==================== block 1
### Placement by cell class, block 1

Bar = 20 um. Fill, decap, tap and diode cells in grey.
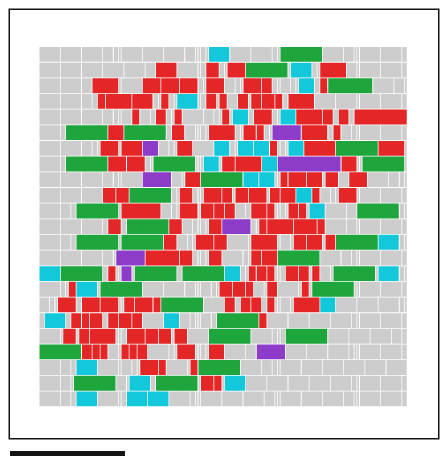
### The metal 1 layer, block 1

Supply wires on this layer in grey.
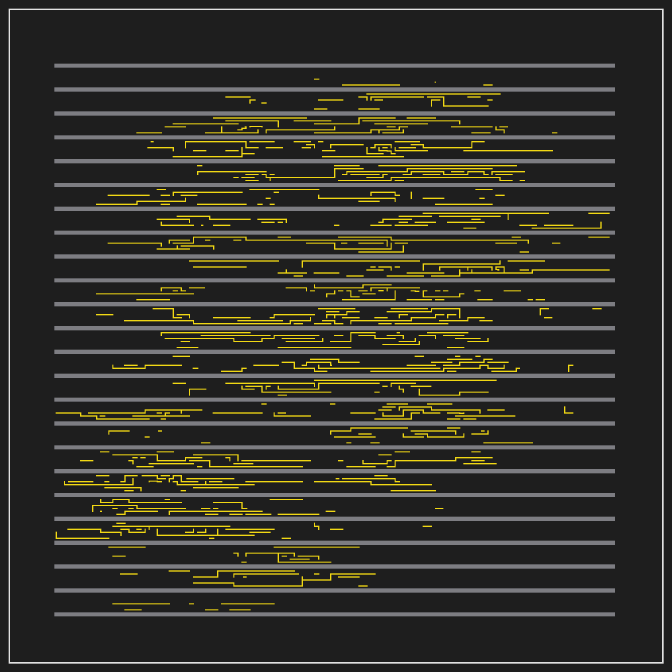
--- src/rtl/wave_decoder.sv ---
// wave_decoder: frame-aligning receiver for the 8-symbol wave line (sync 1000101 + data bit).
module wave_decoder #(
  parameter int LOCK_FRAMES   = 2,
  parameter int UNLOCK_FRAMES = 2
) (
  input  logic       clk,
  input  logic       rst,
  input  logic       din,
  output logic       data_out,
  output logic       data_valid,
  output logic       locked,
  output logic       sync_err,
  output logic [7:0] err_count
);
  typedef enum logic [1:0] {HUNT, VERIFY, LOCKED} state_t;
  localparam logic [3:0] LF = 4'(LOCK_FRAMES);
  localparam logic [3:0] UF = 4'(UNLOCK_FRAMES);
  state_t state_q, state_d;
  logic [7:0] sr_q, sr_d;
  logic [2:0] phase_q, phase_d;
  logic [3:0] good_q, good_d, bad_q, bad_d;
  logic data_out_q, data_out_d, data_valid_q, data_valid_d;
  logic locked_q, locked_d, sync_err_q, sync_err_d;
  logic [7:0] err_count_q, err_count_d;
  logic match, boundary;
  always_comb begin
    sr_d         = {sr_q[6:0], din};
    match        = sr_d[7:1] == 7'b1000101;
    boundary     = (state_q != HUNT) && (phase_q == 3'd7);
    state_d      = state_q;
    phase_d      = phase_q + 3'd1;
    good_d       = good_q;
    bad_d        = bad_q;
    data_out_d   = data_out_q;
    data_valid_d = 1'b0;
    sync_err_d   = 1'b0;
    case (state_q)
      HUNT: if (match) begin
        phase_d = 3'd0;
        good_d  = 4'd1;
        bad_d   = 4'd0;
        if (LF == 4'd1) begin
          state_d      = LOCKED;
          data_out_d   = sr_d[0];
          data_valid_d = 1'b1;
        end else begin
          state_d = VERIFY;
        end
      end
      VERIFY: if (boundary) begin
        if (match) begin
          good_d = good_q + 4'd1;
          if (good_q + 4'd1 == LF) begin
            state_d      = LOCKED;
            bad_d        = 4'd0;
            data_out_d   = sr_d[0];
            data_valid_d = 1'b1;
          end
        end else begin
          sync_err_d = 1'b1;
          state_d    = HUNT;
        end
      end
      LOCKED: if (boundary) begin
        if (match) begin
          data_out_d   = sr_d[0];
          data_valid_d = 1'b1;
          bad_d        = 4'd0;
        end else begin
          sync_err_d = 1'b1;
          bad_d      = bad_q + 4'd1;
          state_d    = (bad_q + 4'd1 == UF) ? HUNT : LOCKED;
        end
      end
      default: state_d = HUNT;
    endcase
    locked_d    = state_d == LOCKED;
    err_count_d = (sync_err_d && err_count_q != 8'hff) ? err_count_q + 8'd1 : err_count_q;
  end
  always_ff @(posedge clk) begin
    if (rst) begin
      state_q      <= HUNT;
      sr_q         <= '0;
      phase_q      <= '0;
      good_q       <= '0;
      bad_q        <= '0;
      data_out_q   <= 1'b0;
      data_valid_q <= 1'b0;
      locked_q     <= 1'b0;
      sync_err_q   <= 1'b0;
      err_count_q  <= '0;
    end else begin
      state_q      <= state_d;
      sr_q         <= sr_d;
      phase_q      <= phase_d;
      good_q       <= good_d;
      bad_q        <= bad_d;
      data_out_q   <= data_out_d;
      data_valid_q <= data_valid_d;
      locked_q     <= locked_d;
      sync_err_q   <= sync_err_d;
      err_count_q  <= err_count_d;
    end
  end
  assign data_out   = data_out_q;
  assign data_valid = data_valid_q;
  assign locked     = locked_q;
  assign sync_err   = sync_err_q;
  assign err_count  = err_count_q;
endmodule

--- config.mk ---
export PLATFORM = sky130hd
export DESIGN_NAME = wave_decoder
export DESIGN_NICKNAME = d
export VERILOG_FILES = /design/src/rtl/wave_decoder.sv
export SDC_FILE = /design/constraint.sdc
export NUM_CORES = 1
export LEC_CHECK = 0
export CAP_MARGIN = 20
export CORE_MARGIN = 5
export CORE_UTILIZATION = 40
export DETAILED_ROUTE_END_ITERATION = 8
export HOLD_SLACK_MARGIN = 0.1
export PLACE_DENSITY = 0.68
export SKIP_CTS_REPAIR_TIMING = 1
export SYNTH_ARGS = -nofsm -noshare
export SYNTH_HDL_FRONTEND = slang
export SYNTH_SLANG_ARGS = --single-unit
--- constraint.sdc ---
create_clock -name clk -period 1.82 [get_ports clk]
set_input_delay 0.364 -clock clk [delete_from_list [all_inputs] [get_ports clk]]
set_output_delay 0.364 -clock clk [all_outputs]
set_load 0.02 [all_outputs]
==> flow_summary_export.csv <==
group,metric,value,unit
status,status,"completed",
worst_setup_path,cp-startpoint,"err_count[2]$_SDFFE_PP0P_",
worst_setup_path,regToRegEndpoint,"bad_q[3]$_SDFFE_PP0P_",
grt,grt_pass1_vias,1363,
detailed_routing,initialDrtViolationCount,94,
layout,area_delta_synth_final,26.06,%
power,powerSeq,714,uW
timing,fin_worst_skew,0.008957,ns
power,combPwrFrac,0.027,
layout,seq_share,0.3074,
worst_setup_path,cp_data_arrival_time,1.36,ns
layout,largest_reg_flops,8,
yosys,ff_type,"dfxtp_1",
clock_network,h-tree-depth,2,
yosys,synth-edff-count,0,
yosys,yosys-top-cells-area,"dfxtp_1 (39%), ha_1 (8.3%), nor2_1 (4.3%)",
yosys,compound_area_frac,0.1367,
worst_setup_path,cp_cell_sequence,"clkdlybuf4s50_1",
worst_setup_path,reg2reg_slack,0.14,ns
clock_network,cts_buffers,5,
timing,worst_pin_slew,0.3469,ns
layout,seq_cells,32,
## Picture notes: 'Placement by cell class' of block 1
- cyan: remaining buffers and delay cells (cells 30)
- red: remaining logic cells (cells 146)
- green: registers (cells 32)
- purple: clock drivers and dummy loads (cells 8)

## Picture notes: 'The metal 1 layer' of block 1
- share of all routed wire: 47%
- main direction: horizontal
- nets with wire on the layer: 207
- longest straight run: 20.7 um
- wire length on this layer: 1,680 um
drt total wl: 3610 um
total number of vias: 1,442
met1 GRT Util: 0.1791


==================== block 2
### The metal 1 layer, block 2

Supply wires on this layer in grey.
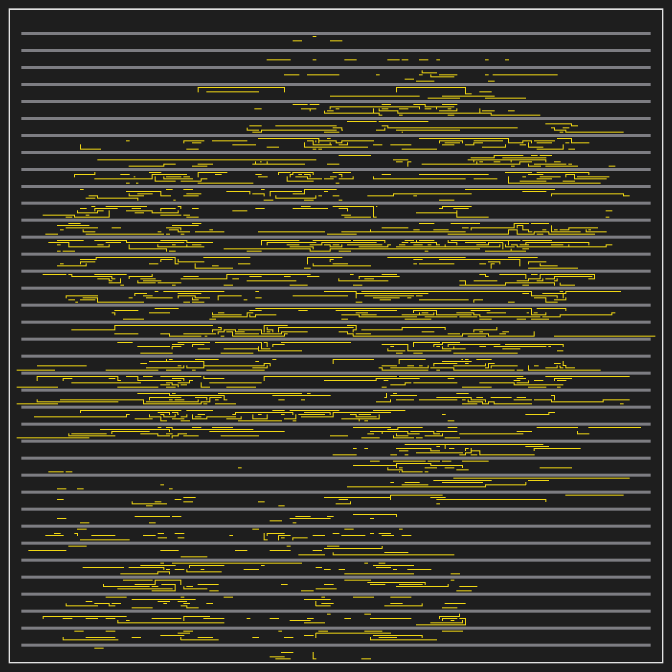
### Wiring by layer, block 2

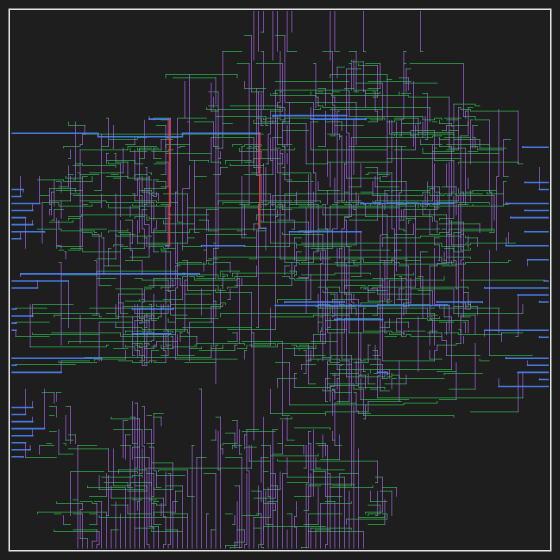
`src/rtl/mips_dbg_pkg.sv`:
```
// Shared debug encodings for the MIPS_DLX execution controller and the host-side debug unit.
package mips_dbg_pkg;

    typedef enum logic [2:0] {
        ST_IDLE  = 3'd0,
        ST_RUN   = 3'd1,
        ST_STEP  = 3'd2,
        ST_BREAK = 3'd3,
        ST_DONE  = 3'd4
    } exec_state_t;

    localparam logic [1:0] CMD_CLEAR = 2'b00;
    localparam logic [1:0] CMD_RUN   = 2'b01;
    localparam logic [1:0] CMD_STEP  = 2'b10;
    localparam logic [1:0] CMD_HALT  = 2'b11;

    localparam logic [1:0] CAUSE_NONE       = 2'b00;
    localparam logic [1:0] CAUSE_BP         = 2'b01;
    localparam logic [1:0] CAUSE_HALT_INSTR = 2'b10;
    localparam logic [1:0] CAUSE_HOST       = 2'b11;

endpackage

```
`src/rtl/mips_exec_controller.sv`:
```
// Run/step/halt sequencer: sole driver of the MIPS_DLX global enable, with breakpoint
// gating, halt-instruction retirement stop and a saturating enabled-cycle counter.
module mips_exec_controller
    import mips_dbg_pkg::*;
#(
    parameter int PC_W   = 32,
    parameter int STEP_W = 8,
    parameter int CNT_W  = 32
) (
    input  logic              clock,
    input  logic              reset_n,
    input  logic              cmd_valid,
    output logic              cmd_ready,
    input  logic [1:0]        cmd_code,
    input  logic [STEP_W-1:0] cmd_arg,
    input  logic              bp_en,
    input  logic [PC_W-1:0]   bp_addr,
    input  logic [PC_W-1:0]   fetch_pc,
    input  logic              halt_retire,
    output logic              cpu_enable,
    output logic [2:0]        state_o,
    output logic [1:0]        stop_cause,
    output logic [CNT_W-1:0]  cycle_cnt
);

    localparam logic [STEP_W-1:0] STEP_ONE = {{(STEP_W-1){1'b0}}, 1'b1};
    localparam logic [CNT_W-1:0]  CNT_ONE  = {{(CNT_W-1){1'b0}}, 1'b1};
    localparam logic [CNT_W-1:0]  CNT_MAX  = {CNT_W{1'b1}};

    exec_state_t       state_r;
    logic [1:0]        stop_cause_r;
    logic [CNT_W-1:0]  cycle_cnt_r;
    logic [STEP_W-1:0] step_left_r;
    logic              bp_skip_r;

    logic              running_s;
    logic              bp_hit_s;
    logic              accept_s;
    logic              resumable_s;
    logic              expire_s;
    logic [STEP_W-1:0] step_load_s;

    // Breakpoint gating is combinational so the breakpoint instruction is never fetched.
    always_comb begin
        running_s   = (state_r == ST_RUN) || (state_r == ST_STEP);
        bp_hit_s    = bp_en && (fetch_pc == bp_addr) && !bp_skip_r;
        cpu_enable  = running_s && !bp_hit_s;
        cmd_ready   = (state_r != ST_DONE) || (cmd_code == CMD_CLEAR);
        accept_s    = cmd_valid && cmd_ready;
        resumable_s = (state_r == ST_IDLE) || (state_r == ST_BREAK);
        expire_s    = cpu_enable && (state_r == ST_STEP) && (step_left_r == STEP_ONE);
        if (cmd_arg == {STEP_W{1'b0}}) begin
            step_load_s = STEP_ONE;
        end else begin
            step_load_s = cmd_arg;
        end
    end

    // Sequencer state, stop cause, step budget, breakpoint skip and cycle counter.
    always_ff @(posedge clock or negedge reset_n) begin
        if (!reset_n) begin
            state_r      <= ST_IDLE;
            stop_cause_r <= CAUSE_NONE;
            cycle_cnt_r  <= {CNT_W{1'b0}};
            step_left_r  <= {STEP_W{1'b0}};
            bp_skip_r    <= 1'b0;
        end else begin
            if (cpu_enable && (cycle_cnt_r != CNT_MAX)) begin
                cycle_cnt_r <= cycle_cnt_r + CNT_ONE;
            end
            if (cpu_enable) begin
                bp_skip_r <= 1'b0;
            end
            if (cpu_enable && (state_r == ST_STEP)) begin
                step_left_r <= step_left_r - STEP_ONE;
            end

            // Event priority: CLEAR > halt retire > breakpoint > host HALT > step expiry.
            if (accept_s && (cmd_code == CMD_CLEAR)) begin
                state_r      <= ST_IDLE;
                stop_cause_r <= CAUSE_NONE;
                cycle_cnt_r  <= {CNT_W{1'b0}};
                bp_skip_r    <= 1'b0;
            end else if (running_s && halt_retire) begin
                state_r      <= ST_DONE;
                stop_cause_r <= CAUSE_HALT_INSTR;
            end else if (running_s && bp_hit_s) begin
                state_r      <= ST_BREAK;
                stop_cause_r <= CAUSE_BP;
            end else if (running_s && accept_s && (cmd_code == CMD_HALT)) begin
                state_r      <= ST_IDLE;
                stop_cause_r <= CAUSE_HOST;
            end else if (expire_s) begin
                state_r <= ST_IDLE;
            end else if (resumable_s && accept_s && (cmd_code == CMD_RUN)) begin
                state_r      <= ST_RUN;
                stop_cause_r <= CAUSE_NONE;
                bp_skip_r    <= (state_r == ST_BREAK);
            end else if (resumable_s && accept_s && (cmd_code == CMD_STEP)) begin
                state_r      <= ST_STEP;
                stop_cause_r <= CAUSE_NONE;
                step_left_r  <= step_load_s;
                bp_skip_r    <= (state_r == ST_BREAK);
            end else begin
                state_r <= state_r;
            end
        end
    end

    assign state_o    = state_r;
    assign stop_cause = stop_cause_r;
    assign cycle_cnt  = cycle_cnt_r;

endmodule

```
`config.mk`:
```
export PLATFORM = sky130hd
export DESIGN_NAME = mips_exec_controller
export DESIGN_NICKNAME = d
export VERILOG_FILES = /design/src/rtl/mips_dbg_pkg.sv /design/src/rtl/mips_exec_controller.sv
export SDC_FILE = /design/constraint.sdc
export NUM_CORES = 1
export LEC_CHECK = 0
export CORE_MARGIN = 1.5
export CORE_UTILIZATION = 30
export DETAILED_ROUTE_END_ITERATION = 7
export GPL_ROUTABILITY_DRIVEN = 0
export GPL_TIMING_DRIVEN = 0
export SYNTH_ARGS = -nofsm -noshare
export SYNTH_HDL_FRONTEND = slang
export SYNTH_SLANG_ARGS = --single-unit
```
`constraint.sdc`:
```
create_clock -name clock -period 7.4 [get_ports clock]
set_clock_uncertainty 0.2 [all_clocks]
set_input_delay 1.48 -clock clock [delete_from_list [all_inputs] [get_ports clock]]
set_output_delay 1.48 -clock clock [all_outputs]
set_load 0.005 [all_outputs]
```
==> flow_summary_export.csv <==
group,metric,value,unit
place,place_ws,1.749,ns
worst_setup_path,reg2reg_slack,4.60,ns
timing,max_freq,178.1,MHz
yosys,synth.top_cells.by_count,"dfrtp_1 (46), nand2_1 (34), xor2_1 (32)",
yosys,yosys-top-cells-area,"dfrtp_1 (37%), xor2_1 (9.1%), xnor2_1 (5.7%)",
worst_setup_path,cp-startpoint,"bp_addr[7]",
status,status,"completed",
worst_setup_path,slowest_delay,0.47,ns
power,combPwrFrac,0.381,
clock_network,holdBufCountCts,0,
layout,nonClockInverterCount,5,
layout,n_all_buffers,137,
grt,grt.busiest_layer,"met2",
yosys,mux_share,0.03002,
layout,area_delta_synth_final,46.98,%
power,irDropWorstVdd,136.5,uV
place,dpl.cell_count,601,
place,dp_hpwl,6924,um
yosys,topCombFamilyByArea,"simple AND/OR/NAND/NOR gates",
grt,grt_max_degree,33,
worst_setup_path,cp_data_arrival_time,3.94,ns
## Picture notes: 'The metal 1 layer' of block 2
- nets with wire on the layer: 485
- longest straight run: 44.2 um

## Picture notes: 'Wiring by layer' of block 2
- blue: M3 (wire length 449 um)
- purple: M2 (wire length 4,390 um)
- red: M4 (wire length 42.8 um)
- green: M1 (wire length 4,030 um)


==================== block 3
--- config.mk ---
export PLATFORM = sky130hd
export DESIGN_NAME = gpio_input_conditioner
export DESIGN_NICKNAME = d
export VERILOG_FILES = /design/src/rtl/gpio_input_conditioner.sv
export SDC_FILE = /design/constraint.sdc
export NUM_CORES = 1
export LEC_CHECK = 0
export ABC_AREA = 1
export CAP_MARGIN = 20
export CORE_ASPECT_RATIO = 0.5
export CORE_MARGIN = 2
export CORE_UTILIZATION = 65
export DETAILED_ROUTE_END_ITERATION = 12
export HOLD_SLACK_MARGIN = 0.08
export PLACE_DENSITY = 0.89
export SLEW_MARGIN = 20
export SYNTH_ARGS = -nofsm -noshare
export SYNTH_HDL_FRONTEND = slang
export SYNTH_SLANG_ARGS = --single-unit
--- constraint.sdc ---
create_clock -name clk -period 3.5 [get_ports clk]
set_clock_uncertainty 0.15 [all_clocks]
set_input_delay 0.525 -clock clk [delete_from_list [all_inputs] [get_ports clk]]
set_output_delay 0.525 -clock clk [all_outputs]
set_load 0.01 [all_outputs]
--- src/rtl/gpio_input_conditioner.sv ---
// Per-bit GPIO input conditioner: pad synchroniser, debounce, rise/fall event pulses.
// Optional sticky event flags and interrupt output when GPIO_IN_IRQ_EN is defined.
module gpio_input_conditioner #(
    parameter int unsigned WIDTH           = 32,
    parameter int unsigned SYNC_STAGES     = 2,
    parameter int unsigned DEBOUNCE_CYCLES = 1000
) (
    input  logic             clk,
    input  logic             rst,
    input  logic [WIDTH-1:0] pins_in,
    output logic [WIDTH-1:0] gpio_in,
    output logic [WIDTH-1:0] rise_pulse,
    output logic [WIDTH-1:0] fall_pulse
`ifdef GPIO_IN_IRQ_EN
    ,
    input  logic [WIDTH-1:0] irq_clear,
    output logic [WIDTH-1:0] irq_pending,
    output logic             irq
`endif
);

    localparam int unsigned CNT_W = $clog2(DEBOUNCE_CYCLES + 1);
    localparam logic [CNT_W-1:0] CNT_MAX = CNT_W'(DEBOUNCE_CYCLES - 1);

    logic [WIDTH-1:0] r_sync [SYNC_STAGES];
    logic [CNT_W-1:0] r_cnt  [WIDTH];
    logic [WIDTH-1:0] r_level;
    logic [WIDTH-1:0] r_rise;
    logic [WIDTH-1:0] r_fall;

    logic [WIDTH-1:0] w_sync;
    logic [WIDTH-1:0] w_disagree;
    logic [WIDTH-1:0] w_at_max;
    logic [WIDTH-1:0] w_accept;

    // Synchroniser chain; the last stage feeds the debouncers
    always_ff @(posedge clk) begin
        if (rst) begin
            for (int s = 0; s < int'(SYNC_STAGES); s++) begin
                r_sync[s] <= '0;
            end
        end else begin
            r_sync[0] <= pins_in;
            for (int s = 1; s < int'(SYNC_STAGES); s++) begin
                r_sync[s] <= r_sync[s-1];
            end
        end
    end

    assign w_sync = r_sync[SYNC_STAGES-1];

    // A bit is accepted on the cycle its disagreement run reaches the full length
    always_comb begin
        w_disagree = w_sync ^ r_level;
        w_at_max   = '0;
        for (int i = 0; i < int'(WIDTH); i++) begin
            w_at_max[i] = (r_cnt[i] == CNT_MAX);
        end
        w_accept = w_disagree & w_at_max;
    end

    always_ff @(posedge clk) begin
        if (rst) begin
            for (int i = 0; i < int'(WIDTH); i++) begin
                r_cnt[i] <= '0;
            end
        end else begin
            for (int i = 0; i < int'(WIDTH); i++) begin
                if (!w_disagree[i] || w_at_max[i]) begin
                    r_cnt[i] <= '0;
                end else begin
                    r_cnt[i] <= r_cnt[i] + CNT_W'(1);
                end
            end
        end
    end

    // Level update and event pulses share one edge so they stay aligned
    always_ff @(posedge clk) begin
        if (rst) begin
            r_level <= '0;
            r_rise  <= '0;
            r_fall  <= '0;
        end else begin
            r_level <= r_level ^ w_accept;
            r_rise  <= w_accept & w_sync;
            r_fall  <= w_accept & ~w_sync;
        end
    end

    assign gpio_in    = r_level;
    assign rise_pulse = r_rise;
    assign fall_pulse = r_fall;

`ifdef GPIO_IN_IRQ_EN
    logic [WIDTH-1:0] r_pending;
    logic             r_irq;
    logic [WIDTH-1:0] w_pending_next;

    // Set has priority over a same-cycle clear
    always_comb begin
        w_pending_next = (r_pending & ~irq_clear) | r_rise | r_fall;
    end

    always_ff @(posedge clk) begin
        if (rst) begin
            r_pending <= '0;
            r_irq     <= 1'b0;
        end else begin
            r_pending <= w_pending_next;
            r_irq     <= |w_pending_next;
        end
    end

    assign irq_pending = r_pending;
    assign irq         = r_irq;
`endif

endmodule
==> flow_summary_export.csv <==
group,metric,value,unit
worst_setup_path,start_kind,"register",
detailed_routing,met1_length,19030,um
yosys,synth_top_cell_by_count,"nand2_1",
yosys,adder_share,0.01719,
timing,rsz0062_at_grt,"no",
worst_setup_path,slowest_stage,"clkdlybuf4s50_1",
min_path,hp-start,"r_sync[0][27]$_SDFF_PP0_",
worst_setup_path,critical_path_peak_fanout,4,
layout,n_all_buffers,131,
worst_setup_path,slowest_delay,0.58,ns
power,combPwrFrac,0.046,
power,p_comb,552,uW
detailed_routing,dr.pass1.iters,5,
yosys,async_flop_share,0,
floorplan,dieArea,0.03745,mm^2
power,irDropWorstVdd,400.0,uV
floorplan,io_pins,130,
timing,period_used_share,0.6413,
grt,grt_pass1_vias,17670,
status,status,"completed",
clock_network,insertion_delay,0.55,ns
worst_setup_path,regToRegEndpoint,"r_cnt[0][16]$_SDFFCE_PN0P_",
clock_network,root_buffer,"clkbuf_16",
power,power_frac_clock,0.415,
worst_setup_path,ff2ff_path_depth,6,
grt,grt_pass1_wl,74780,um
worst_setup_path,cp.required,2.82,ns
yosys,synth-edff-count,320,
### Routed metal per tile, block 3

27 x 14 tiles, from black (low) to pale yellow (high), scaled to the fullest tile. Values are wire area over tile area, all layers added.
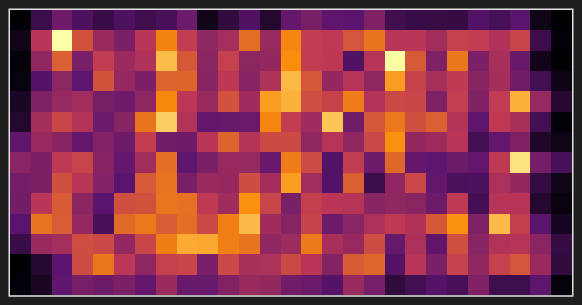
- mean over tiles: 0.19
- fullest tile: 0.46
- tiles over half the peak: 33%
- nearly empty tiles: 2.4%
routed length per instance: 12.17 um
drt total wl: 45,100 um
total number of vias: 18,410
total global-route track usage: 0.2380

### Wiring by layer, block 3

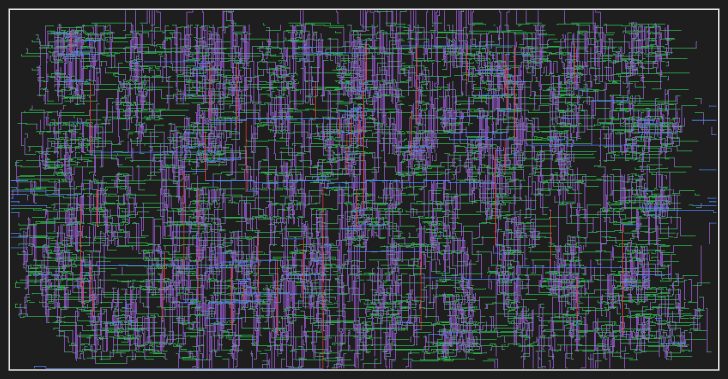
- red: M4 (wire length 926 um)
- purple: M2 (wire length 23.6 mm)
- blue: M3 (wire length 1,580 um)
- green: M1 (wire length 19,000 um)

### Placed standard cells, block 3

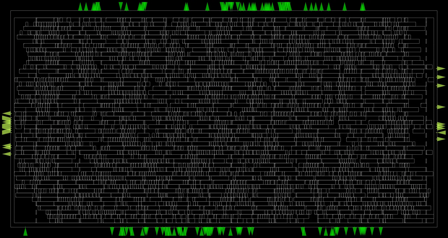
FILL cells: 2,258
FF+latch count: 480
post-layout util: 0.7958
post-route insts no fill: 3,706
fraction of area in registers: 0.4614


==================== block 4
### Wiring by layer, block 4

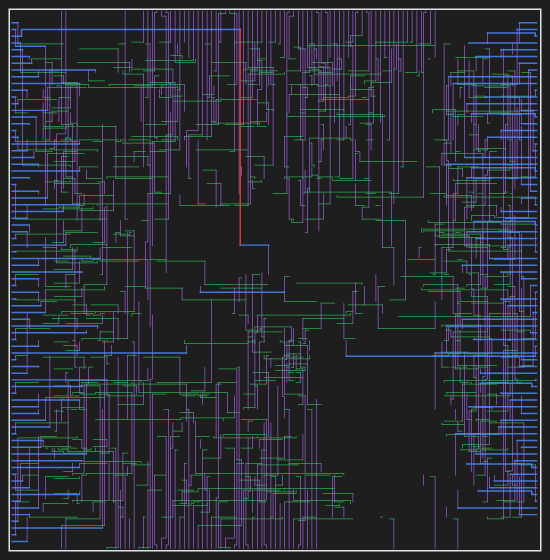
**config.mk**
```make
export PLATFORM = sky130hd
export DESIGN_NAME = crypto_wallet2_nios_onchip_mem_arbiter
export DESIGN_NICKNAME = d
export VERILOG_FILES = /design/src/rtl/crypto_wallet2_nios_onchip_mem_arbiter.sv
export SDC_FILE = /design/constraint.sdc
export NUM_CORES = 1
export LEC_CHECK = 0
export CAP_MARGIN = 25
export CORE_AREA = 3 3 104 106
export DETAILED_ROUTE_END_ITERATION = 10
export DIE_AREA = 0 0 107 109
export GPL_TIMING_DRIVEN = 0
export PLACE_DENSITY_LB_ADDON = 0.08
export SKIP_LAST_GASP = 1
export SLEW_MARGIN = 15
export SYNTH_ARGS = -nofsm -noshare
export SYNTH_HDL_FRONTEND = slang
export SYNTH_SLANG_ARGS = --single-unit
```
**constraint.sdc**
```tcl
create_clock -name clk -period 1.5 [get_ports clk]
set_clock_uncertainty 0.2 [all_clocks]
set_input_delay 0.15 -clock clk [delete_from_list [all_inputs] [get_ports clk]]
set_output_delay 0.15 -clock clk [all_outputs]
set_load 0.03 [all_outputs]
```
**src/rtl/crypto_wallet2_nios_onchip_mem_arbiter.sv**
```systemverilog
// Two-port round-robin arbiter in front of a single-port on-chip memory.
// Each cycle at most one Avalon-MM request is forwarded to the memory. Reads
// complete with a fixed one-cycle latency. Under contention the requester that
// was not granted most recently wins.
// Optional feature: define ONCHIP_ARB_BOUNDS_CHECK_EN to trap accesses at or
// beyond NUM_WORDS. Such accesses are still accepted, but the memory is not
// selected. An out-of-range read returns 32'hDEADBEEF and an out-of-range write
// is dropped. The first offending address is latched in err_addr alongside a
// sticky err_flag.
module crypto_wallet2_nios_onchip_mem_arbiter #(
    parameter int ADDR_W    = 13,
    parameter int DATA_W    = 32,
    parameter int NUM_WORDS = 6500
) (
    input  logic                clk,
    input  logic                reset,

    input  logic                m0_read,
    input  logic                m0_write,
    input  logic [ADDR_W-1:0]   m0_address,
    input  logic [DATA_W/8-1:0] m0_byteenable,
    input  logic [DATA_W-1:0]   m0_writedata,
    output logic                m0_waitrequest,
    output logic [DATA_W-1:0]   m0_readdata,
    output logic                m0_readdatavalid,

    input  logic                m1_read,
    input  logic                m1_write,
    input  logic [ADDR_W-1:0]   m1_address,
    input  logic [DATA_W/8-1:0] m1_byteenable,
    input  logic [DATA_W-1:0]   m1_writedata,
    output logic                m1_waitrequest,
    output logic [DATA_W-1:0]   m1_readdata,
    output logic                m1_readdatavalid,

    output logic                mem_chipselect,
    output logic                mem_write,
    output logic [ADDR_W-1:0]   mem_address,
    output logic [DATA_W/8-1:0] mem_byteenable,
    output logic [DATA_W-1:0]   mem_writedata,
    output logic                mem_clken,
    input  logic [DATA_W-1:0]   mem_readdata,

    output logic                err_flag,
    output logic [ADDR_W-1:0]   err_addr,
    output logic                grant_last
);

    localparam int                BE_W     = DATA_W / 8;
    localparam logic [DATA_W-1:0] OOB_DATA = DATA_W'(32'hDEADBEEF);

    // Registered state
    logic              grant_last_q, grant_last_d;
    logic              rd_vld_q,     rd_vld_d;
    logic              rd_idx_q,     rd_idx_d;
    logic              rd_oob_q,     rd_oob_d;

    // Grant decision and the selected request
    logic              req0, req1;
    logic              gnt_vld, gnt_idx;
    logic              sel_write;
    logic [ADDR_W-1:0] sel_addr;
    logic [BE_W-1:0]   sel_be;
    logic [DATA_W-1:0] sel_wdata;
    logic              sel_oob;

    // Response path
    logic              rsp_vld;
    logic [DATA_W-1:0] rsp_data;

    // Arbitration: a lone requester wins at once; under contention the port
    // that did not win last time is granted. Nothing is granted during reset.
    always_comb begin
        req0    = m0_read | m0_write;
        req1    = m1_read | m1_write;
        gnt_vld = 1'b0;
        gnt_idx = 1'b0;
        if (!reset) begin
            if (req0 && req1) begin
                gnt_vld = 1'b1;
                gnt_idx = ~grant_last_q;
            end else if (req0) begin
                gnt_vld = 1'b1;
                gnt_idx = 1'b0;
            end else if (req1) begin
                gnt_vld = 1'b1;
                gnt_idx = 1'b1;
            end
        end
    end

    // Request mux: a port raising both read and write is handled as a write
    always_comb begin
        if (gnt_idx) begin
            sel_write = m1_write;
            sel_addr  = m1_address;
            sel_be    = m1_byteenable;
            sel_wdata = m1_writedata;
        end else begin
            sel_write = m0_write;
            sel_addr  = m0_address;
            sel_be    = m0_byteenable;
            sel_wdata = m0_writedata;
        end
    end

`ifdef ONCHIP_ARB_BOUNDS_CHECK_EN
    // Compare one bit wider than the address so that NUM_WORDS == 2**ADDR_W still works
    localparam logic [ADDR_W:0] NUM_WORDS_W = (ADDR_W+1)'(NUM_WORDS);

    logic              err_flag_q, err_flag_d;
    logic [ADDR_W-1:0] err_addr_q, err_addr_d;

    assign sel_oob = gnt_vld && ({1'b0, sel_addr} >= NUM_WORDS_W);

    // Sticky error capture: only the first out-of-range address is kept
    always_comb begin
        err_flag_d = err_flag_q;
        err_addr_d = err_addr_q;
        if (sel_oob && !err_flag_q) begin
            err_flag_d = 1'b1;
            err_addr_d = sel_addr;
        end
    end

    // Error registers, cleared only by reset
    always_ff @(posedge clk) begin
        if (reset) begin
            err_flag_q <= 1'b0;
            err_addr_q <= '0;
        end else begin
            err_flag_q <= err_flag_d;
            err_addr_q <= err_addr_d;
        end
    end

    assign err_flag = err_flag_q;
    assign err_addr = err_addr_q;
`else
    assign sel_oob  = 1'b0;
    assign err_flag = 1'b0;
    assign err_addr = '0;
`endif

    // Memory side is driven straight from the winner in the acceptance cycle
    always_comb begin
        mem_chipselect = gnt_vld & ~sel_oob;
        mem_write      = gnt_vld & ~sel_oob & sel_write;
        mem_address    = gnt_vld ? sel_addr  : '0;
        mem_byteenable = gnt_vld ? sel_be    : '0;
        mem_writedata  = gnt_vld ? sel_wdata : '0;
        mem_clken      = ~reset;
        m0_waitrequest = ~(gnt_vld & ~gnt_idx);
        m1_waitrequest = ~(gnt_vld &  gnt_idx);
    end

    // Next state: remember the winner and which port (if any) awaits read data
    always_comb begin
        grant_last_d = gnt_vld ? gnt_idx : grant_last_q;
        rd_vld_d     = gnt_vld & ~sel_write;
        rd_idx_d     = gnt_idx;
        rd_oob_d     = sel_oob;
    end

    // Arbiter and read-tracking registers
    always_ff @(posedge clk) begin
        if (reset) begin
            grant_last_q <= 1'b1;
            rd_vld_q     <= 1'b0;
            rd_idx_q     <= 1'b0;
            rd_oob_q     <= 1'b0;
        end else begin
            grant_last_q <= grant_last_d;
            rd_vld_q     <= rd_vld_d;
            rd_idx_q     <= rd_idx_d;
            rd_oob_q     <= rd_oob_d;
        end
    end

    assign grant_last = grant_last_q;

    // Read return one cycle after acceptance. A reset landing in the return
    // cycle swallows the response. Idle ports read back zero.
    always_comb begin
        rsp_vld          = rd_vld_q & ~reset;
        rsp_data         = rd_oob_q ? OOB_DATA : mem_readdata;
        m0_readdatavalid = rsp_vld & ~rd_idx_q;
        m1_readdatavalid = rsp_vld &  rd_idx_q;
        m0_readdata      = m0_readdatavalid ? rsp_data : '0;
        m1_readdata      = m1_readdatavalid ? rsp_data : '0;
    end

endmodule

```
==> flow_summary_export.csv <==
group,metric,value,unit
layout,stdcell_count,610,
yosys,compound_area_frac,0.4084,
yosys,adder_share,0,
yosys,topCombFamilyByArea,"AND-OR/OR-AND gates",
timing,setup_viol,117,
clock_network,clockBufferDepth,2,
worst_setup_path,regToRegEndpoint,"rd_idx_q$_SDFF_PP0_",
yosys,yosys_warnings,0,
floorplan,die.size.y,109,um
detailed_routing,drc_errors,0,
worst_setup_path,cp_data_arrival_time,1.52,ns
status,status,"complete, but fails checks",
power,p_int,1283,uW
grt,overflow,0,
power,power_frac_clock,0.109,
layout,n_antenna_cell,0,
status,violations,"setup timing",
detailed_routing,met1_length,3023,um
yosys,avgSynthCellArea,7.750,um^2
place,placed_area,0.004153,mm^2
layout,n_all_buffers,321,
layout,drive_gt1_frac,0.6604,
timing,finalWorstSetupSlack,-0.3653,ns
layout,layout.nonclk_buf_frac,0.6513,
power,p_sw,841.2,uW
job,maxCapViolCount,0,
worst_setup_path,cp.required,1.15,ns
layout,nFillCells,874,
timing,slew_violations,0,
## Picture notes: 'Wiring by layer' of block 4
- green: M1 (wire length 3,020 um)
- blue: M3 (wire length 1,190 um)
- purple: M2 (wire length 5,890 um)
- red: M4 (wire length 43.5 um)


==================== block 5
### Routed metal per tile, block 5

15 x 15 tiles, from black (low) to pale yellow (high), scaled to the fullest tile. Values are wire area over tile area, all layers added.
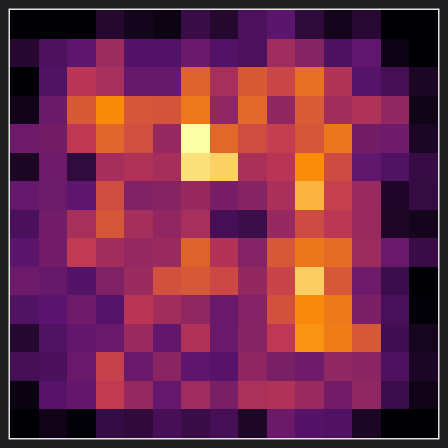
### Placement by cell class, block 5

Bar = 20 um. Fill, decap, tap and diode cells in grey.
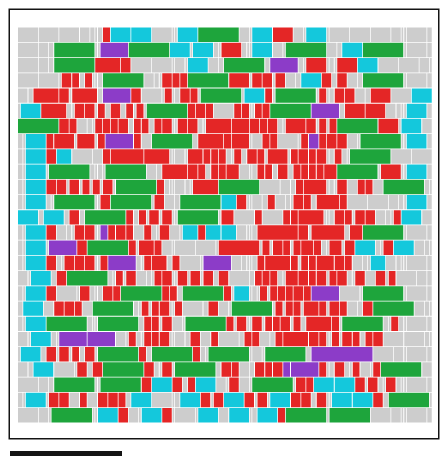
File: config.mk
export PLATFORM = sky130hd
export DESIGN_NAME = bcd_serial_accumulator
export DESIGN_NICKNAME = d
export VERILOG_FILES = /design/src/rtl/bcd_serial_accumulator.sv
export SDC_FILE = /design/constraint.sdc
export NUM_CORES = 1
export LEC_CHECK = 0
export ABC_AREA = 1
export CORE_UTILIZATION = 52
export DETAILED_ROUTE_END_ITERATION = 16
export PLACE_DENSITY = 0.77
export SYNTH_ARGS = -nofsm -noshare
export SYNTH_HDL_FRONTEND = slang
export SYNTH_HIERARCHICAL = 1
export SYNTH_SLANG_ARGS = --single-unit
File: constraint.sdc
create_clock -name clk -period 3.5 [get_ports clk]
set_input_delay 0.35 -clock clk [delete_from_list [all_inputs] [get_ports clk]]
set_output_delay 0.35 -clock clk [all_outputs]
set_load 0.01 [all_outputs]
File: src/rtl/bcd_serial_accumulator.sv
// Digit-serial BCD adder: one digit per clock through a single BCD adder cell,
// least-significant digit first, with valid/ready handshakes on both sides.

module bcd_adder (
    input  logic [3:0] a_i,
    input  logic [3:0] b_i,
    input  logic       c_i,
    output logic [3:0] s_o,
    output logic       c_o
);

    logic [4:0] bin_s;

    assign bin_s = {1'b0, a_i} + {1'b0, b_i} + {4'd0, c_i};

    // Decimal correction: binary sums above 9 get +6 and produce a carry
    always_comb begin
        if (bin_s > 5'd9) begin
            s_o = bin_s[3:0] + 4'd6;
            c_o = 1'b1;
        end else begin
            s_o = bin_s[3:0];
            c_o = 1'b0;
        end
    end

endmodule

module bcd_serial_accumulator #(
    parameter int NDIGITS = 4
) (
    input  logic                   clk,
    input  logic                   rst_n,
    input  logic                   in_valid,
    output logic                   in_ready,
    input  logic [4*NDIGITS-1:0]   operand_a,
    input  logic [4*NDIGITS-1:0]   operand_b,
    input  logic                   carry_in,
    output logic                   out_valid,
    input  logic                   out_ready,
    output logic [4*NDIGITS-1:0]   sum,
    output logic                   carry_out,
    output logic                   digit_err
);

    localparam int IDXW = (NDIGITS > 1) ? $clog2(NDIGITS) : 1;
    localparam logic [IDXW-1:0] LAST_IDX = IDXW'(NDIGITS - 1);

    typedef enum logic [1:0] {
        IDLE = 2'd0,
        ADD  = 2'd1,
        DONE = 2'd2
    } state_t;

    state_t               state_q;
    logic [IDXW-1:0]      idx_q;
    logic [4*NDIGITS-1:0] a_q;
    logic [4*NDIGITS-1:0] b_q;
    logic                 carry_q;
    logic [4*NDIGITS-1:0] sum_q;
    logic                 carry_out_q;
    logic                 digit_err_q;
    logic                 in_ready_q;
    logic                 out_valid_q;

    logic [3:0]           dig_a_s;
    logic [3:0]           dig_b_s;
    logic [3:0]           cell_sum_s;
    logic                 cell_carry_s;
    logic                 bad_digit_s;

    // Select the current digit pair from the captured operands
    always_comb begin
        dig_a_s     = a_q[{idx_q, 2'b00} +: 4];
        dig_b_s     = b_q[{idx_q, 2'b00} +: 4];
        bad_digit_s = (dig_a_s > 4'd9) | (dig_b_s > 4'd9);
    end

    bcd_adder u_bcd_adder (
        .a_i (dig_a_s),
        .b_i (dig_b_s),
        .c_i (carry_q),
        .s_o (cell_sum_s),
        .c_o (cell_carry_s)
    );

    // Sequencer FSM with registered handshake and result outputs
    always_ff @(posedge clk) begin
        if (!rst_n) begin
            state_q     <= IDLE;
            idx_q       <= '0;
            a_q         <= '0;
            b_q         <= '0;
            carry_q     <= 1'b0;
            sum_q       <= '0;
            carry_out_q <= 1'b0;
            digit_err_q <= 1'b0;
            in_ready_q  <= 1'b0;
            out_valid_q <= 1'b0;
        end else begin
            case (state_q)
                IDLE: begin
                    if (in_valid && in_ready_q) begin
                        a_q         <= operand_a;
                        b_q         <= operand_b;
                        carry_q     <= carry_in;
                        sum_q       <= '0;
                        digit_err_q <= 1'b0;
                        idx_q       <= '0;
                        in_ready_q  <= 1'b0;
                        state_q     <= ADD;
                    end else begin
                        in_ready_q  <= 1'b1;
                    end
                end
                ADD: begin
                    sum_q[{idx_q, 2'b00} +: 4] <= cell_sum_s;
                    carry_q     <= cell_carry_s;
                    digit_err_q <= digit_err_q | bad_digit_s;
                    // idx saturates at the top digit instead of wrapping
                    if (idx_q == LAST_IDX) begin
                        carry_out_q <= cell_carry_s;
                        out_valid_q <= 1'b1;
                        state_q     <= DONE;
                    end else begin
                        idx_q       <= idx_q + {{(IDXW-1){1'b0}}, 1'b1};
                    end
                end
                DONE: begin
                    if (out_ready) begin
                        out_valid_q <= 1'b0;
                        in_ready_q  <= 1'b1;
                        state_q     <= IDLE;
                    end else begin
                        out_valid_q <= 1'b1;
                    end
                end
                default: begin
                    out_valid_q <= 1'b0;
                    in_ready_q  <= 1'b0;
                    state_q     <= IDLE;
                end
            endcase
        end
    end

    assign in_ready  = in_ready_q;
    assign out_valid = out_valid_q;
    assign sum       = sum_q;
    assign carry_out = carry_out_q;
    assign digit_err = digit_err_q;

endmodule
==> flow_summary_export.csv <==
group,metric,value,unit
yosys,synth-edff-count,0,
grt,grt.busiest_layer,"met2",
yosys,yosys_warnings,6,
timing,fin_worst_skew,0.003699,ns
worst_setup_path,critical_path_peak_fanout,17,
power,p_int,1940,uW
grt,overflow,0,
layout,largest_class,"logic gates",
worst_setup_path,cp_data_arrival_time,3.53,ns
floorplan,fp-utilization,0.5511,
place,dp_hpwl,4781,um
status,status,"completed",
power,combPwrFrac,0.546,
job,log.warning_count,32,
power,p_sw,1505,uW
timing,worst_pin_slew,0.5479,ns
worst_setup_path,worst-path-stages,18,
floorplan,taps,70,
worst_setup_path,endpoint,"sum[7]$_SDFFE_PN0P_",
min_path,holdCritPathClass,"reg -> reg",
grt,grt_util_met2,0.4045,
clock_network,clockBufferDepth,2,
Notes on 'Routed metal per tile' of block 5 above:
- fullest tile: 0.52
- mean over tiles: 0.18
- nearly empty tiles: 5.8%
- densest ninth of the die: centre
- tiles over half the peak: 22%
total number of vias: 2,707
drt total wl: 6546 um
routed length per instance: 12.47 um
total global-route track usage: 0.2487

Notes on 'Placement by cell class' of block 5 above:
- purple: clock drivers and dummy loads (cells 16)
- red: remaining logic cells (cells 319)
- green: registers (cells 57)
- cyan: remaining buffers and delay cells (cells 63)


==================== block 6
### Placement by cell class, block 6

Bar = 20 um. Fill, decap, tap and diode cells in grey.
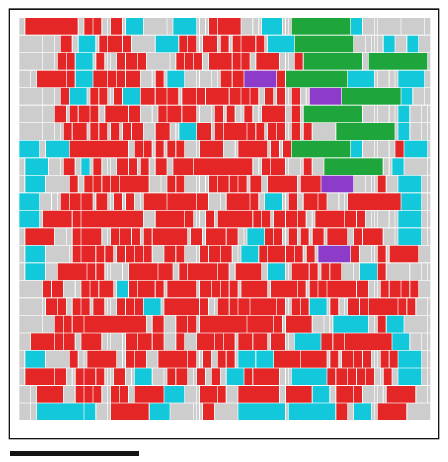
### Placed standard cells, block 6

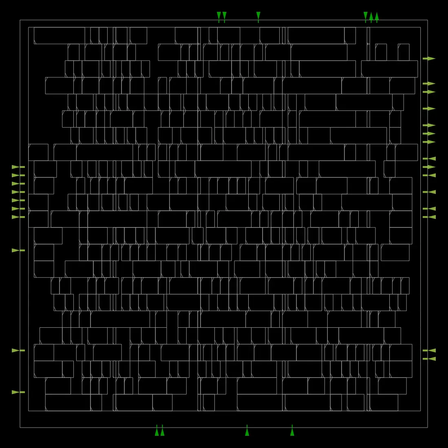
### Routed metal per tile, block 6

13 x 13 tiles, from black (low) to pale yellow (high), scaled to the fullest tile. Values are wire area over tile area, all layers added.
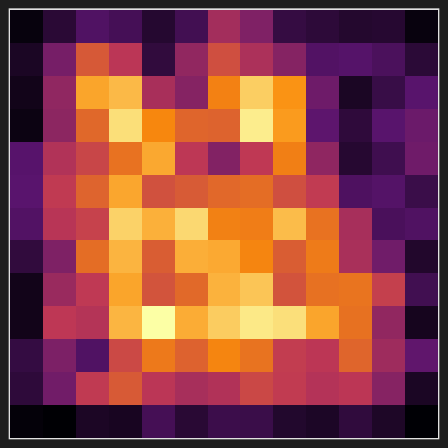
$ cat config.mk
export PLATFORM = sky130hd
export DESIGN_NAME = alu_unit
export DESIGN_NICKNAME = d
export VERILOG_FILES = /design/src/rtl/alu_unit.sv
export SDC_FILE = /design/constraint.sdc
export NUM_CORES = 1
export LEC_CHECK = 0
export ABC_AREA = 1
export CAP_MARGIN = 20
export CORE_UTILIZATION = 50
export DETAILED_ROUTE_END_ITERATION = 6
export GPL_ROUTABILITY_DRIVEN = 0
export GPL_TIMING_DRIVEN = 0
export PLACE_DENSITY = 0.74
export SYNTH_ARGS = -nofsm -noshare
export SYNTH_HDL_FRONTEND = slang
export SYNTH_SLANG_ARGS = --single-unit
$ cat constraint.sdc
create_clock -name clk -period 0.8 [get_ports clk]
set_clock_uncertainty 0.15 [all_clocks]
set_input_delay 0.16 -clock clk [delete_from_list [all_inputs] [get_ports clk]]
set_output_delay 0.16 -clock clk [all_outputs]
set_load 0.01 [all_outputs]
$ cat src/rtl/alu_unit.sv
`default_nettype none
// ============================================================================
// Module   : alu_unit
// Purpose  : Registered ALU execute stage. An arithmetic/logic unit feeds a
//            one-position shifter. The shifted result, the unit carry-out and
//            a zero flag are captured on every rising clock edge. The unit
//            accepts one operation per cycle and has no handshake.
// Ports    : clk  - rising-edge clock
//            rst  - asynchronous active-high reset (y=0, cout=0, zf=1)
//            a    - operand A                       [SIZE-1:0]
//            b    - operand B                       [SIZE-1:0]
//            cin  - carry-in to the arithmetic unit
//            sel  - [5:4] shift, [3] 1=arith/0=logic, [2:0] opcode
//            y    - registered shifted result       [SIZE-1:0]
//            cout - registered arithmetic carry-out (0 for logic ops)
//            zf   - registered zero flag of y
// Revision : 1.0 - initial release
// ============================================================================
module alu_unit #(
    parameter int SIZE = 8
) (
    input  logic            clk,
    input  logic            rst,
    input  logic [SIZE-1:0] a,
    input  logic [SIZE-1:0] b,
    input  logic            cin,
    input  logic [5:0]      sel,
    output logic [SIZE-1:0] y,
    output logic            cout,
    output logic            zf
);

    localparam logic [1:0] c_SH_PASS  = 2'b00;
    localparam logic [1:0] c_SH_RIGHT = 2'b01;
    localparam logic [1:0] c_SH_LEFT  = 2'b10;

    logic [SIZE-1:0] w_opa;
    logic [SIZE-1:0] w_opb;
    logic [SIZE:0]   w_sum;
    logic [SIZE-1:0] w_logic;
    logic [SIZE-1:0] w_unit;
    logic            w_carry;
    logic [SIZE-1:0] w_shift;

    logic [SIZE-1:0] r_y;
    logic            r_cout;
    logic            r_zf;

    // Every arithmetic op is a single adder fed by a selected pair of
    // operands plus cin; only the operand selection varies by opcode.
    always_comb begin
        w_opa = '0;
        w_opb = '0;
        case (sel[2:0])
            3'b000: begin w_opa = a;  w_opb = '0; end
            3'b001: begin w_opa = a;  w_opb = b;  end
            3'b010: begin w_opa = a;  w_opb = ~b; end
            3'b011: begin w_opa = a;  w_opb = '1; end
            3'b100: begin w_opa = '0; w_opb = b;  end
            3'b101: begin w_opa = ~a; w_opb = b;  end
            3'b110: begin w_opa = a;  w_opb = a;  end
            default: begin w_opa = '0; w_opb = '0; end
        endcase
    end

    assign w_sum = {1'b0, w_opa} + {1'b0, w_opb} + {{SIZE{1'b0}}, cin};

    always_comb begin
        w_logic = '0;
        case (sel[2:0])
            3'b000:  w_logic = a & b;
            3'b001:  w_logic = a | b;
            3'b010:  w_logic = a ^ b;
            3'b011:  w_logic = ~a;
            3'b100:  w_logic = ~(a & b);
            3'b101:  w_logic = ~(a | b);
            3'b110:  w_logic = ~(a ^ b);
            default: w_logic = b;
        endcase
    end

    // Logic ops never produce a carry, whatever cin is.
    assign w_unit  = sel[3] ? w_sum[SIZE-1:0] : w_logic;
    assign w_carry = sel[3] ? w_sum[SIZE]     : 1'b0;

    always_comb begin
        w_shift = '0;
        case (sel[5:4])
            c_SH_PASS:  w_shift = w_unit;
            c_SH_RIGHT: w_shift = {1'b0, w_unit[SIZE-1:1]};
            c_SH_LEFT:  w_shift = {w_unit[SIZE-2:0], 1'b0};
            default:    w_shift = '0;
        endcase
    end

    always_ff @(posedge clk or posedge rst) begin
        if (rst) begin
            r_y    <= '0;
            r_cout <= 1'b0;
            r_zf   <= 1'b1;
        end else begin
            r_y    <= w_shift;
            r_cout <= w_carry;
            r_zf   <= (w_shift == '0);
        end
    end

    assign y    = r_y;
    assign cout = r_cout;
    assign zf   = r_zf;

endmodule
`default_nettype wire

==> flow_summary_export.csv <==
group,metric,value,unit
layout,regArea,251.5,um^2
grt,grt.met3_usage,0.02911,
job,maxCapViolCount,0,
worst_setup_path,worst-path-stages,17,
status,violations,"setup timing",
worst_setup_path,cp.required,0.82,ns
grt,overflow,0,
place,placed_area,0.002542,mm^2
layout,largest_class,"logic gates",
yosys,xor_area_frac,0,
yosys,synth_cell_types,28,
layout,n_antenna_cell,0,
worst_setup_path,start_kind,"input port",
yosys,top_area_frac,0.2167,
worst_setup_path,cp_cell_sequence,"buf_12 -> buf_8 -> nand2_4 -> nor2_4 -> a211oi_2 -> fa_2 -> inv_2 -> fa_2 -> nand2_1 -> nand2_1 -> o21ai_1 -> nand2_2 -> nand2_1 -> nand3_2 -> nor2_1 -> nand2_1 -> nor2_1",
place,dpl.cell_count,440,
yosys,synth.top_cells.by_count,"nand2_1 (120), inv_1 (50), nor2_1 (32)",
worst_setup_path,cp-end-kind,"register",
detailed_routing,postRouteAntennaNets,0,
worst_setup_path,cp-startpoint,"sel[1]",
detailed_routing,met1_length,2936,um
timing,fin_setup_tns,-15.66,ns
floorplan,die_x,66.47,um
power,combPwrFrac,0.616,
status,status,"complete, but fails checks",
timing,setup_viol,20,
timing,finalWorstSetupSlack,-1.572,ns
Notes on 'Placement by cell class' of block 6 above:
- red: remaining logic cells (cells 339)
- green: registers (cells 10)
- cyan: remaining buffers and delay cells (cells 64)
- purple: clock drivers and dummy loads (cells 4)
fraction of area in registers: 0.08535
Final Instance Area: 0.002947 mm^2
post-layout util: 0.7366

Notes on 'Placed standard cells' of block 6 above:
tap cell count: 50
Cell Rows: 23
FILL cells: 354
FF+latch count: 10
post-route insts no fill: 467

Notes on 'Routed metal per tile' of block 6 above:
- mean over tiles: 0.24
- nearly empty tiles: 1.8%
- fullest tile: 0.55
total global-route track usage: 0.3045
drt total wl: 6588 um
total number of vias: 2,578
routed length per instance: 14.11 um


==================== block 7
### Wiring by layer, block 7

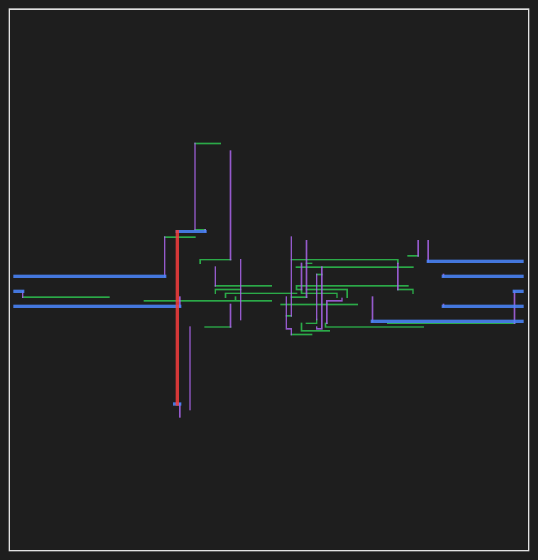
$ cat config.mk
export PLATFORM = sky130hd
export DESIGN_NAME = seq_pattern_detector_flat
export DESIGN_NICKNAME = d
export VERILOG_FILES = /design/src/rtl/seq_pattern_detector_if.sv /design/src/rtl/seq_pattern_detector.sv /design/src/flat_wrapper.sv
export SDC_FILE = /design/constraint.sdc
export NUM_CORES = 1
export LEC_CHECK = 0
export ABC_CLOCK_PERIOD_IN_PS = 1040
export CORE_AREA = 5 5 42 44
export CTS_CLUSTER_SIZE = 28
export DETAILED_ROUTE_END_ITERATION = 8
export DIE_AREA = 0 0 47 49
export SLEW_MARGIN = 20
export SYNTH_ARGS = -nofsm -noshare
export SYNTH_HDL_FRONTEND = slang
export SYNTH_SLANG_ARGS = --single-unit
$ cat constraint.sdc
create_clock -name clk -period 1.04 [get_ports clk]
set_input_delay 0.104 -clock clk [delete_from_list [all_inputs] [get_ports clk]]
set_output_delay 0.104 -clock clk [all_outputs]
set_load 0.005 [all_outputs]
$ cat src/rtl/seq_pattern_detector_if.sv
// Serial-stream bus for seq_pattern_detector: qualified input bit, clear, and
// the registered detector outputs. match_count exists only under SEQDET_MATCH_COUNT_EN.
interface seq_pattern_detector_if #(
  parameter int PAT_W = 3
`ifdef SEQDET_MATCH_COUNT_EN
  , parameter int CNT_W = 8
`endif
);
  localparam int SW = $clog2(PAT_W + 1);

  logic          clr;
  logic          in_valid;
  logic          in;
  logic          match;
  logic [SW-1:0] state_o;
`ifdef SEQDET_MATCH_COUNT_EN
  logic [CNT_W-1:0] match_count;

  modport master (output clr, in_valid, in, input match, state_o, match_count);
  modport slave  (input clr, in_valid, in, output match, state_o, match_count);
`else
  modport master (output clr, in_valid, in, input match, state_o);
  modport slave  (input clr, in_valid, in, output match, state_o);
`endif
endinterface

$ cat src/rtl/seq_pattern_detector.sv
// Moore serial pattern detector with KMP fallback, optional overlap, input
// qualification and sync clear. SEQDET_MATCH_COUNT_EN adds a saturating match counter.
module seq_pattern_detector #(
  parameter int             PAT_W   = 3,
  parameter logic [PAT_W-1:0] PATTERN = 3'b101,
  parameter int             OVERLAP = 1
`ifdef SEQDET_MATCH_COUNT_EN
  , parameter int           CNT_W   = 8
`endif
) (
  input  logic                 clk,
  input  logic                 aresetn,
  seq_pattern_detector_if.slave bus
);
  localparam int SW = $clog2(PAT_W + 1);
  localparam int NS = 2 ** SW;
  localparam logic [SW-1:0] FULL = SW'(PAT_W);

  // Longest pattern prefix that is a suffix of (first k pattern bits, then b).
  function automatic logic [SW-1:0] next_state(int k, logic b);
    logic [PAT_W:0] h;
    int len, best;
    logic ok;
    h = '0;
    for (int i = 0; i < PAT_W; i++)
      if (i < k) h[i] = PATTERN[PAT_W-1-i];
    h[k] = b;
    len  = k + 1;
    best = 0;
    for (int j = 1; j <= PAT_W; j++) begin
      if (j <= len) begin
        ok = 1'b1;
        for (int t = 0; t < PAT_W; t++)
          if (t < j) begin
            if (h[len-j+t] != PATTERN[PAT_W-1-t]) ok = 1'b0;
          end
        if (ok) best = j;
      end
    end
    return SW'(best);
  endfunction

  logic [SW-1:0] tbl0 [NS];
  logic [SW-1:0] tbl1 [NS];

  // FULL restarts from S0 when non-overlapping; encodings above FULL are unreachable.
  for (genvar k = 0; k < NS; k++) begin : g_tbl
    localparam int KS = (k > PAT_W || (k == PAT_W && OVERLAP == 0)) ? 0 : k;
    localparam logic [SW-1:0] N0 = (k <= PAT_W) ? next_state(KS, 1'b0) : '0;
    localparam logic [SW-1:0] N1 = (k <= PAT_W) ? next_state(KS, 1'b1) : '0;
    assign tbl0[k] = N0;
    assign tbl1[k] = N1;
  end

  logic [SW-1:0] state, state_nxt;

  always_ff @(posedge clk or negedge aresetn)
    if (!aresetn) state <= '0;
    else          state <= state_nxt;

  always_comb begin
    state_nxt = state;
    if (bus.clr)           state_nxt = '0;
    else if (bus.in_valid) state_nxt = bus.in ? tbl1[state] : tbl0[state];
  end

  assign bus.match   = (state == FULL);
  assign bus.state_o = state;

`ifdef SEQDET_MATCH_COUNT_EN
  logic [CNT_W-1:0] cnt;

  always_ff @(posedge clk or negedge aresetn)
    if (!aresetn)     cnt <= '0;
    else if (bus.clr) cnt <= '0;
    else if (bus.in_valid && state_nxt == FULL && cnt != '1)
      cnt <= cnt + CNT_W'(1);

  assign bus.match_count = cnt;
`endif
endmodule

$ cat src/flat_wrapper.sv
// flat-port wrapper written by rule: the top's interface ports become plain ports
module seq_pattern_detector_flat 
#(
  parameter int             PAT_W   = 3,
  parameter logic [PAT_W-1:0] PATTERN = 3'b101,
  parameter int             OVERLAP = 1

)
  (clk, aresetn, bus_clr, bus_in_valid, bus_in, bus_match, bus_state_o);
  seq_pattern_detector_if #(.PAT_W(PAT_W)) bus_i ();
  input  logic clk;
  input  logic aresetn;
  input wire logic [$bits(bus_i.clr)-1:0] bus_clr;
  input wire logic [$bits(bus_i.in_valid)-1:0] bus_in_valid;
  input wire logic [$bits(bus_i.in)-1:0] bus_in;
  output wire logic [$bits(bus_i.match)-1:0] bus_match;
  output wire logic [$bits(bus_i.state_o)-1:0] bus_state_o;
  assign bus_i.clr = bus_clr;
  assign bus_i.in_valid = bus_in_valid;
  assign bus_i.in = bus_in;
  assign bus_match = bus_i.match;
  assign bus_state_o = bus_i.state_o;
  seq_pattern_detector #(.PAT_W(PAT_W), .PATTERN(PATTERN), .OVERLAP(OVERLAP)) u_core (.clk(clk), .aresetn(aresetn), .bus(bus_i));
endmodule
==> flow_summary_export.csv <==
group,metric,value,unit
timing,setup_viol,0,
status,status,"completed",
place,placed_area,187.7,um^2
layout,final_area,210.2,um^2
layout,lay_top_count,"clkdlybuf4s50_1",
power,powerSeq,83.6,uW
yosys,top_area_cell,"dfrtp_1",
power,powerDensity,1382,mW/mm^2
detailed_routing,route.met2.wl,84,um
layout,seq_cells,2,
timing,rsz0062_at_grt,"no",
worst_setup_path,worstSetupPathType,"reg -> out",
yosys,mux_share,0.1026,
clock_network,cts_resized,4,
worst_setup_path,worst-path-stages,1,
yosys,synth-seq-cells,2,
yosys,ys_seq_frac,0.5128,
worst_setup_path,cp_cell_sequence,"dlygate4sd2_1",
power,p_int,232.6,uW
layout,regArea,50.05,um^2
timing,min_period,0.9709,ns
clock_network,holdBufCountCts,0,
About 'Wiring by layer' of block 7:
- red: M4 (wire length 15.6 um)
- blue: M3 (wire length 69.0 um)
- green: M1 (wire length 125 um)
- purple: M2 (wire length 84.1 um)
total number of vias: 112
drt total wl: 293 um
routed length per instance: 7.919 um


==================== block 8
### Placement by cell class, block 8

Bar = 20 um. Fill, decap, tap and diode cells in grey.
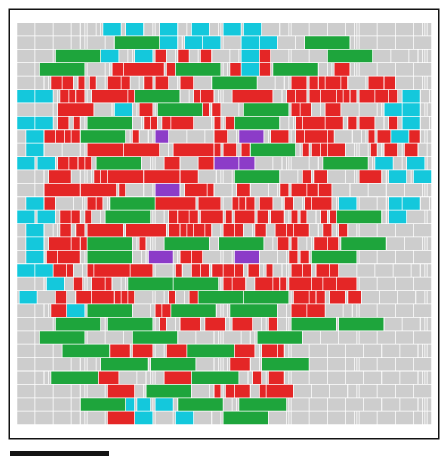
### Routed metal per tile, block 8

17 x 17 tiles, from black (low) to pale yellow (high), scaled to the fullest tile. Values are wire area over tile area, all layers added.
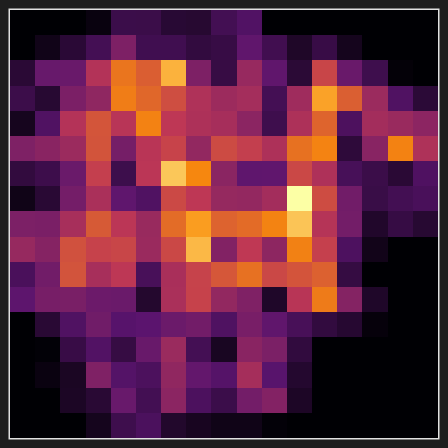
<file path="src/rtl/trees_pkg.sv">
// Shared types and constants for the tree-layer spawn logic.
// Holds the scheduler state encoding, LFSR taps and the spawn interval rule.
package trees_pkg;

  localparam int TREES_COUNT_DEF   = 16;
  localparam int BASE_INTERVAL_DEF = 20;
  localparam int MIN_INTERVAL_DEF  = 3;

  // Galois right-shift form of x^16 + x^14 + x^13 + x^11 + 1
  localparam logic [15:0] LFSR_TAPS = 16'hB400;

  typedef enum logic [1:0] {
    SP_IDLE,
    SP_WAIT,
    SP_SEARCH,
    SP_DRAIN
  } spawn_state_t;

  // Faster levels shorten the interval; only the low speed byte counts, negatives act as 0
  function automatic int spawn_interval(input logic signed [31:0] speed,
                                        input int base_iv,
                                        input int min_iv);
    int s;
    int cut;
    s   = speed[31] ? 0 : int'({24'd0, speed[7:0]});
    cut = (s > (base_iv - min_iv)) ? (base_iv - min_iv) : s;
    return base_iv - cut;
  endfunction

endpackage

</file>
<file path="src/rtl/trees_lfsr16.sv">
// Free-running 16-bit Galois LFSR with a parameterised seed and low-bit output tap.
// Shared by the random spawners of the game.
module trees_lfsr16
  import trees_pkg::*;
#(
  parameter logic [15:0] SEED  = 16'hACE1,
  parameter int          OUT_W = 4
) (
  input  logic             clk,
  input  logic             resetN,
  input  logic             i_en,
  output logic [OUT_W-1:0] o_rand
);

  logic [15:0] r_lfsr;

  always_ff @(posedge clk or negedge resetN) begin
    if (!resetN) begin
      r_lfsr <= SEED;
    end else if (i_en) begin
      r_lfsr <= {1'b0, r_lfsr[15:1]} ^ (r_lfsr[0] ? LFSR_TAPS : 16'h0000);
    end
  end

  assign o_rand = r_lfsr[OUT_W-1:0];

endmodule

</file>
<file path="src/rtl/trees_spawn_scheduler.sv">
// Drives the per-slot tree enables: timed spawns into a random free slot,
// retires on treeDone, and drains the field when the level ends.
module trees_spawn_scheduler
  import trees_pkg::*;
#(
  parameter int          TREES_COUNT   = TREES_COUNT_DEF,
  parameter int          BASE_INTERVAL = BASE_INTERVAL_DEF,
  parameter int          MIN_INTERVAL  = MIN_INTERVAL_DEF,
  parameter int          MAX_ACTIVE    = 10,
  parameter logic [15:0] LFSR_SEED     = 16'hACE1
) (
  input  logic                               clk,
  input  logic                               resetN,
  input  logic                               startOfLevel,
  input  logic                               endLevel,
  input  logic                               oneTensSec,
  input  logic signed [31:0]                 levelSpeed,
  input  logic [TREES_COUNT-1:0]             treeDone,
  output logic [TREES_COUNT-1:0]             enableTreesVector,
  output logic [$clog2(TREES_COUNT+1)-1:0]   activeCount,
  output logic                               levelDrained
);

  localparam int PW = $clog2(TREES_COUNT);
  localparam int AW = $clog2(TREES_COUNT + 1);
  localparam int CW = $clog2(BASE_INTERVAL + 1);

  spawn_state_t           r_state, w_state_next;
  logic [CW-1:0]          r_cnt, w_cnt_next;
  logic [PW-1:0]          r_ptr, w_ptr_next;
  logic [PW-1:0]          r_scanned, w_scanned_next;
  logic [TREES_COUNT-1:0] r_enable, w_enable_next, w_set_mask;
  logic [AW-1:0]          r_active, w_active_next;
  logic                   r_drained, w_drained_next;
  logic                   w_clear_all;
  logic [PW-1:0]          w_rand;
  logic [CW-1:0]          w_interval;

  trees_lfsr16 #(
    .SEED  (LFSR_SEED),
    .OUT_W (PW)
  ) u_lfsr (
    .clk    (clk),
    .resetN (resetN),
    .i_en   (1'b1),
    .o_rand (w_rand)
  );

  assign w_interval = CW'(spawn_interval(levelSpeed, BASE_INTERVAL, MIN_INTERVAL));

  always_ff @(posedge clk or negedge resetN) begin
    if (!resetN) begin
      r_state   <= SP_IDLE;
      r_cnt     <= '0;
      r_ptr     <= '0;
      r_scanned <= '0;
      r_enable  <= '0;
      r_active  <= '0;
      r_drained <= 1'b0;
    end else begin
      r_state   <= w_state_next;
      r_cnt     <= w_cnt_next;
      r_ptr     <= w_ptr_next;
      r_scanned <= w_scanned_next;
      r_enable  <= w_enable_next;
      r_active  <= w_active_next;
      r_drained <= w_drained_next;
    end
  end

  always_comb begin
    w_state_next   = r_state;
    w_cnt_next     = r_cnt;
    w_ptr_next     = r_ptr;
    w_scanned_next = r_scanned;
    w_set_mask     = '0;
    w_clear_all    = 1'b0;
    w_drained_next = 1'b0;

    unique case (r_state)
      SP_IDLE: ;
      SP_WAIT: begin
        if (endLevel) begin
          w_state_next = SP_DRAIN;
        end else if (r_cnt == '0) begin
          w_state_next   = SP_SEARCH;
          w_ptr_next     = w_rand;
          w_scanned_next = '0;
        end else if (oneTensSec) begin
          w_cnt_next = r_cnt - CW'(1);
        end
      end
      SP_SEARCH: begin
        // A full field or a full lap both drop this spawn opportunity
        if (endLevel) begin
          w_state_next = SP_DRAIN;
        end else if (r_active >= AW'(MAX_ACTIVE)) begin
          w_state_next = SP_WAIT;
          w_cnt_next   = w_interval;
        end else if (!r_enable[r_ptr]) begin
          w_set_mask[r_ptr] = 1'b1;
          w_state_next      = SP_WAIT;
          w_cnt_next        = w_interval;
        end else if (r_scanned == PW'(TREES_COUNT - 1)) begin
          w_state_next = SP_WAIT;
          w_cnt_next   = w_interval;
        end else begin
          w_ptr_next     = r_ptr + PW'(1);
          w_scanned_next = r_scanned + PW'(1);
        end
      end
      SP_DRAIN: begin
        if (r_active == '0) begin
          w_drained_next = 1'b1;
          w_state_next   = SP_IDLE;
        end
      end
      default: w_state_next = SP_IDLE;
    endcase

    if (startOfLevel) begin
      w_clear_all    = 1'b1;
      w_set_mask     = '0;
      w_drained_next = 1'b0;
      w_state_next   = SP_WAIT;
      w_cnt_next     = w_interval;
    end
  end

  // Slot retire and spawn-set are independent per bit; SEARCH never picks an enabled slot
  for (genvar gi = 0; gi < TREES_COUNT; gi++) begin : g_slot
    assign w_enable_next[gi] = ~w_clear_all & ((r_enable[gi] & ~treeDone[gi]) | w_set_mask[gi]);
  end

  always_comb begin
    w_active_next = '0;
    for (int i = 0; i < TREES_COUNT; i++) begin
      w_active_next = w_active_next + AW'(w_enable_next[i]);
    end
  end

  assign enableTreesVector = r_enable;
  assign activeCount       = r_active;
  assign levelDrained      = r_drained;

endmodule

</file>
<file path="config.mk">
export PLATFORM = sky130hd
export DESIGN_NAME = trees_spawn_scheduler
export DESIGN_NICKNAME = d
export VERILOG_FILES = /design/src/rtl/trees_pkg.sv /design/src/rtl/trees_lfsr16.sv /design/src/rtl/trees_spawn_scheduler.sv
export SDC_FILE = /design/constraint.sdc
export NUM_CORES = 1
export LEC_CHECK = 0
export ABC_CLOCK_PERIOD_IN_PS = 12900
export CAP_MARGIN = 20
export CORE_UTILIZATION = 45
export CTS_CLUSTER_DIAMETER = 100
export DETAILED_ROUTE_END_ITERATION = 12
export GPL_ROUTABILITY_DRIVEN = 0
export PLACE_DENSITY = 0.71
export SLEW_MARGIN = 20
export SYNTH_ARGS = -nofsm -noshare
export SYNTH_HDL_FRONTEND = slang
export SYNTH_HIERARCHICAL = 1
export SYNTH_SLANG_ARGS = --single-unit
</file>
<file path="constraint.sdc">
create_clock -name clk -period 12.9 [get_ports clk]
set_input_delay 3.87 -clock clk [delete_from_list [all_inputs] [get_ports clk]]
set_output_delay 3.87 -clock clk [all_outputs]
set_load 0.03 [all_outputs]
</file>
==> flow_summary_export.csv <==
group,metric,value,unit
yosys,ys_seq_frac,0.4124,
detailed_routing,postRouteAntennaNets,0,
status,status,"completed",
floorplan,io_pins,75,
power,power_frac_clock,0.177,
clock_network,h-tree-depth,2,
power,p_leak,0.001616,uW
yosys,xor_area_frac,0.01892,
clock_network,cts_buffers,5,
detailed_routing,wl_met3,257,um
floorplan,die.size.y,86.86,um
layout,lay_top_count,"clkdlybuf4s50_1",
layout,largest_class,"logic gates",
min_path,holdCritPathClass,"reg -> reg",
grt,overflow,0,
yosys,synth.cell_area,0.003241,mm^2
layout,drive_gt1_frac,0.1036,
worst_setup_path,reg2reg_slack,7.68,ns
layout,nets,433,
floorplan,fp-utilization,0.4718,
worst_setup_path,worst-path-stages,16,
yosys,yosysChipArea,0.003241,mm^2
timing,setup_viol,0,
detailed_routing,route.met2.wl,3239,um
place,placed_area,0.003780,mm^2
grt,grt_util_met2,0.3121,
Notes on 'Placement by cell class' of block 8 above:
- purple: clock drivers and dummy loads (cells 7)
- red: remaining logic cells (cells 244)
- cyan: remaining buffers and delay cells (cells 53)
- green: registers (cells 53)
total core area: 0.006869 mm^2
fraction of area in registers: 0.3457

Notes on 'Routed metal per tile' of block 8 above:
- tiles over half the peak: 18%
- fullest tile: 0.51
- mean over tiles: 0.14
total global-route track usage: 0.1970
routed length per instance: 15.30 um
drt total wl: 6932 um


==================== block 9
[src/rtl/pc_fetch_unit.sv]
// IF stage: PC ownership, instruction-memory req/ready handshake, IF/ID register, redirect/flush handling.
// Optional MISALIGN output is enabled by defining MISALIGN_TRAP_EN.
module pc_fetch_unit #(
  parameter logic [31:0] RESET_VECTOR = 32'h0000_0000,
  parameter logic [31:0] NOP_INSN     = 32'h0000_0013
) (
  input  logic        CLK,
  input  logic        RESET,
  input  logic        BRANCH_SELECT,
  input  logic [31:0] TARGET_ADDRESS,
  input  logic        STALL,
  output logic        IMEM_REQ,
  output logic [31:0] IMEM_ADDR,
  input  logic        IMEM_READY,
  input  logic [31:0] IMEM_RDATA,
  output logic [31:0] IF_PC,
  output logic [31:0] IF_PC4,
  output logic [31:0] IF_INSTR,
  output logic        IF_VALID,
`ifdef MISALIGN_TRAP_EN
  output logic        MISALIGN,
`endif
  output logic        FLUSH_OUT
);

  // state   | meaning
  // IDLE    | first cycle after reset, no request yet
  // FETCH   | request at pc outstanding
  // HOLD    | fetched word parked in skid buffer while IF/ID is stalled
  // DISCARD | wrong-path request still in flight; word dropped, then fetch at pend_target
  typedef enum logic [1:0] {IDLE, FETCH, HOLD, DISCARD} state_t;

  state_t      state;
  logic [31:0] pc;
  logic [31:0] pend_target;
  logic [31:0] skid_pc;
  logic [31:0] skid_data;
  logic [31:0] if_pc_q, if_pc4_q, if_instr_q;
  logic        if_valid_q;
  logic        flush_q;
  logic        misalign_q;
  logic [31:0] tgt_aligned;

  assign tgt_aligned = {TARGET_ADDRESS[31:2], 2'b00};

  assign IMEM_REQ  = (state == FETCH) || (state == DISCARD);
  assign IMEM_ADDR = pc;
  assign IF_PC     = if_pc_q;
  assign IF_PC4    = if_pc4_q;
  assign IF_INSTR  = if_instr_q;
  assign IF_VALID  = if_valid_q;
  assign FLUSH_OUT = flush_q;
`ifdef MISALIGN_TRAP_EN
  assign MISALIGN  = misalign_q;
`endif

  always_ff @(posedge CLK) begin
    if (!RESET) begin
      state       <= IDLE;
      pc          <= RESET_VECTOR;
      pend_target <= RESET_VECTOR;
      skid_pc     <= 32'h0;
      skid_data   <= NOP_INSN;
      if_pc_q     <= 32'h0;
      if_pc4_q    <= 32'h0;
      if_instr_q  <= NOP_INSN;
      if_valid_q  <= 1'b0;
      flush_q     <= 1'b0;
      misalign_q  <= 1'b0;
    end else begin
      flush_q    <= 1'b0;
      misalign_q <= 1'b0;
      if (BRANCH_SELECT) begin
        flush_q    <= 1'b1;
        misalign_q <= |TARGET_ADDRESS[1:0];
        if_valid_q <= 1'b0;
        if_instr_q <= NOP_INSN;
        // A request already on the bus cannot be withdrawn, so park the target until it completes.
        if ((state == FETCH || state == DISCARD) && !IMEM_READY) begin
          state       <= DISCARD;
          pend_target <= tgt_aligned;
        end else begin
          state <= FETCH;
          pc    <= tgt_aligned;
        end
      end else begin
        case (state)
          IDLE: state <= FETCH;
          FETCH: begin
            if (IMEM_READY && !STALL) begin
              if_pc_q    <= pc;
              if_pc4_q   <= pc + 32'd4;
              if_instr_q <= IMEM_RDATA;
              if_valid_q <= 1'b1;
              pc         <= pc + 32'd4;
            end else if (IMEM_READY && STALL) begin
              skid_pc   <= pc;
              skid_data <= IMEM_RDATA;
              state     <= HOLD;
            end else if (!STALL) begin
              if_valid_q <= 1'b0;
              if_instr_q <= NOP_INSN;
            end
          end
          HOLD: begin
            if (!STALL) begin
              if_pc_q    <= skid_pc;
              if_pc4_q   <= skid_pc + 32'd4;
              if_instr_q <= skid_data;
              if_valid_q <= 1'b1;
              pc         <= pc + 32'd4;
              state      <= FETCH;
            end
          end
          DISCARD: begin
            if_valid_q <= 1'b0;
            if_instr_q <= NOP_INSN;
            if (IMEM_READY) begin
              pc    <= pend_target;
              state <= FETCH;
            end
          end
          default: state <= IDLE;
        endcase
      end
    end
  end

endmodule

[config.mk]
export PLATFORM = sky130hd
export DESIGN_NAME = pc_fetch_unit
export DESIGN_NICKNAME = d
export VERILOG_FILES = /design/src/rtl/pc_fetch_unit.sv
export SDC_FILE = /design/constraint.sdc
export NUM_CORES = 1
export LEC_CHECK = 0
export ABC_CLOCK_PERIOD_IN_PS = 2700
export CAP_MARGIN = 20
export CELL_PAD_IN_SITES_DETAIL_PLACEMENT = 0
export CELL_PAD_IN_SITES_GLOBAL_PLACEMENT = 1
export CORE_ASPECT_RATIO = 1.1
export CORE_MARGIN = 4
export CORE_UTILIZATION = 38
export DETAILED_ROUTE_END_ITERATION = 7
export PLACE_DENSITY_LB_ADDON = 0.2
export SLEW_MARGIN = 20
export SYNTH_ARGS = -nofsm -noshare
export SYNTH_HDL_FRONTEND = slang
export SYNTH_SLANG_ARGS = --single-unit
[constraint.sdc]
create_clock -name CLK -period 2.7 [get_ports CLK]
set_input_delay 0.54 -clock CLK [delete_from_list [all_inputs] [get_ports CLK]]
set_output_delay 0.54 -clock CLK [all_outputs]
set_load 0.05 [all_outputs]
### Placement by cell class, block 9

Bar = 50 um. Fill, decap, tap and diode cells in grey.
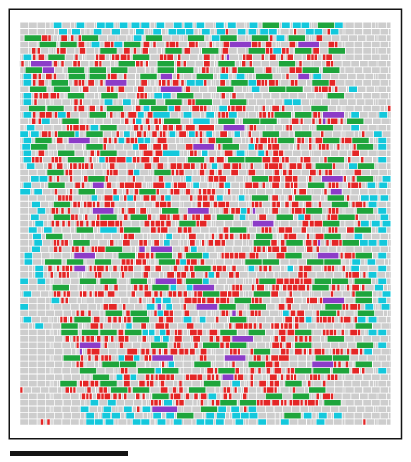
- purple: clock drivers and dummy loads (cells 41)
- cyan: remaining buffers and delay cells (cells 257)
- green: registers (cells 218)
- red: remaining logic cells (cells 1,043)

### The metal 1 layer, block 9

Supply wires on this layer in grey.
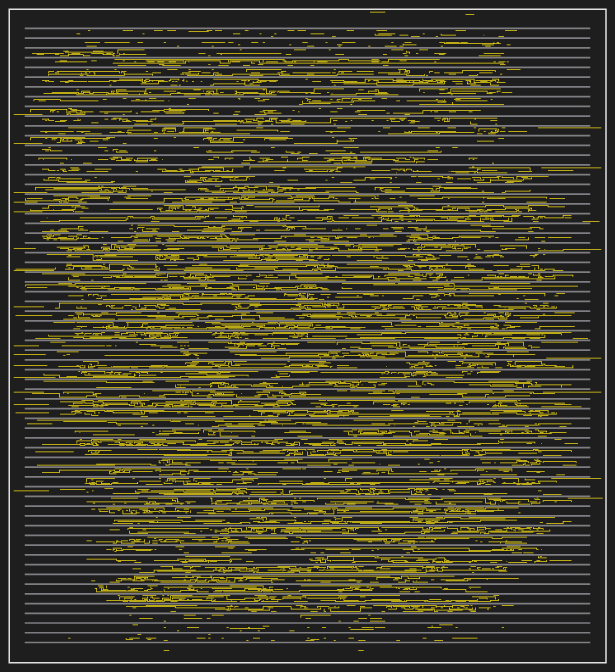
- longest straight run: 68.1 um
- nets with wire on the layer: 1,474

### Routed metal per tile, block 9

33 x 36 tiles, from black (low) to pale yellow (high), scaled to the fullest tile. Values are wire area over tile area, all layers added.
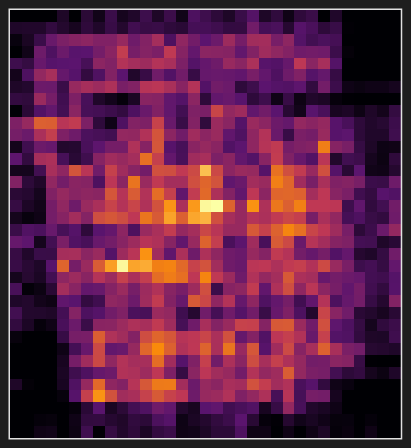
- tiles over half the peak: 14%
- densest ninth of the die: centre
- fullest tile: 0.65
- nearly empty tiles: 9.7%
- emptiest ninth of the die: upper right
- mean over tiles: 0.19
routed length per instance: 18.26 um
total global-route track usage: 0.2190

==> flow_summary_export.csv <==
group,metric,value,unit
layout,nFillCells,2655,
layout,comb_share,0.4079,
yosys,synth.cell_area,0.01045,mm^2
yosys,compound_area_frac,0.2312,
timing,hold_slack,0.4541,ns
yosys,top_area_cell,"dfxtp_1",
status,status,"completed",
power,power.group.top,"sequential cells",
power,p_leak,0.004566,uW
timing,fin_setup_tns,0,ns
detailed_routing,drc_errors,0,
timing,slew_violations,0,
power,power_frac_clock,0.411,
clock_network,insertion_delay,0.53,ns
worst_setup_path,cp-startpoint,"IMEM_ADDR[25]$_SDFFE_PN0P_",
worst_setup_path,ff2ff_path_depth,5,
floorplan,io_pins,200,

==================== block 10
### Routed metal per tile, block 10

19 x 19 tiles, from black (low) to pale yellow (high), scaled to the fullest tile. Values are wire area over tile area, all layers added.
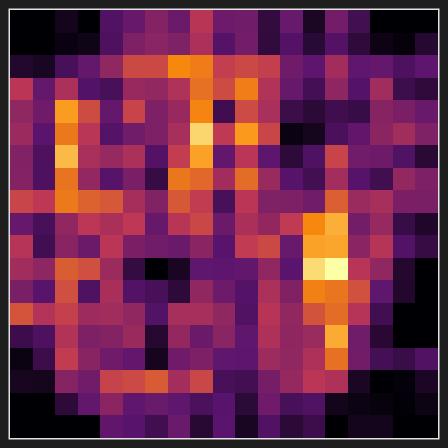
[config.mk]
export PLATFORM = sky130hd
export DESIGN_NAME = inst_encoder_flat
export DESIGN_NICKNAME = d
export VERILOG_FILES = /design/src/rtl/inst_enc_pkg.sv /design/src/rtl/inst_encoder_if.sv /design/src/rtl/inst_pack.sv /design/src/rtl/inst_encoder.sv /design/src/flat_wrapper.sv
export SDC_FILE = /design/constraint.sdc
export NUM_CORES = 1
export LEC_CHECK = 0
export ABC_AREA = 1
export CORE_MARGIN = 5
export CORE_UTILIZATION = 39
export DETAILED_ROUTE_END_ITERATION = 8
export PLACE_DENSITY_LB_ADDON = 0.2
export SETUP_SLACK_MARGIN = 0.4
export SLEW_MARGIN = 20
export SYNTH_ARGS = -nofsm -noshare
export SYNTH_HDL_FRONTEND = slang
export SYNTH_SLANG_ARGS = --single-unit
[constraint.sdc]
create_clock -name clk -period 1.69 [get_ports clk]
set_input_delay 0.338 -clock clk [delete_from_list [all_inputs] [get_ports clk]]
set_output_delay 0.338 -clock clk [all_outputs]
set_load 0.01 [all_outputs]
[src/rtl/inst_enc_pkg.sv]
// Shared types and constants for the MIPS instruction encoder.
// Format codes, field widths/positions and the loader state enum.
// Imported by the interface, the packer and the top.
package inst_enc_pkg;

    typedef enum logic [1:0] {
        FMT_R   = 2'b00,
        FMT_I   = 2'b01,
        FMT_J   = 2'b10,
        FMT_RSV = 2'b11
    } fmt_e;

    localparam int INST_W  = 32;
    localparam int OP_W    = 6;
    localparam int REG_W   = 5;
    localparam int SHAMT_W = 5;
    localparam int IMM_W   = 16;
    localparam int ADDR_W  = 26;
    localparam int FUNCT_W = 6;

    localparam int OP_MSB    = 31;
    localparam int RS_LSB    = 21;
    localparam int RT_LSB    = 16;
    localparam int RD_LSB    = 11;
    localparam int SHAMT_LSB = 6;

    typedef enum logic {
        LOAD = 1'b0,
        DONE = 1'b1
    } state_e;

endpackage

[src/rtl/inst_encoder_if.sv]
// Field-set input stream and encoded-word output stream of the encoder.
// slave: the encoder side; master: loader / instruction-memory side.
// Both streams use valid/ready handshakes.
interface inst_encoder_if;
    import inst_enc_pkg::*;

    logic                 in_valid;
    logic                 in_ready;
    logic [1:0]           fmt;
    logic [OP_W-1:0]      op;
    logic [REG_W-1:0]     rs;
    logic [REG_W-1:0]     rt;
    logic [REG_W-1:0]     rd;
    logic [SHAMT_W-1:0]   shamt;
    logic [IMM_W-1:0]     imm;
    logic [ADDR_W-1:0]    addr;
    logic [FUNCT_W-1:0]   funct;

    logic                 out_valid;
    logic                 out_ready;
    logic [INST_W-1:0]    out_inst;
    logic [31:0]          out_addr;
    logic                 out_last;

    modport slave (
        input  in_valid, fmt, op, rs, rt, rd, shamt, imm, addr, funct, out_ready,
        output in_ready, out_valid, out_inst, out_addr, out_last
    );

    modport master (
        output in_valid, fmt, op, rs, rt, rd, shamt, imm, addr, funct, out_ready,
        input  in_ready, out_valid, out_inst, out_addr, out_last
    );

endinterface

[src/rtl/inst_pack.sv]
// Purpose: pack decoded fields into an R, I or J format instruction word.
// Latency: combinational.
// Backpressure: none, pure function of its inputs.
module inst_pack
    import inst_enc_pkg::*;
(
    input  logic [1:0]          fmt,
    input  logic [OP_W-1:0]     op,
    input  logic [REG_W-1:0]    rs,
    input  logic [REG_W-1:0]    rt,
    input  logic [REG_W-1:0]    rd,
    input  logic [SHAMT_W-1:0]  shamt,
    input  logic [IMM_W-1:0]    imm,
    input  logic [ADDR_W-1:0]   addr,
    input  logic [FUNCT_W-1:0]  funct,
    output logic [INST_W-1:0]   inst
);

    // Opcode is common to all formats; the rest depends on the format.
    // The reserved code falls through to R so it is harmless if emitted.
    always_comb begin
        inst = '0;
        inst[OP_MSB -: OP_W] = op;
        case (fmt)
            FMT_I: begin
                inst[RS_LSB +: REG_W] = rs;
                inst[RT_LSB +: REG_W] = rt;
                inst[IMM_W-1:0]       = imm;
            end
            FMT_J: begin
                inst[ADDR_W-1:0] = addr;
            end
            default: begin
                inst[RS_LSB +: REG_W]        = rs;
                inst[RT_LSB +: REG_W]        = rt;
                inst[RD_LSB +: REG_W]        = rd;
                inst[SHAMT_LSB +: SHAMT_W]   = shamt;
                inst[FUNCT_W-1:0]            = funct;
            end
        endcase
    end

endmodule

[src/rtl/inst_encoder.sv]
// Purpose: encode field sets into instruction words with sequential addresses; stops after DEPTH words (INST_ENC_CHECK_EN adds reserved-format drop + err).
// Latency: one cycle, accept in N -> out_valid in N+1, one word per cycle.
// Backpressure: in_ready drops while the held word is stalled by out_ready, and after the last word until restart.
module inst_encoder
    import inst_enc_pkg::*;
#(
    parameter int          DEPTH   = 64,
    parameter logic [31:0] PC_BASE = 32'h0000_0000
)(
    input  logic            clk,
    input  logic            rst,
    input  logic            restart,
    inst_encoder_if.slave   bus,
    output logic            done,
    output logic            err
);

    localparam int                IDX_W    = $clog2(DEPTH);
    localparam logic [IDX_W-1:0]  LAST_IDX = IDX_W'(DEPTH - 1);

    state_e              state;
    logic [IDX_W-1:0]    index;
    logic                full;      // last word already accepted; no wrap
    logic [INST_W-1:0]   packed_inst;
    logic [31:0]         cur_addr;
    logic                slot_free;
    logic                accept;
    logic                rsv;
    logic                emit;
    logic                out_hs;

    logic                out_valid_q;
    logic [INST_W-1:0]   out_inst_q;
    logic [31:0]         out_addr_q;
    logic                out_last_q;

    inst_pack u_pack (
        .fmt   (bus.fmt),
        .op    (bus.op),
        .rs    (bus.rs),
        .rt    (bus.rt),
        .rd    (bus.rd),
        .shamt (bus.shamt),
        .imm   (bus.imm),
        .addr  (bus.addr),
        .funct (bus.funct),
        .inst  (packed_inst)
    );

    // full also covers a stalled last word, so no separate index test is needed.
    assign slot_free    = !out_valid_q || bus.out_ready;
    assign bus.in_ready = (state == LOAD) && !restart && !full && slot_free;
    assign accept       = bus.in_valid && bus.in_ready;
    assign emit         = accept && !rsv;
    assign out_hs       = out_valid_q && bus.out_ready;
    assign cur_addr     = PC_BASE + (32'(index) << 2);

`ifdef INST_ENC_CHECK_EN
    assign rsv = (bus.fmt == FMT_RSV);
`else
    assign rsv = 1'b0;
`endif

    assign bus.out_valid = out_valid_q;
    assign bus.out_inst  = out_inst_q;
    assign bus.out_addr  = out_addr_q;
    assign bus.out_last  = out_last_q;

    // Output register: load on emit, drain on handshake, hold while stalled.
    always_ff @(posedge clk or posedge rst) begin
        if (rst) begin
            out_valid_q <= 1'b0;
            out_inst_q  <= '0;
            out_addr_q  <= PC_BASE;
            out_last_q  <= 1'b0;
        end else if (emit) begin
            out_valid_q <= 1'b1;
            out_inst_q  <= packed_inst;
            out_addr_q  <= cur_addr;
            out_last_q  <= (index == LAST_IDX);
        end else if (out_hs) begin
            out_valid_q <= 1'b0;
        end
    end

    // Word index: saturates at the last word and flags full instead of wrapping.
    always_ff @(posedge clk or posedge rst) begin
        if (rst) begin
            index <= '0;
            full  <= 1'b0;
        end else if (restart) begin
            index <= '0;
            full  <= 1'b0;
        end else if (emit) begin
            if (index == LAST_IDX) begin
                full <= 1'b1;
            end else begin
                index <= index + 1'b1;
            end
        end
    end

    // Loader FSM: DONE once the last word leaves; restart wins over a same-cycle handshake.
    always_ff @(posedge clk or posedge rst) begin
        if (rst) begin
            state <= LOAD;
            done  <= 1'b0;
        end else begin
            case (state)
                LOAD: begin
                    if (!restart && full && out_hs && out_last_q) begin
                        state <= DONE;
                        done  <= 1'b1;
                    end
                end
                DONE: begin
                    if (restart) begin
                        state <= LOAD;
                        done  <= 1'b0;
                    end
                end
                default: begin
                    state <= LOAD;
                    done  <= 1'b0;
                end
            endcase
        end
    end

`ifdef INST_ENC_CHECK_EN
    // Sticky flag for consumed reserved-format field sets.
    always_ff @(posedge clk or posedge rst) begin
        if (rst) begin
            err <= 1'b0;
        end else if (restart) begin
            err <= 1'b0;
        end else if (accept && rsv) begin
            err <= 1'b1;
        end
    end
`else
    assign err = 1'b0;
`endif

endmodule

[src/flat_wrapper.sv]
// flat-port wrapper written by rule: the top's interface ports become plain ports
module inst_encoder_flat import inst_enc_pkg::*;
#(
    parameter int          DEPTH   = 64,
    parameter logic [31:0] PC_BASE = 32'h0000_0000
)
  (clk, rst, restart, done, err, bus_in_valid, bus_fmt, bus_op, bus_rs, bus_rt, bus_rd, bus_shamt, bus_imm, bus_addr, bus_funct, bus_out_ready, bus_in_ready, bus_out_valid, bus_out_inst, bus_out_addr, bus_out_last);
  inst_encoder_if bus_i ();
  input  logic clk;
  input  logic rst;
  input  logic restart;
  output logic done;
  output logic err;
  input wire logic [$bits(bus_i.in_valid)-1:0] bus_in_valid;
  input wire logic [$bits(bus_i.fmt)-1:0] bus_fmt;
  input wire logic [$bits(bus_i.op)-1:0] bus_op;
  input wire logic [$bits(bus_i.rs)-1:0] bus_rs;
  input wire logic [$bits(bus_i.rt)-1:0] bus_rt;
  input wire logic [$bits(bus_i.rd)-1:0] bus_rd;
  input wire logic [$bits(bus_i.shamt)-1:0] bus_shamt;
  input wire logic [$bits(bus_i.imm)-1:0] bus_imm;
  input wire logic [$bits(bus_i.addr)-1:0] bus_addr;
  input wire logic [$bits(bus_i.funct)-1:0] bus_funct;
  input wire logic [$bits(bus_i.out_ready)-1:0] bus_out_ready;
  output wire logic [$bits(bus_i.in_ready)-1:0] bus_in_ready;
  output wire logic [$bits(bus_i.out_valid)-1:0] bus_out_valid;
  output wire logic [$bits(bus_i.out_inst)-1:0] bus_out_inst;
  output wire logic [$bits(bus_i.out_addr)-1:0] bus_out_addr;
  output wire logic [$bits(bus_i.out_last)-1:0] bus_out_last;
  assign bus_i.in_valid = bus_in_valid;
  assign bus_i.fmt = bus_fmt;
  assign bus_i.op = bus_op;
  assign bus_i.rs = bus_rs;
  assign bus_i.rt = bus_rt;
  assign bus_i.rd = bus_rd;
  assign bus_i.shamt = bus_shamt;
  assign bus_i.imm = bus_imm;
  assign bus_i.addr = bus_addr;
  assign bus_i.funct = bus_funct;
  assign bus_i.out_ready = bus_out_ready;
  assign bus_in_ready = bus_i.in_ready;
  assign bus_out_valid = bus_i.out_valid;
  assign bus_out_inst = bus_i.out_inst;
  assign bus_out_addr = bus_i.out_addr;
  assign bus_out_last = bus_i.out_last;
  inst_encoder #(.DEPTH(DEPTH), .PC_BASE(PC_BASE)) u_core (.clk(clk), .rst(rst), .restart(restart), .bus(bus_i), .done(done), .err(err));
endmodule
==> flow_summary_export.csv <==
group,metric,value,unit
layout,n_antenna_cell,0,
layout,seq_share,0.2670,
layout,clock_buffers,7,
status,status,"completed",
worst_setup_path,cp.required,1.88,ns
timing,fin_setup_tns,0,ns
timing,hold_violations,0,
worst_setup_path,cp-startpoint,"bus_in_valid",
worst_setup_path,start_kind,"input port",
detailed_routing,viasPerCell,4.575,
worst_setup_path,cp-end-kind,"register",
layout,lay_top_cells,"nand2_1 (152), clkdlybuf4s50_1 (76), dfrtp_1 (49)",
yosys,xor_area_frac,0.006497,
layout,seq_cells,49,
grt,grt.busiest_layer,"met2",
timing,min_period,1.469,ns
worst_setup_path,r2r_start,"u_core.bus.out_valid$_DFFE_PP0P_",
detailed_routing,vias,2800,
grt,grt.met3_usage,0.04425,
detailed_routing,top_layer_used,"met4",
worst_setup_path,reg2reg_slack,0.23,ns
yosys,synth.top_cells.by_count,"nand2_1 (199), dfrtp_1 (49), nand3_1 (28)",
yosys,synth_top_cell_by_count,"nand2_1",
power,p_int,2400,uW
layout,largest_class,"buffers",
worst_setup_path,cp_top_family,"buffers and inverters",
yosys,ys_sh_simple,0.3615,
## Picture notes: 'Routed metal per tile' of block 10
- mean over tiles: 0.16
- nearly empty tiles: 7.8%
- fullest tile: 0.48


==================== block 11
$ cat src/rtl/uart_tx_arbiter.sv
// rtl/uart_tx_arbiter.sv - round-robin message arbiter sharing the UART TX byte stream
//
// Purpose:
//   Grants the single UART TX byte stream to one of N_REQ requesters per
//   message. Optionally sends a channel-ID header byte (HDR_BASE + index)
//   before the payload, then passes the owner's bytes through combinationally
//   until its last byte. A watchdog frees the stream if the owner stalls
//   mid-message for TIMEOUT cycles.
//
// Ports:
//   clk, reset_n        system clock, asynchronous active-low reset
//   req_data            requester i byte at [8i+7:8i]
//   req_valid/req_last  per-requester byte valid / last byte of message
//   req_ready           per-requester accept (only the owner's line can rise)
//   tx_data/tx_valid    byte stream towards the UART wrapper
//   tx_ready            UART wrapper accepts the current byte
//   grant               one-hot current owner, zero while idle
//   busy                arbiter is inside a message (header or payload)
//   timeout_pulse       one-cycle pulse after a watchdog release
//   timeout_id          index released by the most recent watchdog event

module uart_tx_arbiter #(
  parameter int         N_REQ    = 4,
  parameter bit         HDR_EN   = 1'b1,
  parameter logic [7:0] HDR_BASE = 8'hF0,
  parameter int         TIMEOUT  = 1024,
  localparam int        IDW      = $clog2(N_REQ)
) (
  input  logic                 clk,
  input  logic                 reset_n,
  input  logic [8*N_REQ-1:0]   req_data,
  input  logic [N_REQ-1:0]     req_valid,
  input  logic [N_REQ-1:0]     req_last,
  output logic [N_REQ-1:0]     req_ready,
  output logic [7:0]           tx_data,
  output logic                 tx_valid,
  input  logic                 tx_ready,
  output logic [N_REQ-1:0]     grant,
  output logic                 busy,
  output logic                 timeout_pulse,
  output logic [IDW-1:0]       timeout_id
);

  // Counter wide enough to hold TIMEOUT; a disabled watchdog keeps one bit.
  localparam int            CW      = (TIMEOUT > 1) ? $clog2(TIMEOUT + 1) : 1;
  localparam bit            WD_ON   = (TIMEOUT > 0);
  localparam logic [CW-1:0] WD_LAST = WD_ON ? CW'(TIMEOUT - 1) : '0;

  typedef enum logic [1:0] {
    ST_IDLE    = 2'd0,
    ST_HEADER  = 2'd1,
    ST_PAYLOAD = 2'd2
  } state_t;

  state_t         state;
  state_t         state_nxt;

  logic [IDW-1:0] sel;
  logic [IDW-1:0] last_id;
  logic [IDW-1:0] pick_idx;
  logic [IDW-1:0] rr_cand;
  logic           pick_found;
  logic [N_REQ-1:0] grant_pick;

  logic [CW-1:0]  wd_cnt;

  logic [7:0]     sel_data;
  logic           sel_valid;
  logic           sel_last;
  logic           pay_hs;
  logic           msg_end;
  logic           wd_fire;

  // Owner's lane, selected by the registered index.
  assign sel_data  = req_data[{sel, 3'b000} +: 8];
  assign sel_valid = req_valid[sel];
  assign sel_last  = req_last[sel];

  assign pay_hs  = (state == ST_PAYLOAD) && sel_valid && tx_ready;
  assign msg_end = pay_hs && sel_last;

  // Release happens in the cycle the idle count reaches TIMEOUT. A present
  // byte (valid) never counts as idle, so a handshake always wins.
  assign wd_fire = WD_ON && (state == ST_PAYLOAD) && !sel_valid && (wd_cnt == WD_LAST);

  // Round-robin search: first requesting index after last_id, wrapping.
  always_comb begin
    pick_found = 1'b0;
    pick_idx   = '0;
    rr_cand    = '0;
    for (int k = 1; k <= N_REQ; k++) begin
      rr_cand = IDW'((int'(last_id) + k) % N_REQ);
      if (!pick_found && req_valid[rr_cand]) begin
        pick_found = 1'b1;
        pick_idx   = rr_cand;
      end
    end
  end

  assign grant_pick = {{(N_REQ-1){1'b0}}, 1'b1} << pick_idx;

  // State register.
  always_ff @(posedge clk or negedge reset_n) begin
    if (!reset_n) begin
      state <= ST_IDLE;
    end else begin
      state <= state_nxt;
    end
  end

  // Next-state logic.
  always_comb begin
    state_nxt = state;
    case (state)
      ST_IDLE: begin
        if (pick_found) begin
          state_nxt = HDR_EN ? ST_HEADER : ST_PAYLOAD;
        end
      end
      ST_HEADER: begin
        if (tx_ready) begin
          state_nxt = ST_PAYLOAD;
        end
      end
      ST_PAYLOAD: begin
        if (msg_end || wd_fire) begin
          state_nxt = ST_IDLE;
        end
      end
      default: state_nxt = ST_IDLE;
    endcase
  end

  // Output logic: header is generated locally, payload is a pure pass-through.
  always_comb begin
    tx_valid  = 1'b0;
    tx_data   = 8'h00;
    req_ready = '0;
    case (state)
      ST_HEADER: begin
        tx_valid = 1'b1;
        tx_data  = HDR_BASE + {{(8-IDW){1'b0}}, sel};
      end
      ST_PAYLOAD: begin
        tx_valid       = sel_valid;
        tx_data        = sel_data;
        req_ready[sel] = tx_ready;
      end
      default: begin
        tx_valid  = 1'b0;
        tx_data   = 8'h00;
        req_ready = '0;
      end
    endcase
  end

  assign busy = (state != ST_IDLE);

  // Ownership bookkeeping. The owner is latched at selection and kept even if
  // it drops valid afterwards; last_id moves only when a message ends.
  always_ff @(posedge clk or negedge reset_n) begin
    if (!reset_n) begin
      sel     <= '0;
      grant   <= '0;
      last_id <= IDW'(N_REQ - 1);
    end else begin
      if ((state == ST_IDLE) && pick_found) begin
        sel   <= pick_idx;
        grant <= grant_pick;
      end else if (msg_end || wd_fire) begin
        grant <= '0;
      end
      if (msg_end || wd_fire) begin
        last_id <= sel;
      end
    end
  end

  // Watchdog: held at zero outside PAYLOAD (so entry starts from zero),
  // cleared by every payload byte, counts owner-idle cycles otherwise.
  always_ff @(posedge clk or negedge reset_n) begin
    if (!reset_n) begin
      wd_cnt        <= '0;
      timeout_pulse <= 1'b0;
      timeout_id    <= '0;
    end else begin
      if ((state != ST_PAYLOAD) || pay_hs || wd_fire) begin
        wd_cnt <= '0;
      end else if (!sel_valid && WD_ON) begin
        wd_cnt <= wd_cnt + CW'(1);
      end
      timeout_pulse <= wd_fire;
      if (wd_fire) begin
        timeout_id <= sel;
      end
    end
  end

endmodule

$ cat config.mk
export PLATFORM = sky130hd
export DESIGN_NAME = uart_tx_arbiter
export DESIGN_NICKNAME = d
export VERILOG_FILES = /design/src/rtl/uart_tx_arbiter.sv
export SDC_FILE = /design/constraint.sdc
export NUM_CORES = 1
export LEC_CHECK = 0
export ABC_CLOCK_PERIOD_IN_PS = 6600
export CORE_MARGIN = 10
export CORE_UTILIZATION = 47
export DETAILED_ROUTE_END_ITERATION = 10
export PLACE_DENSITY = 0.91
export SYNTH_ARGS = -nofsm -noshare
export SYNTH_HDL_FRONTEND = slang
export SYNTH_SLANG_ARGS = --single-unit
$ cat constraint.sdc
create_clock -name clk -period 6.6 [get_ports clk]
set_clock_uncertainty 0.15 [all_clocks]
set_input_delay 1.32 -clock clk [delete_from_list [all_inputs] [get_ports clk]]
set_output_delay 1.32 -clock clk [all_outputs]
set_load 0.005 [all_outputs]
### Placement by cell class, block 11

Bar = 20 um. Fill, decap, tap and diode cells in grey.
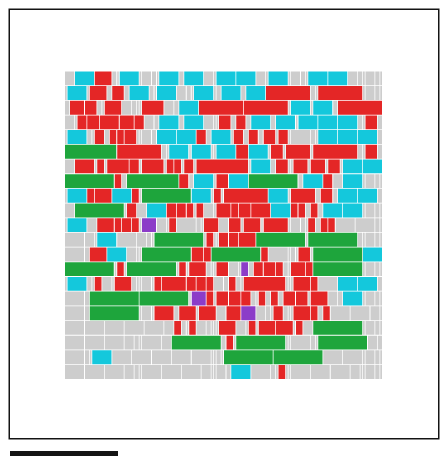
- green: registers (cells 24)
- purple: clock drivers and dummy loads (cells 4)
- red: remaining logic cells (cells 138)
- cyan: remaining buffers and delay cells (cells 63)
fraction of area in registers: 0.2603
Final Instance Area: 0.002317 mm^2
Cell Rows: 21
post-layout util: 0.6890
total core area: 0.003363 mm^2

### Wiring by layer, block 11

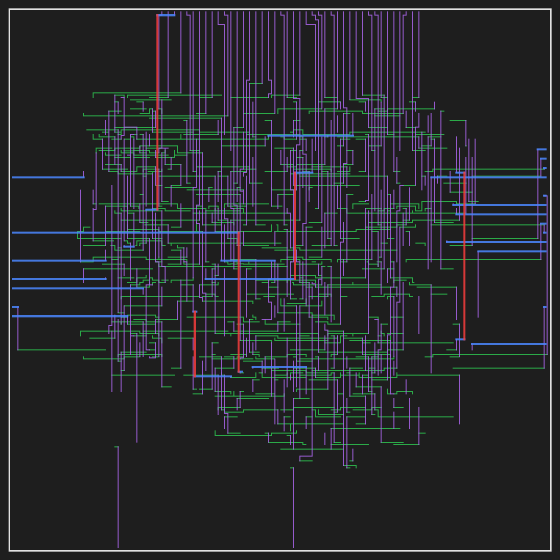
- blue: M3 (wire length 247 um)
- red: M4 (wire length 98.6 um)
- green: M1 (wire length 1,840 um)
- purple: M2 (wire length 2,760 um)
routed length per instance: 17.98 um
total number of vias: 1,532
drt total wl: 4945 um

==> flow_summary_export.csv <==
group,metric,value,unit
status,status,"completed",
yosys,xor_area_frac,0.04239,
timing,setup_viol,0,
detailed_routing,dr.pass1.iters,4,
worst_setup_path,slowest_stage,"mux4_2",
worst_setup_path,cp_cell_sequence,"clkdlybuf4s50_1 -> mux4_2 -> a21oi_1 -> nor2b_1 -> clkdlybuf4s50_1",
layout,comb_share,0.4168,
grt,grt_util_all_layers,0.1544,
worst_setup_path,critical_path_peak_fanout,14,
layout,n_antenna_cell,0,
clock_network,clockBufferDepth,2,
yosys,yosys-top-cells-area,"dfrtp_1 (33%), mux4_2 (11%), nand2_1 (4.5%)",
layout,regArea,603.1,um^2
min_path,hp-start,"timeout_id[1]$_DFFE_PN0P_",
place,placed_area,0.002291,mm^2
grt,met1_usage,0.1666,
yosys,syn-instance-count,173,
worst_setup_path,start_kind,"input port",
layout,comb_area,965.9,um^2

==================== block 12
### Wiring by layer, block 12

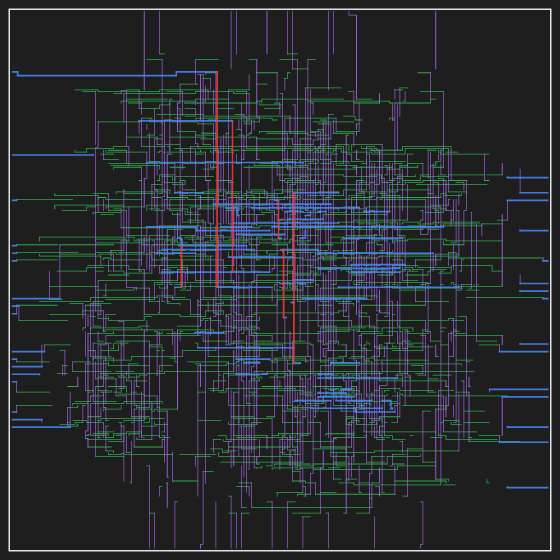
===== config.mk =====
export PLATFORM = sky130hd
export DESIGN_NAME = atm_controller
export DESIGN_NICKNAME = d
export VERILOG_FILES = /design/src/rtl/atm_pkg.sv /design/src/rtl/atm_controller.sv
export SDC_FILE = /design/constraint.sdc
export NUM_CORES = 1
export LEC_CHECK = 0
export CAP_MARGIN = 20
export CORE_MARGIN = 5
export CORE_UTILIZATION = 42
export DETAILED_ROUTE_END_ITERATION = 8
export GPL_TIMING_DRIVEN = 0
export PLACE_DENSITY_LB_ADDON = 0.25
export SYNTH_ARGS = -nofsm -noshare
export SYNTH_HDL_FRONTEND = slang
export SYNTH_SLANG_ARGS = --single-unit

===== constraint.sdc =====
create_clock -name clk -period 5.9 [get_ports clk]
set_input_delay 1.475 -clock clk [delete_from_list [all_inputs] [get_ports clk]]
set_output_delay 1.475 -clock clk [all_outputs]
set_load 0.05 [all_outputs]

===== src/rtl/atm_pkg.sv =====
// Shared types for the ATM session controller: FSM state encoding
// and the opCode values.
package atm_pkg;

  typedef enum logic [3:0] {
    IDLE,
    LANG,
    PIN,
    MENU,
    BALANCE,
    DEPOSIT,
    WITHDRAW,
    ANOTHER,
    FINISH
  } state_t;

  localparam logic [1:0] OP_BAL  = 2'b00;
  localparam logic [1:0] OP_DEP  = 2'b01;
  localparam logic [1:0] OP_WDR  = 2'b10;
  localparam logic [1:0] OP_EXIT = 2'b11;

endpackage


===== src/rtl/atm_controller.sv =====
// Single-account ATM session FSM with registered outputs and balance.
// Define ATM_PIN_LOCKOUT_EN to lock the machine after MAX_TRIES wrong PINs.
module atm_controller
  import atm_pkg::*;
#(
  parameter logic [3:0]  PASSWORD     = 4'b1010,
  parameter logic [31:0] INIT_BALANCE = 32'd1000
`ifdef ATM_PIN_LOCKOUT_EN
  ,
  parameter int          MAX_TRIES    = 3
`endif
) (
  input  logic        clk,
  input  logic        reset,
  input  logic        cardIn,
  input  logic        Language,
  input  logic [3:0]  password,
  input  logic [1:0]  opCode,
  input  logic [6:0]  inputAmount,
  input  logic        moneyDeposited,
  input  logic        Another_Operation,
  input  logic        ejectCard,
  output logic        correctPassword,
  output logic        Balance_Shown,
  output logic        Deposited_Successfully,
  output logic        Withdrawed_Successfully,
  output logic        Input_Approved,
  output logic        ATM_Usage_Finished,
  output logic [31:0] Current_Balance
);

  state_t      state;
  logic        lang_unused;
  logic [31:0] amount;
  logic [32:0] dep_sum;
  logic        cancel;
  logic        card_ok;

  assign amount  = {25'd0, inputAmount};
  assign dep_sum = {1'b0, Current_Balance} + {1'b0, amount};
  assign cancel  = ejectCard && (state != IDLE) && (state != FINISH);

`ifdef ATM_PIN_LOCKOUT_EN
  localparam int TW = $clog2(MAX_TRIES + 1);
  logic [TW-1:0] tries;
  logic          lock;
  assign card_ok = cardIn && !lock;
`else
  assign card_ok = cardIn;
`endif

  always_ff @(posedge clk) begin
    if (!reset) begin
      state                   <= IDLE;
      lang_unused             <= 1'b0;
      correctPassword         <= 1'b0;
      Balance_Shown           <= 1'b0;
      Deposited_Successfully  <= 1'b0;
      Withdrawed_Successfully <= 1'b0;
      Input_Approved          <= 1'b0;
      ATM_Usage_Finished      <= 1'b0;
      Current_Balance         <= INIT_BALANCE;
`ifdef ATM_PIN_LOCKOUT_EN
      tries                   <= '0;
      lock                    <= 1'b0;
`endif
    end else begin
      Balance_Shown           <= 1'b0;
      Deposited_Successfully  <= 1'b0;
      Withdrawed_Successfully <= 1'b0;
      Input_Approved          <= 1'b0;
      ATM_Usage_Finished      <= 1'b0;
      // Eject wins over every transition and blocks balance updates.
      if (cancel) begin
        state <= FINISH;
      end else begin
        case (state)
          IDLE: if (card_ok) state <= LANG;
          LANG: begin
            lang_unused <= Language;
            state       <= PIN;
          end
          PIN: begin
            if (password == PASSWORD) begin
              correctPassword <= 1'b1;
              state           <= MENU;
`ifdef ATM_PIN_LOCKOUT_EN
              tries           <= '0;
            end else if (int'(tries) + 1 >= MAX_TRIES) begin
              tries <= '0;
              lock  <= 1'b1;
              state <= FINISH;
            end else begin
              tries <= tries + 1'b1;
`endif
            end
          end
          MENU: begin
            unique case (opCode)
              OP_BAL:  state <= BALANCE;
              OP_DEP:  state <= DEPOSIT;
              OP_WDR:  state <= WITHDRAW;
              OP_EXIT: state <= FINISH;
            endcase
          end
          BALANCE: begin
            Balance_Shown <= 1'b1;
            state         <= ANOTHER;
          end
          DEPOSIT: begin
            if (moneyDeposited) begin
              if (amount != 0 && !dep_sum[32]) begin
                Current_Balance        <= dep_sum[31:0];
                Deposited_Successfully <= 1'b1;
                Input_Approved         <= 1'b1;
              end
              state <= ANOTHER;
            end
          end
          WITHDRAW: begin
            if (amount != 0 && amount <= Current_Balance) begin
              Current_Balance         <= Current_Balance - amount;
              Withdrawed_Successfully <= 1'b1;
              Input_Approved          <= 1'b1;
            end
            state <= ANOTHER;
          end
          ANOTHER: state <= Another_Operation ? MENU : FINISH;
          FINISH: begin
            ATM_Usage_Finished <= 1'b1;
            correctPassword    <= 1'b0;
            state              <= IDLE;
          end
          default: state <= IDLE;
        endcase
      end
    end
  end

endmodule


==> flow_summary_export.csv <==
group,metric,value,unit
status,status,"completed",
grt,grt_util_all_layers,0.1969,
clock_network,cts_buffers,5,
yosys,yosys_warnings,0,
layout,layout.nonclk_buf_frac,0.1704,
layout,largest_class,"logic gates",
worst_setup_path,regToRegEndpoint,"Current_Balance[4]$_SDFFE_PN0P_",
detailed_routing,vias,3393,
yosys,synth_cell_types,69,
yosys,async_flop_share,0,
power,p_leak,0.001434,uW
floorplan,rows,31,
place,io_buffers,56,
grt,met1_usage,0.2599,
worst_setup_path,slowest_stage,"a211oi_2",
timing,min_period,4.826,ns
clock_network,insertion_delay,0.31,ns
power,switching_share,0.2868,
## Picture notes: 'Wiring by layer' of block 12
- red: M4 (wire length 123 um)
- purple: M2 (wire length 4,340 um)
- blue: M3 (wire length 703 um)
- green: M1 (wire length 4,270 um)


==================== block 13
**config.mk**
```make
export PLATFORM = sky130hd
export DESIGN_NAME = nqueen_solver
export DESIGN_NICKNAME = d
export VERILOG_FILES = /design/src/rtl/nqueen_pkg.sv /design/src/rtl/nq_conflict_masks.sv /design/src/rtl/nqueen_solver.sv
export SDC_FILE = /design/constraint.sdc
export NUM_CORES = 1
export LEC_CHECK = 0
export ABC_CLOCK_PERIOD_IN_PS = 7900
export CAP_MARGIN = 0
export CORE_UTILIZATION = 45
export DETAILED_ROUTE_END_ITERATION = 8
export PLACE_DENSITY_LB_ADDON = 0.25
export SLEW_MARGIN = 15
export SYNTH_ARGS = -nofsm -noshare
export SYNTH_HDL_FRONTEND = slang
export SYNTH_SLANG_ARGS = --single-unit
```
**constraint.sdc**
```tcl
create_clock -name clk -period 7.9 [get_ports clk]
set_input_delay 1.975 -clock clk [delete_from_list [all_inputs] [get_ports clk]]
set_output_delay 1.975 -clock clk [all_outputs]
set_load 0.1 [all_outputs]
```
**src/rtl/nqueen_pkg.sv**
```systemverilog
// Shared definitions for the N-queens solver: FSM states, mode encodings and
// the column-index width helper.
package nqueen_pkg;

    typedef enum logic [2:0] {
        IDLE,
        SCAN,
        BACK,
        EMIT,
        FINISH
    } state_e;

    localparam logic MODE_FIRST = 1'b0;
    localparam logic MODE_ALL   = 1'b1;

    function automatic int cw_of(input int n);
        return (n <= 2) ? 1 : $clog2(n);
    endfunction

endpackage

```
**src/rtl/nq_conflict_masks.sv**
```systemverilog
// Column, diagonal and anti-diagonal occupancy masks with a combinational
// safety test for one (row, column) candidate.
module nq_conflict_masks
    import nqueen_pkg::*;
#(
    parameter int N  = 8,
    parameter int CW = cw_of(N)
) (
    input  logic          clk,
    input  logic          reset,
    input  logic          clearAll_i,
    input  logic          setEn_i,
    input  logic          clrEn_i,
    input  logic [CW-1:0] opRow_i,
    input  logic [CW-1:0] opCol_i,
    input  logic [CW-1:0] chkRow_i,
    input  logic [CW-1:0] chkCol_i,
    output logic          safe_o
);

    localparam int DW = 2 * N - 1;
    localparam int IW = cw_of(DW);

    logic [N-1:0]  colm_q, colm_d;
    logic [DW-1:0] dg_q, dg_d;
    logic [DW-1:0] ad_q, ad_d;

    function automatic logic [IW-1:0] diagIdx(input logic [CW-1:0] r, input logic [CW-1:0] c);
        return IW'(r) + IW'(c);
    endfunction

    // Offset by N-1 so the anti-diagonal index never goes negative.
    function automatic logic [IW-1:0] antiIdx(input logic [CW-1:0] r, input logic [CW-1:0] c);
        return IW'(r) + IW'(N - 1) - IW'(c);
    endfunction

    assign safe_o = !colm_q[chkCol_i] && !dg_q[diagIdx(chkRow_i, chkCol_i)]
                    && !ad_q[antiIdx(chkRow_i, chkCol_i)];

    always_comb begin
        colm_d = colm_q;
        dg_d   = dg_q;
        ad_d   = ad_q;
        if (clearAll_i) begin
            colm_d = '0;
            dg_d   = '0;
            ad_d   = '0;
        end else if (setEn_i) begin
            colm_d[opCol_i]                   = 1'b1;
            dg_d[diagIdx(opRow_i, opCol_i)]   = 1'b1;
            ad_d[antiIdx(opRow_i, opCol_i)]   = 1'b1;
        end else if (clrEn_i) begin
            colm_d[opCol_i]                   = 1'b0;
            dg_d[diagIdx(opRow_i, opCol_i)]   = 1'b0;
            ad_d[antiIdx(opRow_i, opCol_i)]   = 1'b0;
        end
    end

    always_ff @(posedge clk or posedge reset) begin
        if (reset) begin
            colm_q <= '0;
            dg_q   <= '0;
            ad_q   <= '0;
        end else begin
            colm_q <= colm_d;
            dg_q   <= dg_d;
            ad_q   <= ad_d;
        end
    end

endmodule

```
**src/rtl/nqueen_solver.sv**
```systemverilog
// Parametrised N-queens backtracking solver: one candidate per cycle, solutions
// streamed over valid/ready, optional enumeration of every solution.
module nqueen_solver
    import nqueen_pkg::*;
#(
    parameter int N     = 8,
    parameter int CNT_W = 32
) (
    input  logic                  clk,
    input  logic                  reset,
    input  logic                  start,
    input  logic                  mode,
    output logic                  sol_valid,
    input  logic                  sol_ready,
    output logic [N*cw_of(N)-1:0] sol_col,
    output logic [CNT_W-1:0]      sol_count,
    output logic                  busy,
    output logic                  done,
    output logic                  no_answer
);

    localparam int            CW     = cw_of(N);
    localparam logic [CW-1:0] MAXIDX = CW'(N - 1);

    state_e           state_q, state_d;
    logic [CW-1:0]    r_q, r_d, c_q, c_d;
    logic [CW-1:0]    col_q [N];
    logic [CW-1:0]    col_d [N];
    logic             mode_q, mode_d;
    logic [CNT_W-1:0] count_q, count_d;
    logic             noAns_q, noAns_d;

    logic          safe, handshake, firstRow, lastRow, lastCol;
    logic [CW-1:0] prevCol, tailCol;
    logic          maskClear, maskSet, maskClr;
    logic [CW-1:0] opRow, opCol;

    assign firstRow  = (r_q == '0);
    assign lastRow   = (r_q == MAXIDX);
    assign lastCol   = (c_q == MAXIDX);
    assign prevCol   = col_q[r_q - CW'(1)];
    assign tailCol   = col_q[N-1];
    assign handshake = (state_q == EMIT) && sol_ready;

    always_ff @(posedge clk or posedge reset) begin
        if (reset) begin
            state_q <= IDLE;
        end else begin
            state_q <= state_d;
        end
    end

    always_comb begin
        state_d = state_q;
        unique case (state_q)
            IDLE:   if (start) state_d = SCAN;
            SCAN: begin
                if (safe) begin
                    if (lastRow) state_d = EMIT;
                end else if (lastCol) begin
                    state_d = BACK;
                end
            end
            BACK: begin
                if (firstRow)               state_d = FINISH;
                else if (prevCol != MAXIDX) state_d = SCAN;
            end
            EMIT: begin
                if (handshake) begin
                    if (mode_q == MODE_FIRST)   state_d = FINISH;
                    else if (tailCol == MAXIDX) state_d = BACK;
                    else                        state_d = SCAN;
                end
            end
            FINISH: state_d = IDLE;
            default: state_d = IDLE;
        endcase
    end

    always_comb begin
        sol_valid = (state_q == EMIT);
        busy      = (state_q == SCAN) || (state_q == BACK) || (state_q == EMIT);
        done      = (state_q == FINISH);
        sol_count = count_q;
        no_answer = noAns_q;
        sol_col   = '0;
        if (state_q == EMIT) begin
            for (int i = 0; i < N; i++) begin
                sol_col[i*CW +: CW] = col_q[i];
            end
        end
    end

    // Mask set/clear share one address port: the three operations are exclusive by state.
    always_comb begin
        maskClear = (state_q == IDLE) && start;
        maskSet   = (state_q == SCAN) && safe;
        maskClr   = ((state_q == BACK) && !firstRow) || (handshake && (mode_q == MODE_ALL));
        opRow     = r_q;
        opCol     = c_q;
        if (state_q == BACK) begin
            opRow = r_q - CW'(1);
            opCol = prevCol;
        end else if (state_q == EMIT) begin
            opRow = MAXIDX;
            opCol = tailCol;
        end
    end

    always_comb begin
        r_d     = r_q;
        c_d     = c_q;
        col_d   = col_q;
        mode_d  = mode_q;
        count_d = count_q;
        noAns_d = noAns_q;
        unique case (state_q)
            IDLE: begin
                if (start) begin
                    r_d     = '0;
                    c_d     = '0;
                    count_d = '0;
                    noAns_d = 1'b0;
                    mode_d  = mode;
                end
            end
            SCAN: begin
                if (safe) begin
                    col_d[r_q] = c_q;
                    if (!lastRow) begin
                        r_d = r_q + CW'(1);
                        c_d = '0;
                    end
                end else if (!lastCol) begin
                    c_d = c_q + CW'(1);
                end
            end
            BACK: begin
                if (!firstRow) begin
                    r_d = r_q - CW'(1);
                    c_d = prevCol + CW'(1);
                end
            end
            EMIT: begin
                if (handshake) begin
                    if (count_q != {CNT_W{1'b1}}) count_d = count_q + CNT_W'(1);
                    if ((mode_q == MODE_ALL) && (tailCol != MAXIDX)) c_d = tailCol + CW'(1);
                end
            end
            default: ;
        endcase
        // Resolve no_answer on entry to FINISH so it is already valid alongside done.
        if ((state_d == FINISH) && (state_q != FINISH)) noAns_d = (count_d == '0);
    end

    always_ff @(posedge clk or posedge reset) begin
        if (reset) begin
            r_q     <= '0;
            c_q     <= '0;
            mode_q  <= 1'b0;
            count_q <= '0;
            noAns_q <= 1'b0;
            for (int i = 0; i < N; i++) col_q[i] <= '0;
        end else begin
            r_q     <= r_d;
            c_q     <= c_d;
            mode_q  <= mode_d;
            count_q <= count_d;
            noAns_q <= noAns_d;
            for (int i = 0; i < N; i++) col_q[i] <= col_d[i];
        end
    end

    nq_conflict_masks #(
        .N  (N),
        .CW (CW)
    ) uMasks (
        .clk        (clk),
        .reset      (reset),
        .clearAll_i (maskClear),
        .setEn_i    (maskSet),
        .clrEn_i    (maskClr),
        .opRow_i    (opRow),
        .opCol_i    (opCol),
        .chkRow_i   (r_q),
        .chkCol_i   (c_q),
        .safe_o     (safe)
    );

endmodule

```
### Routed metal per tile, block 13

25 x 25 tiles, from black (low) to pale yellow (high), scaled to the fullest tile. Values are wire area over tile area, all layers added.
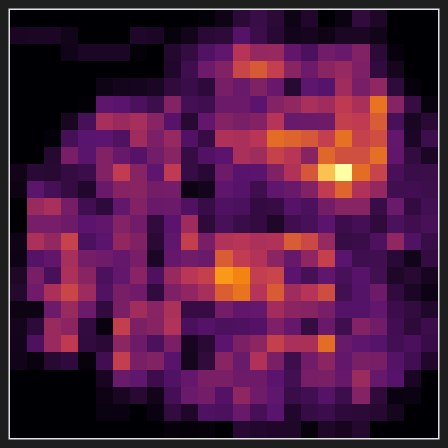
- fullest tile: 0.79
- densest ninth of the die: centre
- mean over tiles: 0.18
- nearly empty tiles: 16%
- emptiest ninth of the die: upper left
- tiles over half the peak: 8.2%

### Placement by cell class, block 13

Bar = 20 um. Fill, decap, tap and diode cells in grey.
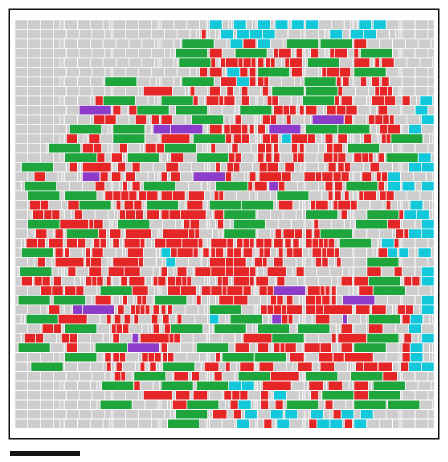
- purple: clock drivers and dummy loads (cells 16)
- cyan: remaining buffers and delay cells (cells 70)
- green: registers (cells 105)
- red: remaining logic cells (cells 523)

==> flow_summary_export.csv <==
group,metric,value,unit
yosys,synth_nets,702,
layout,nonClockInverterCount,24,
layout,seq_cells,105,
worst_setup_path,cp.required,5.93,ns
power,p_leak,0.003172,uW
timing,min_period,5.527,ns
place,gp_congestion,0.9249,
layout,comb_share,0.4828,
detailed_routing,met1_length,7604,um
layout,regArea,0.002628,mm^2
min_path,holdCritPathClass,"reg -> reg",
clock_network,root_buffer,"clkbuf_16",
layout,drive_gt1_frac,0.1064,
clock_network,cts_tree,"done",
yosys,top_area_cell,"dfrtp_1",
yosys,ys_cells,672,
detailed_routing,drc_errors,0,
layout,comb_area,0.003655,mm^2
timing,hold_violations,0,
clock_network,clockBufferDepth,2,
yosys,compound_area_frac,0.1486,
timing,finalWorstSetupSlack,2.373,ns
layout,n_all_buffers,70,
detailed_routing,route.met2.wl,8234,um
power,p_int,1573,uW
yosys,ff_type,"dfrtp_1",
floorplan,coreArea,0.01404,mm^2
status,status,"completed",
floorplan,dieArea,0.01501,mm^2
grt,grt_max_degree,61,
### Wiring by layer, block 13

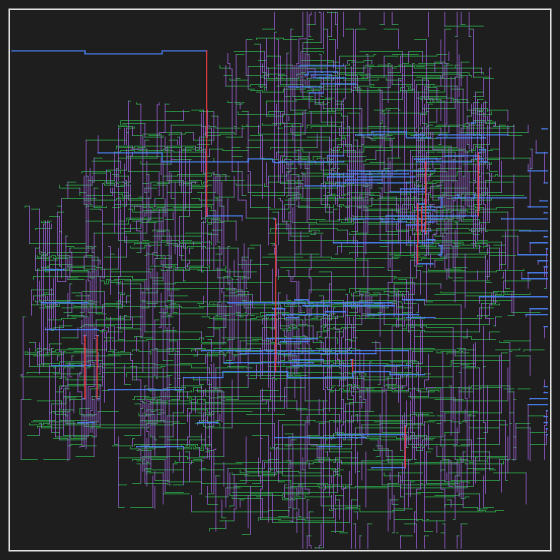
- purple: M2 (wire length 8,230 um)
- blue: M3 (wire length 995 um)
- red: M4 (wire length 163 um)
- green: M1 (wire length 7,600 um)
total number of vias: 5,575
total global-route track usage: 0.2401
drt total wl: 17,000 um
routed length per instance: 19.01 um



==> notes/layouts.md <==
Pictures saved along the way, in no particular order.

Routed metal per tile.
picture 1
19 x 19 tiles, from black (low) to pale yellow (high), scaled to the fullest tile. Values are wire area over tile area, all layers added.
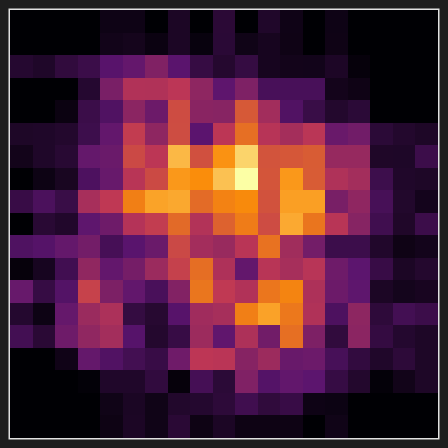
picture 2
16 x 16 tiles, from black (low) to pale yellow (high), scaled to the fullest tile. Values are wire area over tile area, all layers added.
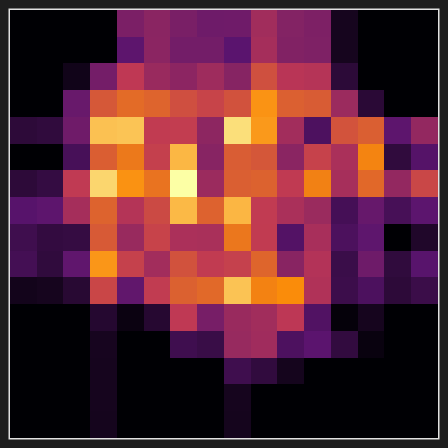
picture 3
15 x 15 tiles, from black (low) to pale yellow (high), scaled to the fullest tile. Values are wire area over tile area, all layers added.
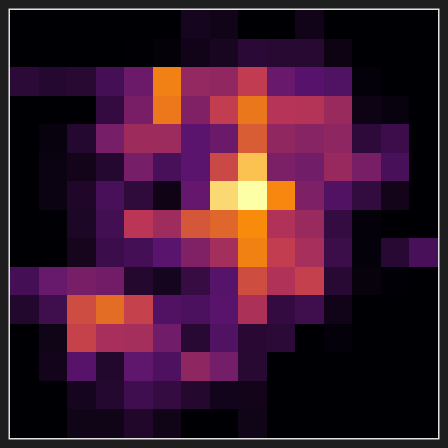
picture 4
21 x 21 tiles, from black (low) to pale yellow (high), scaled to the fullest tile. Values are wire area over tile area, all layers added.
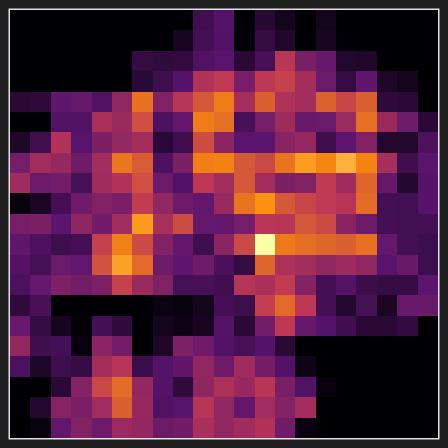
picture 5
9 x 10 tiles, from black (low) to pale yellow (high), scaled to the fullest tile. Values are wire area over tile area, all layers added.
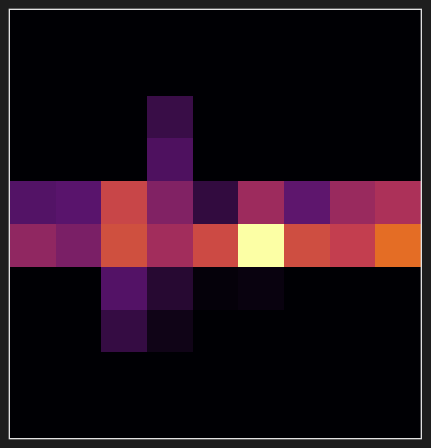
picture 6
21 x 22 tiles, from black (low) to pale yellow (high), scaled to the fullest tile. Values are wire area over tile area, all layers added.
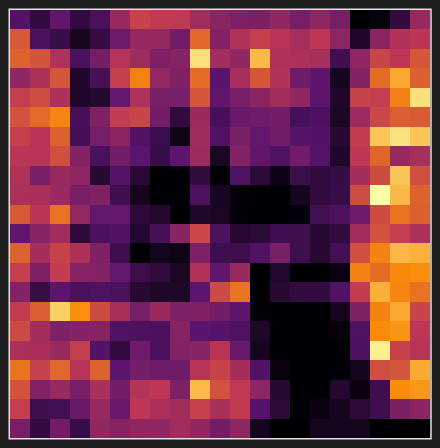
| from | picture |
|---|---|
| block 1 | picture 3 |
| block 7 | picture 5 |
| block 4 | picture 6 |
| block 11 | picture 2 |
| block 2 | picture 4 |
| block 12 | picture 1 |


==> notes/layouts.md <==
Pictures saved along the way, in no particular order.

Placement by cell class.
image #1
Bar = 20 um. Fill, decap, tap and diode cells in grey.
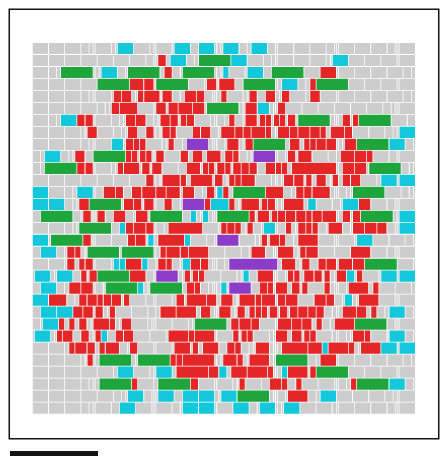
image #2
Bar = 100 um. Fill, decap, tap and diode cells in grey.
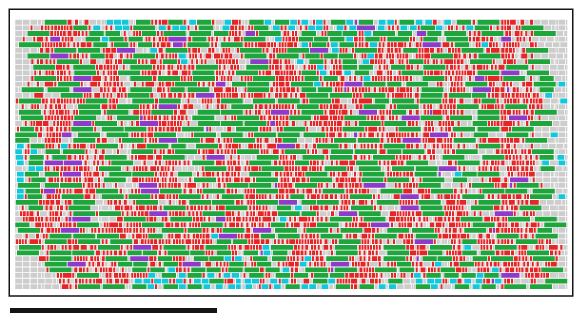
image #3
Bar = 10 um. Fill, decap, tap and diode cells in grey.
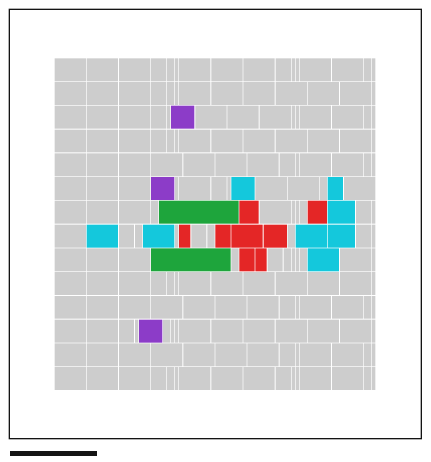
image #4
Bar = 20 um. Fill, decap, tap and diode cells in grey.
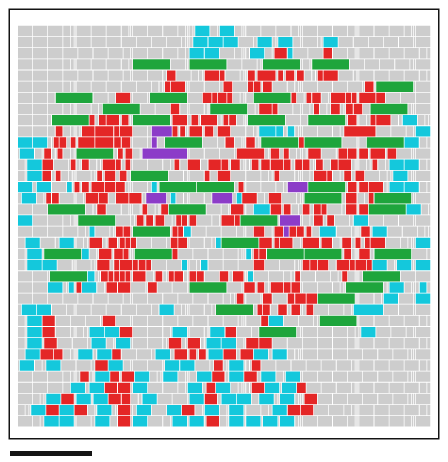
image #5
Bar = 20 um. Fill, decap, tap and diode cells in grey.
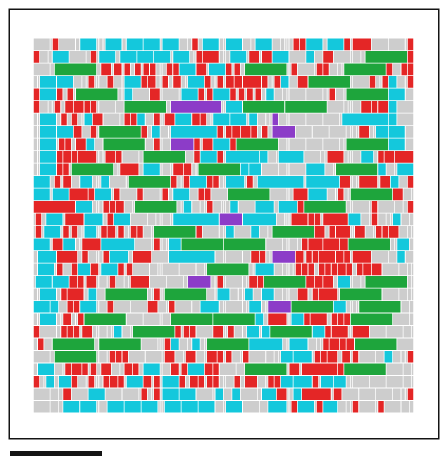
image #6
Bar = 20 um. Fill, decap, tap and diode cells in grey.
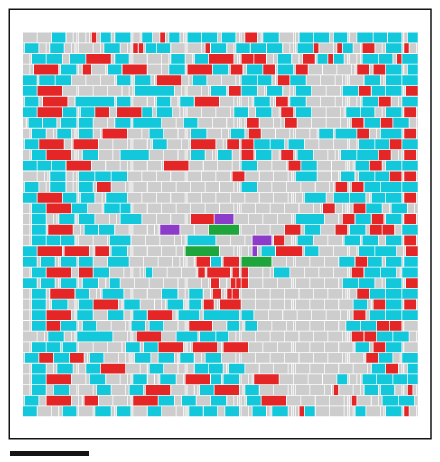
The one with the most sequential cells is image #2.
The one with the smallest die is image #3.
image #6 -> block 4
image #1 -> block 12
image #5 -> block 10
image #3 -> block 7
image #2 -> block 3
image #4 -> block 2

Power and IR drop assume default switching activity.
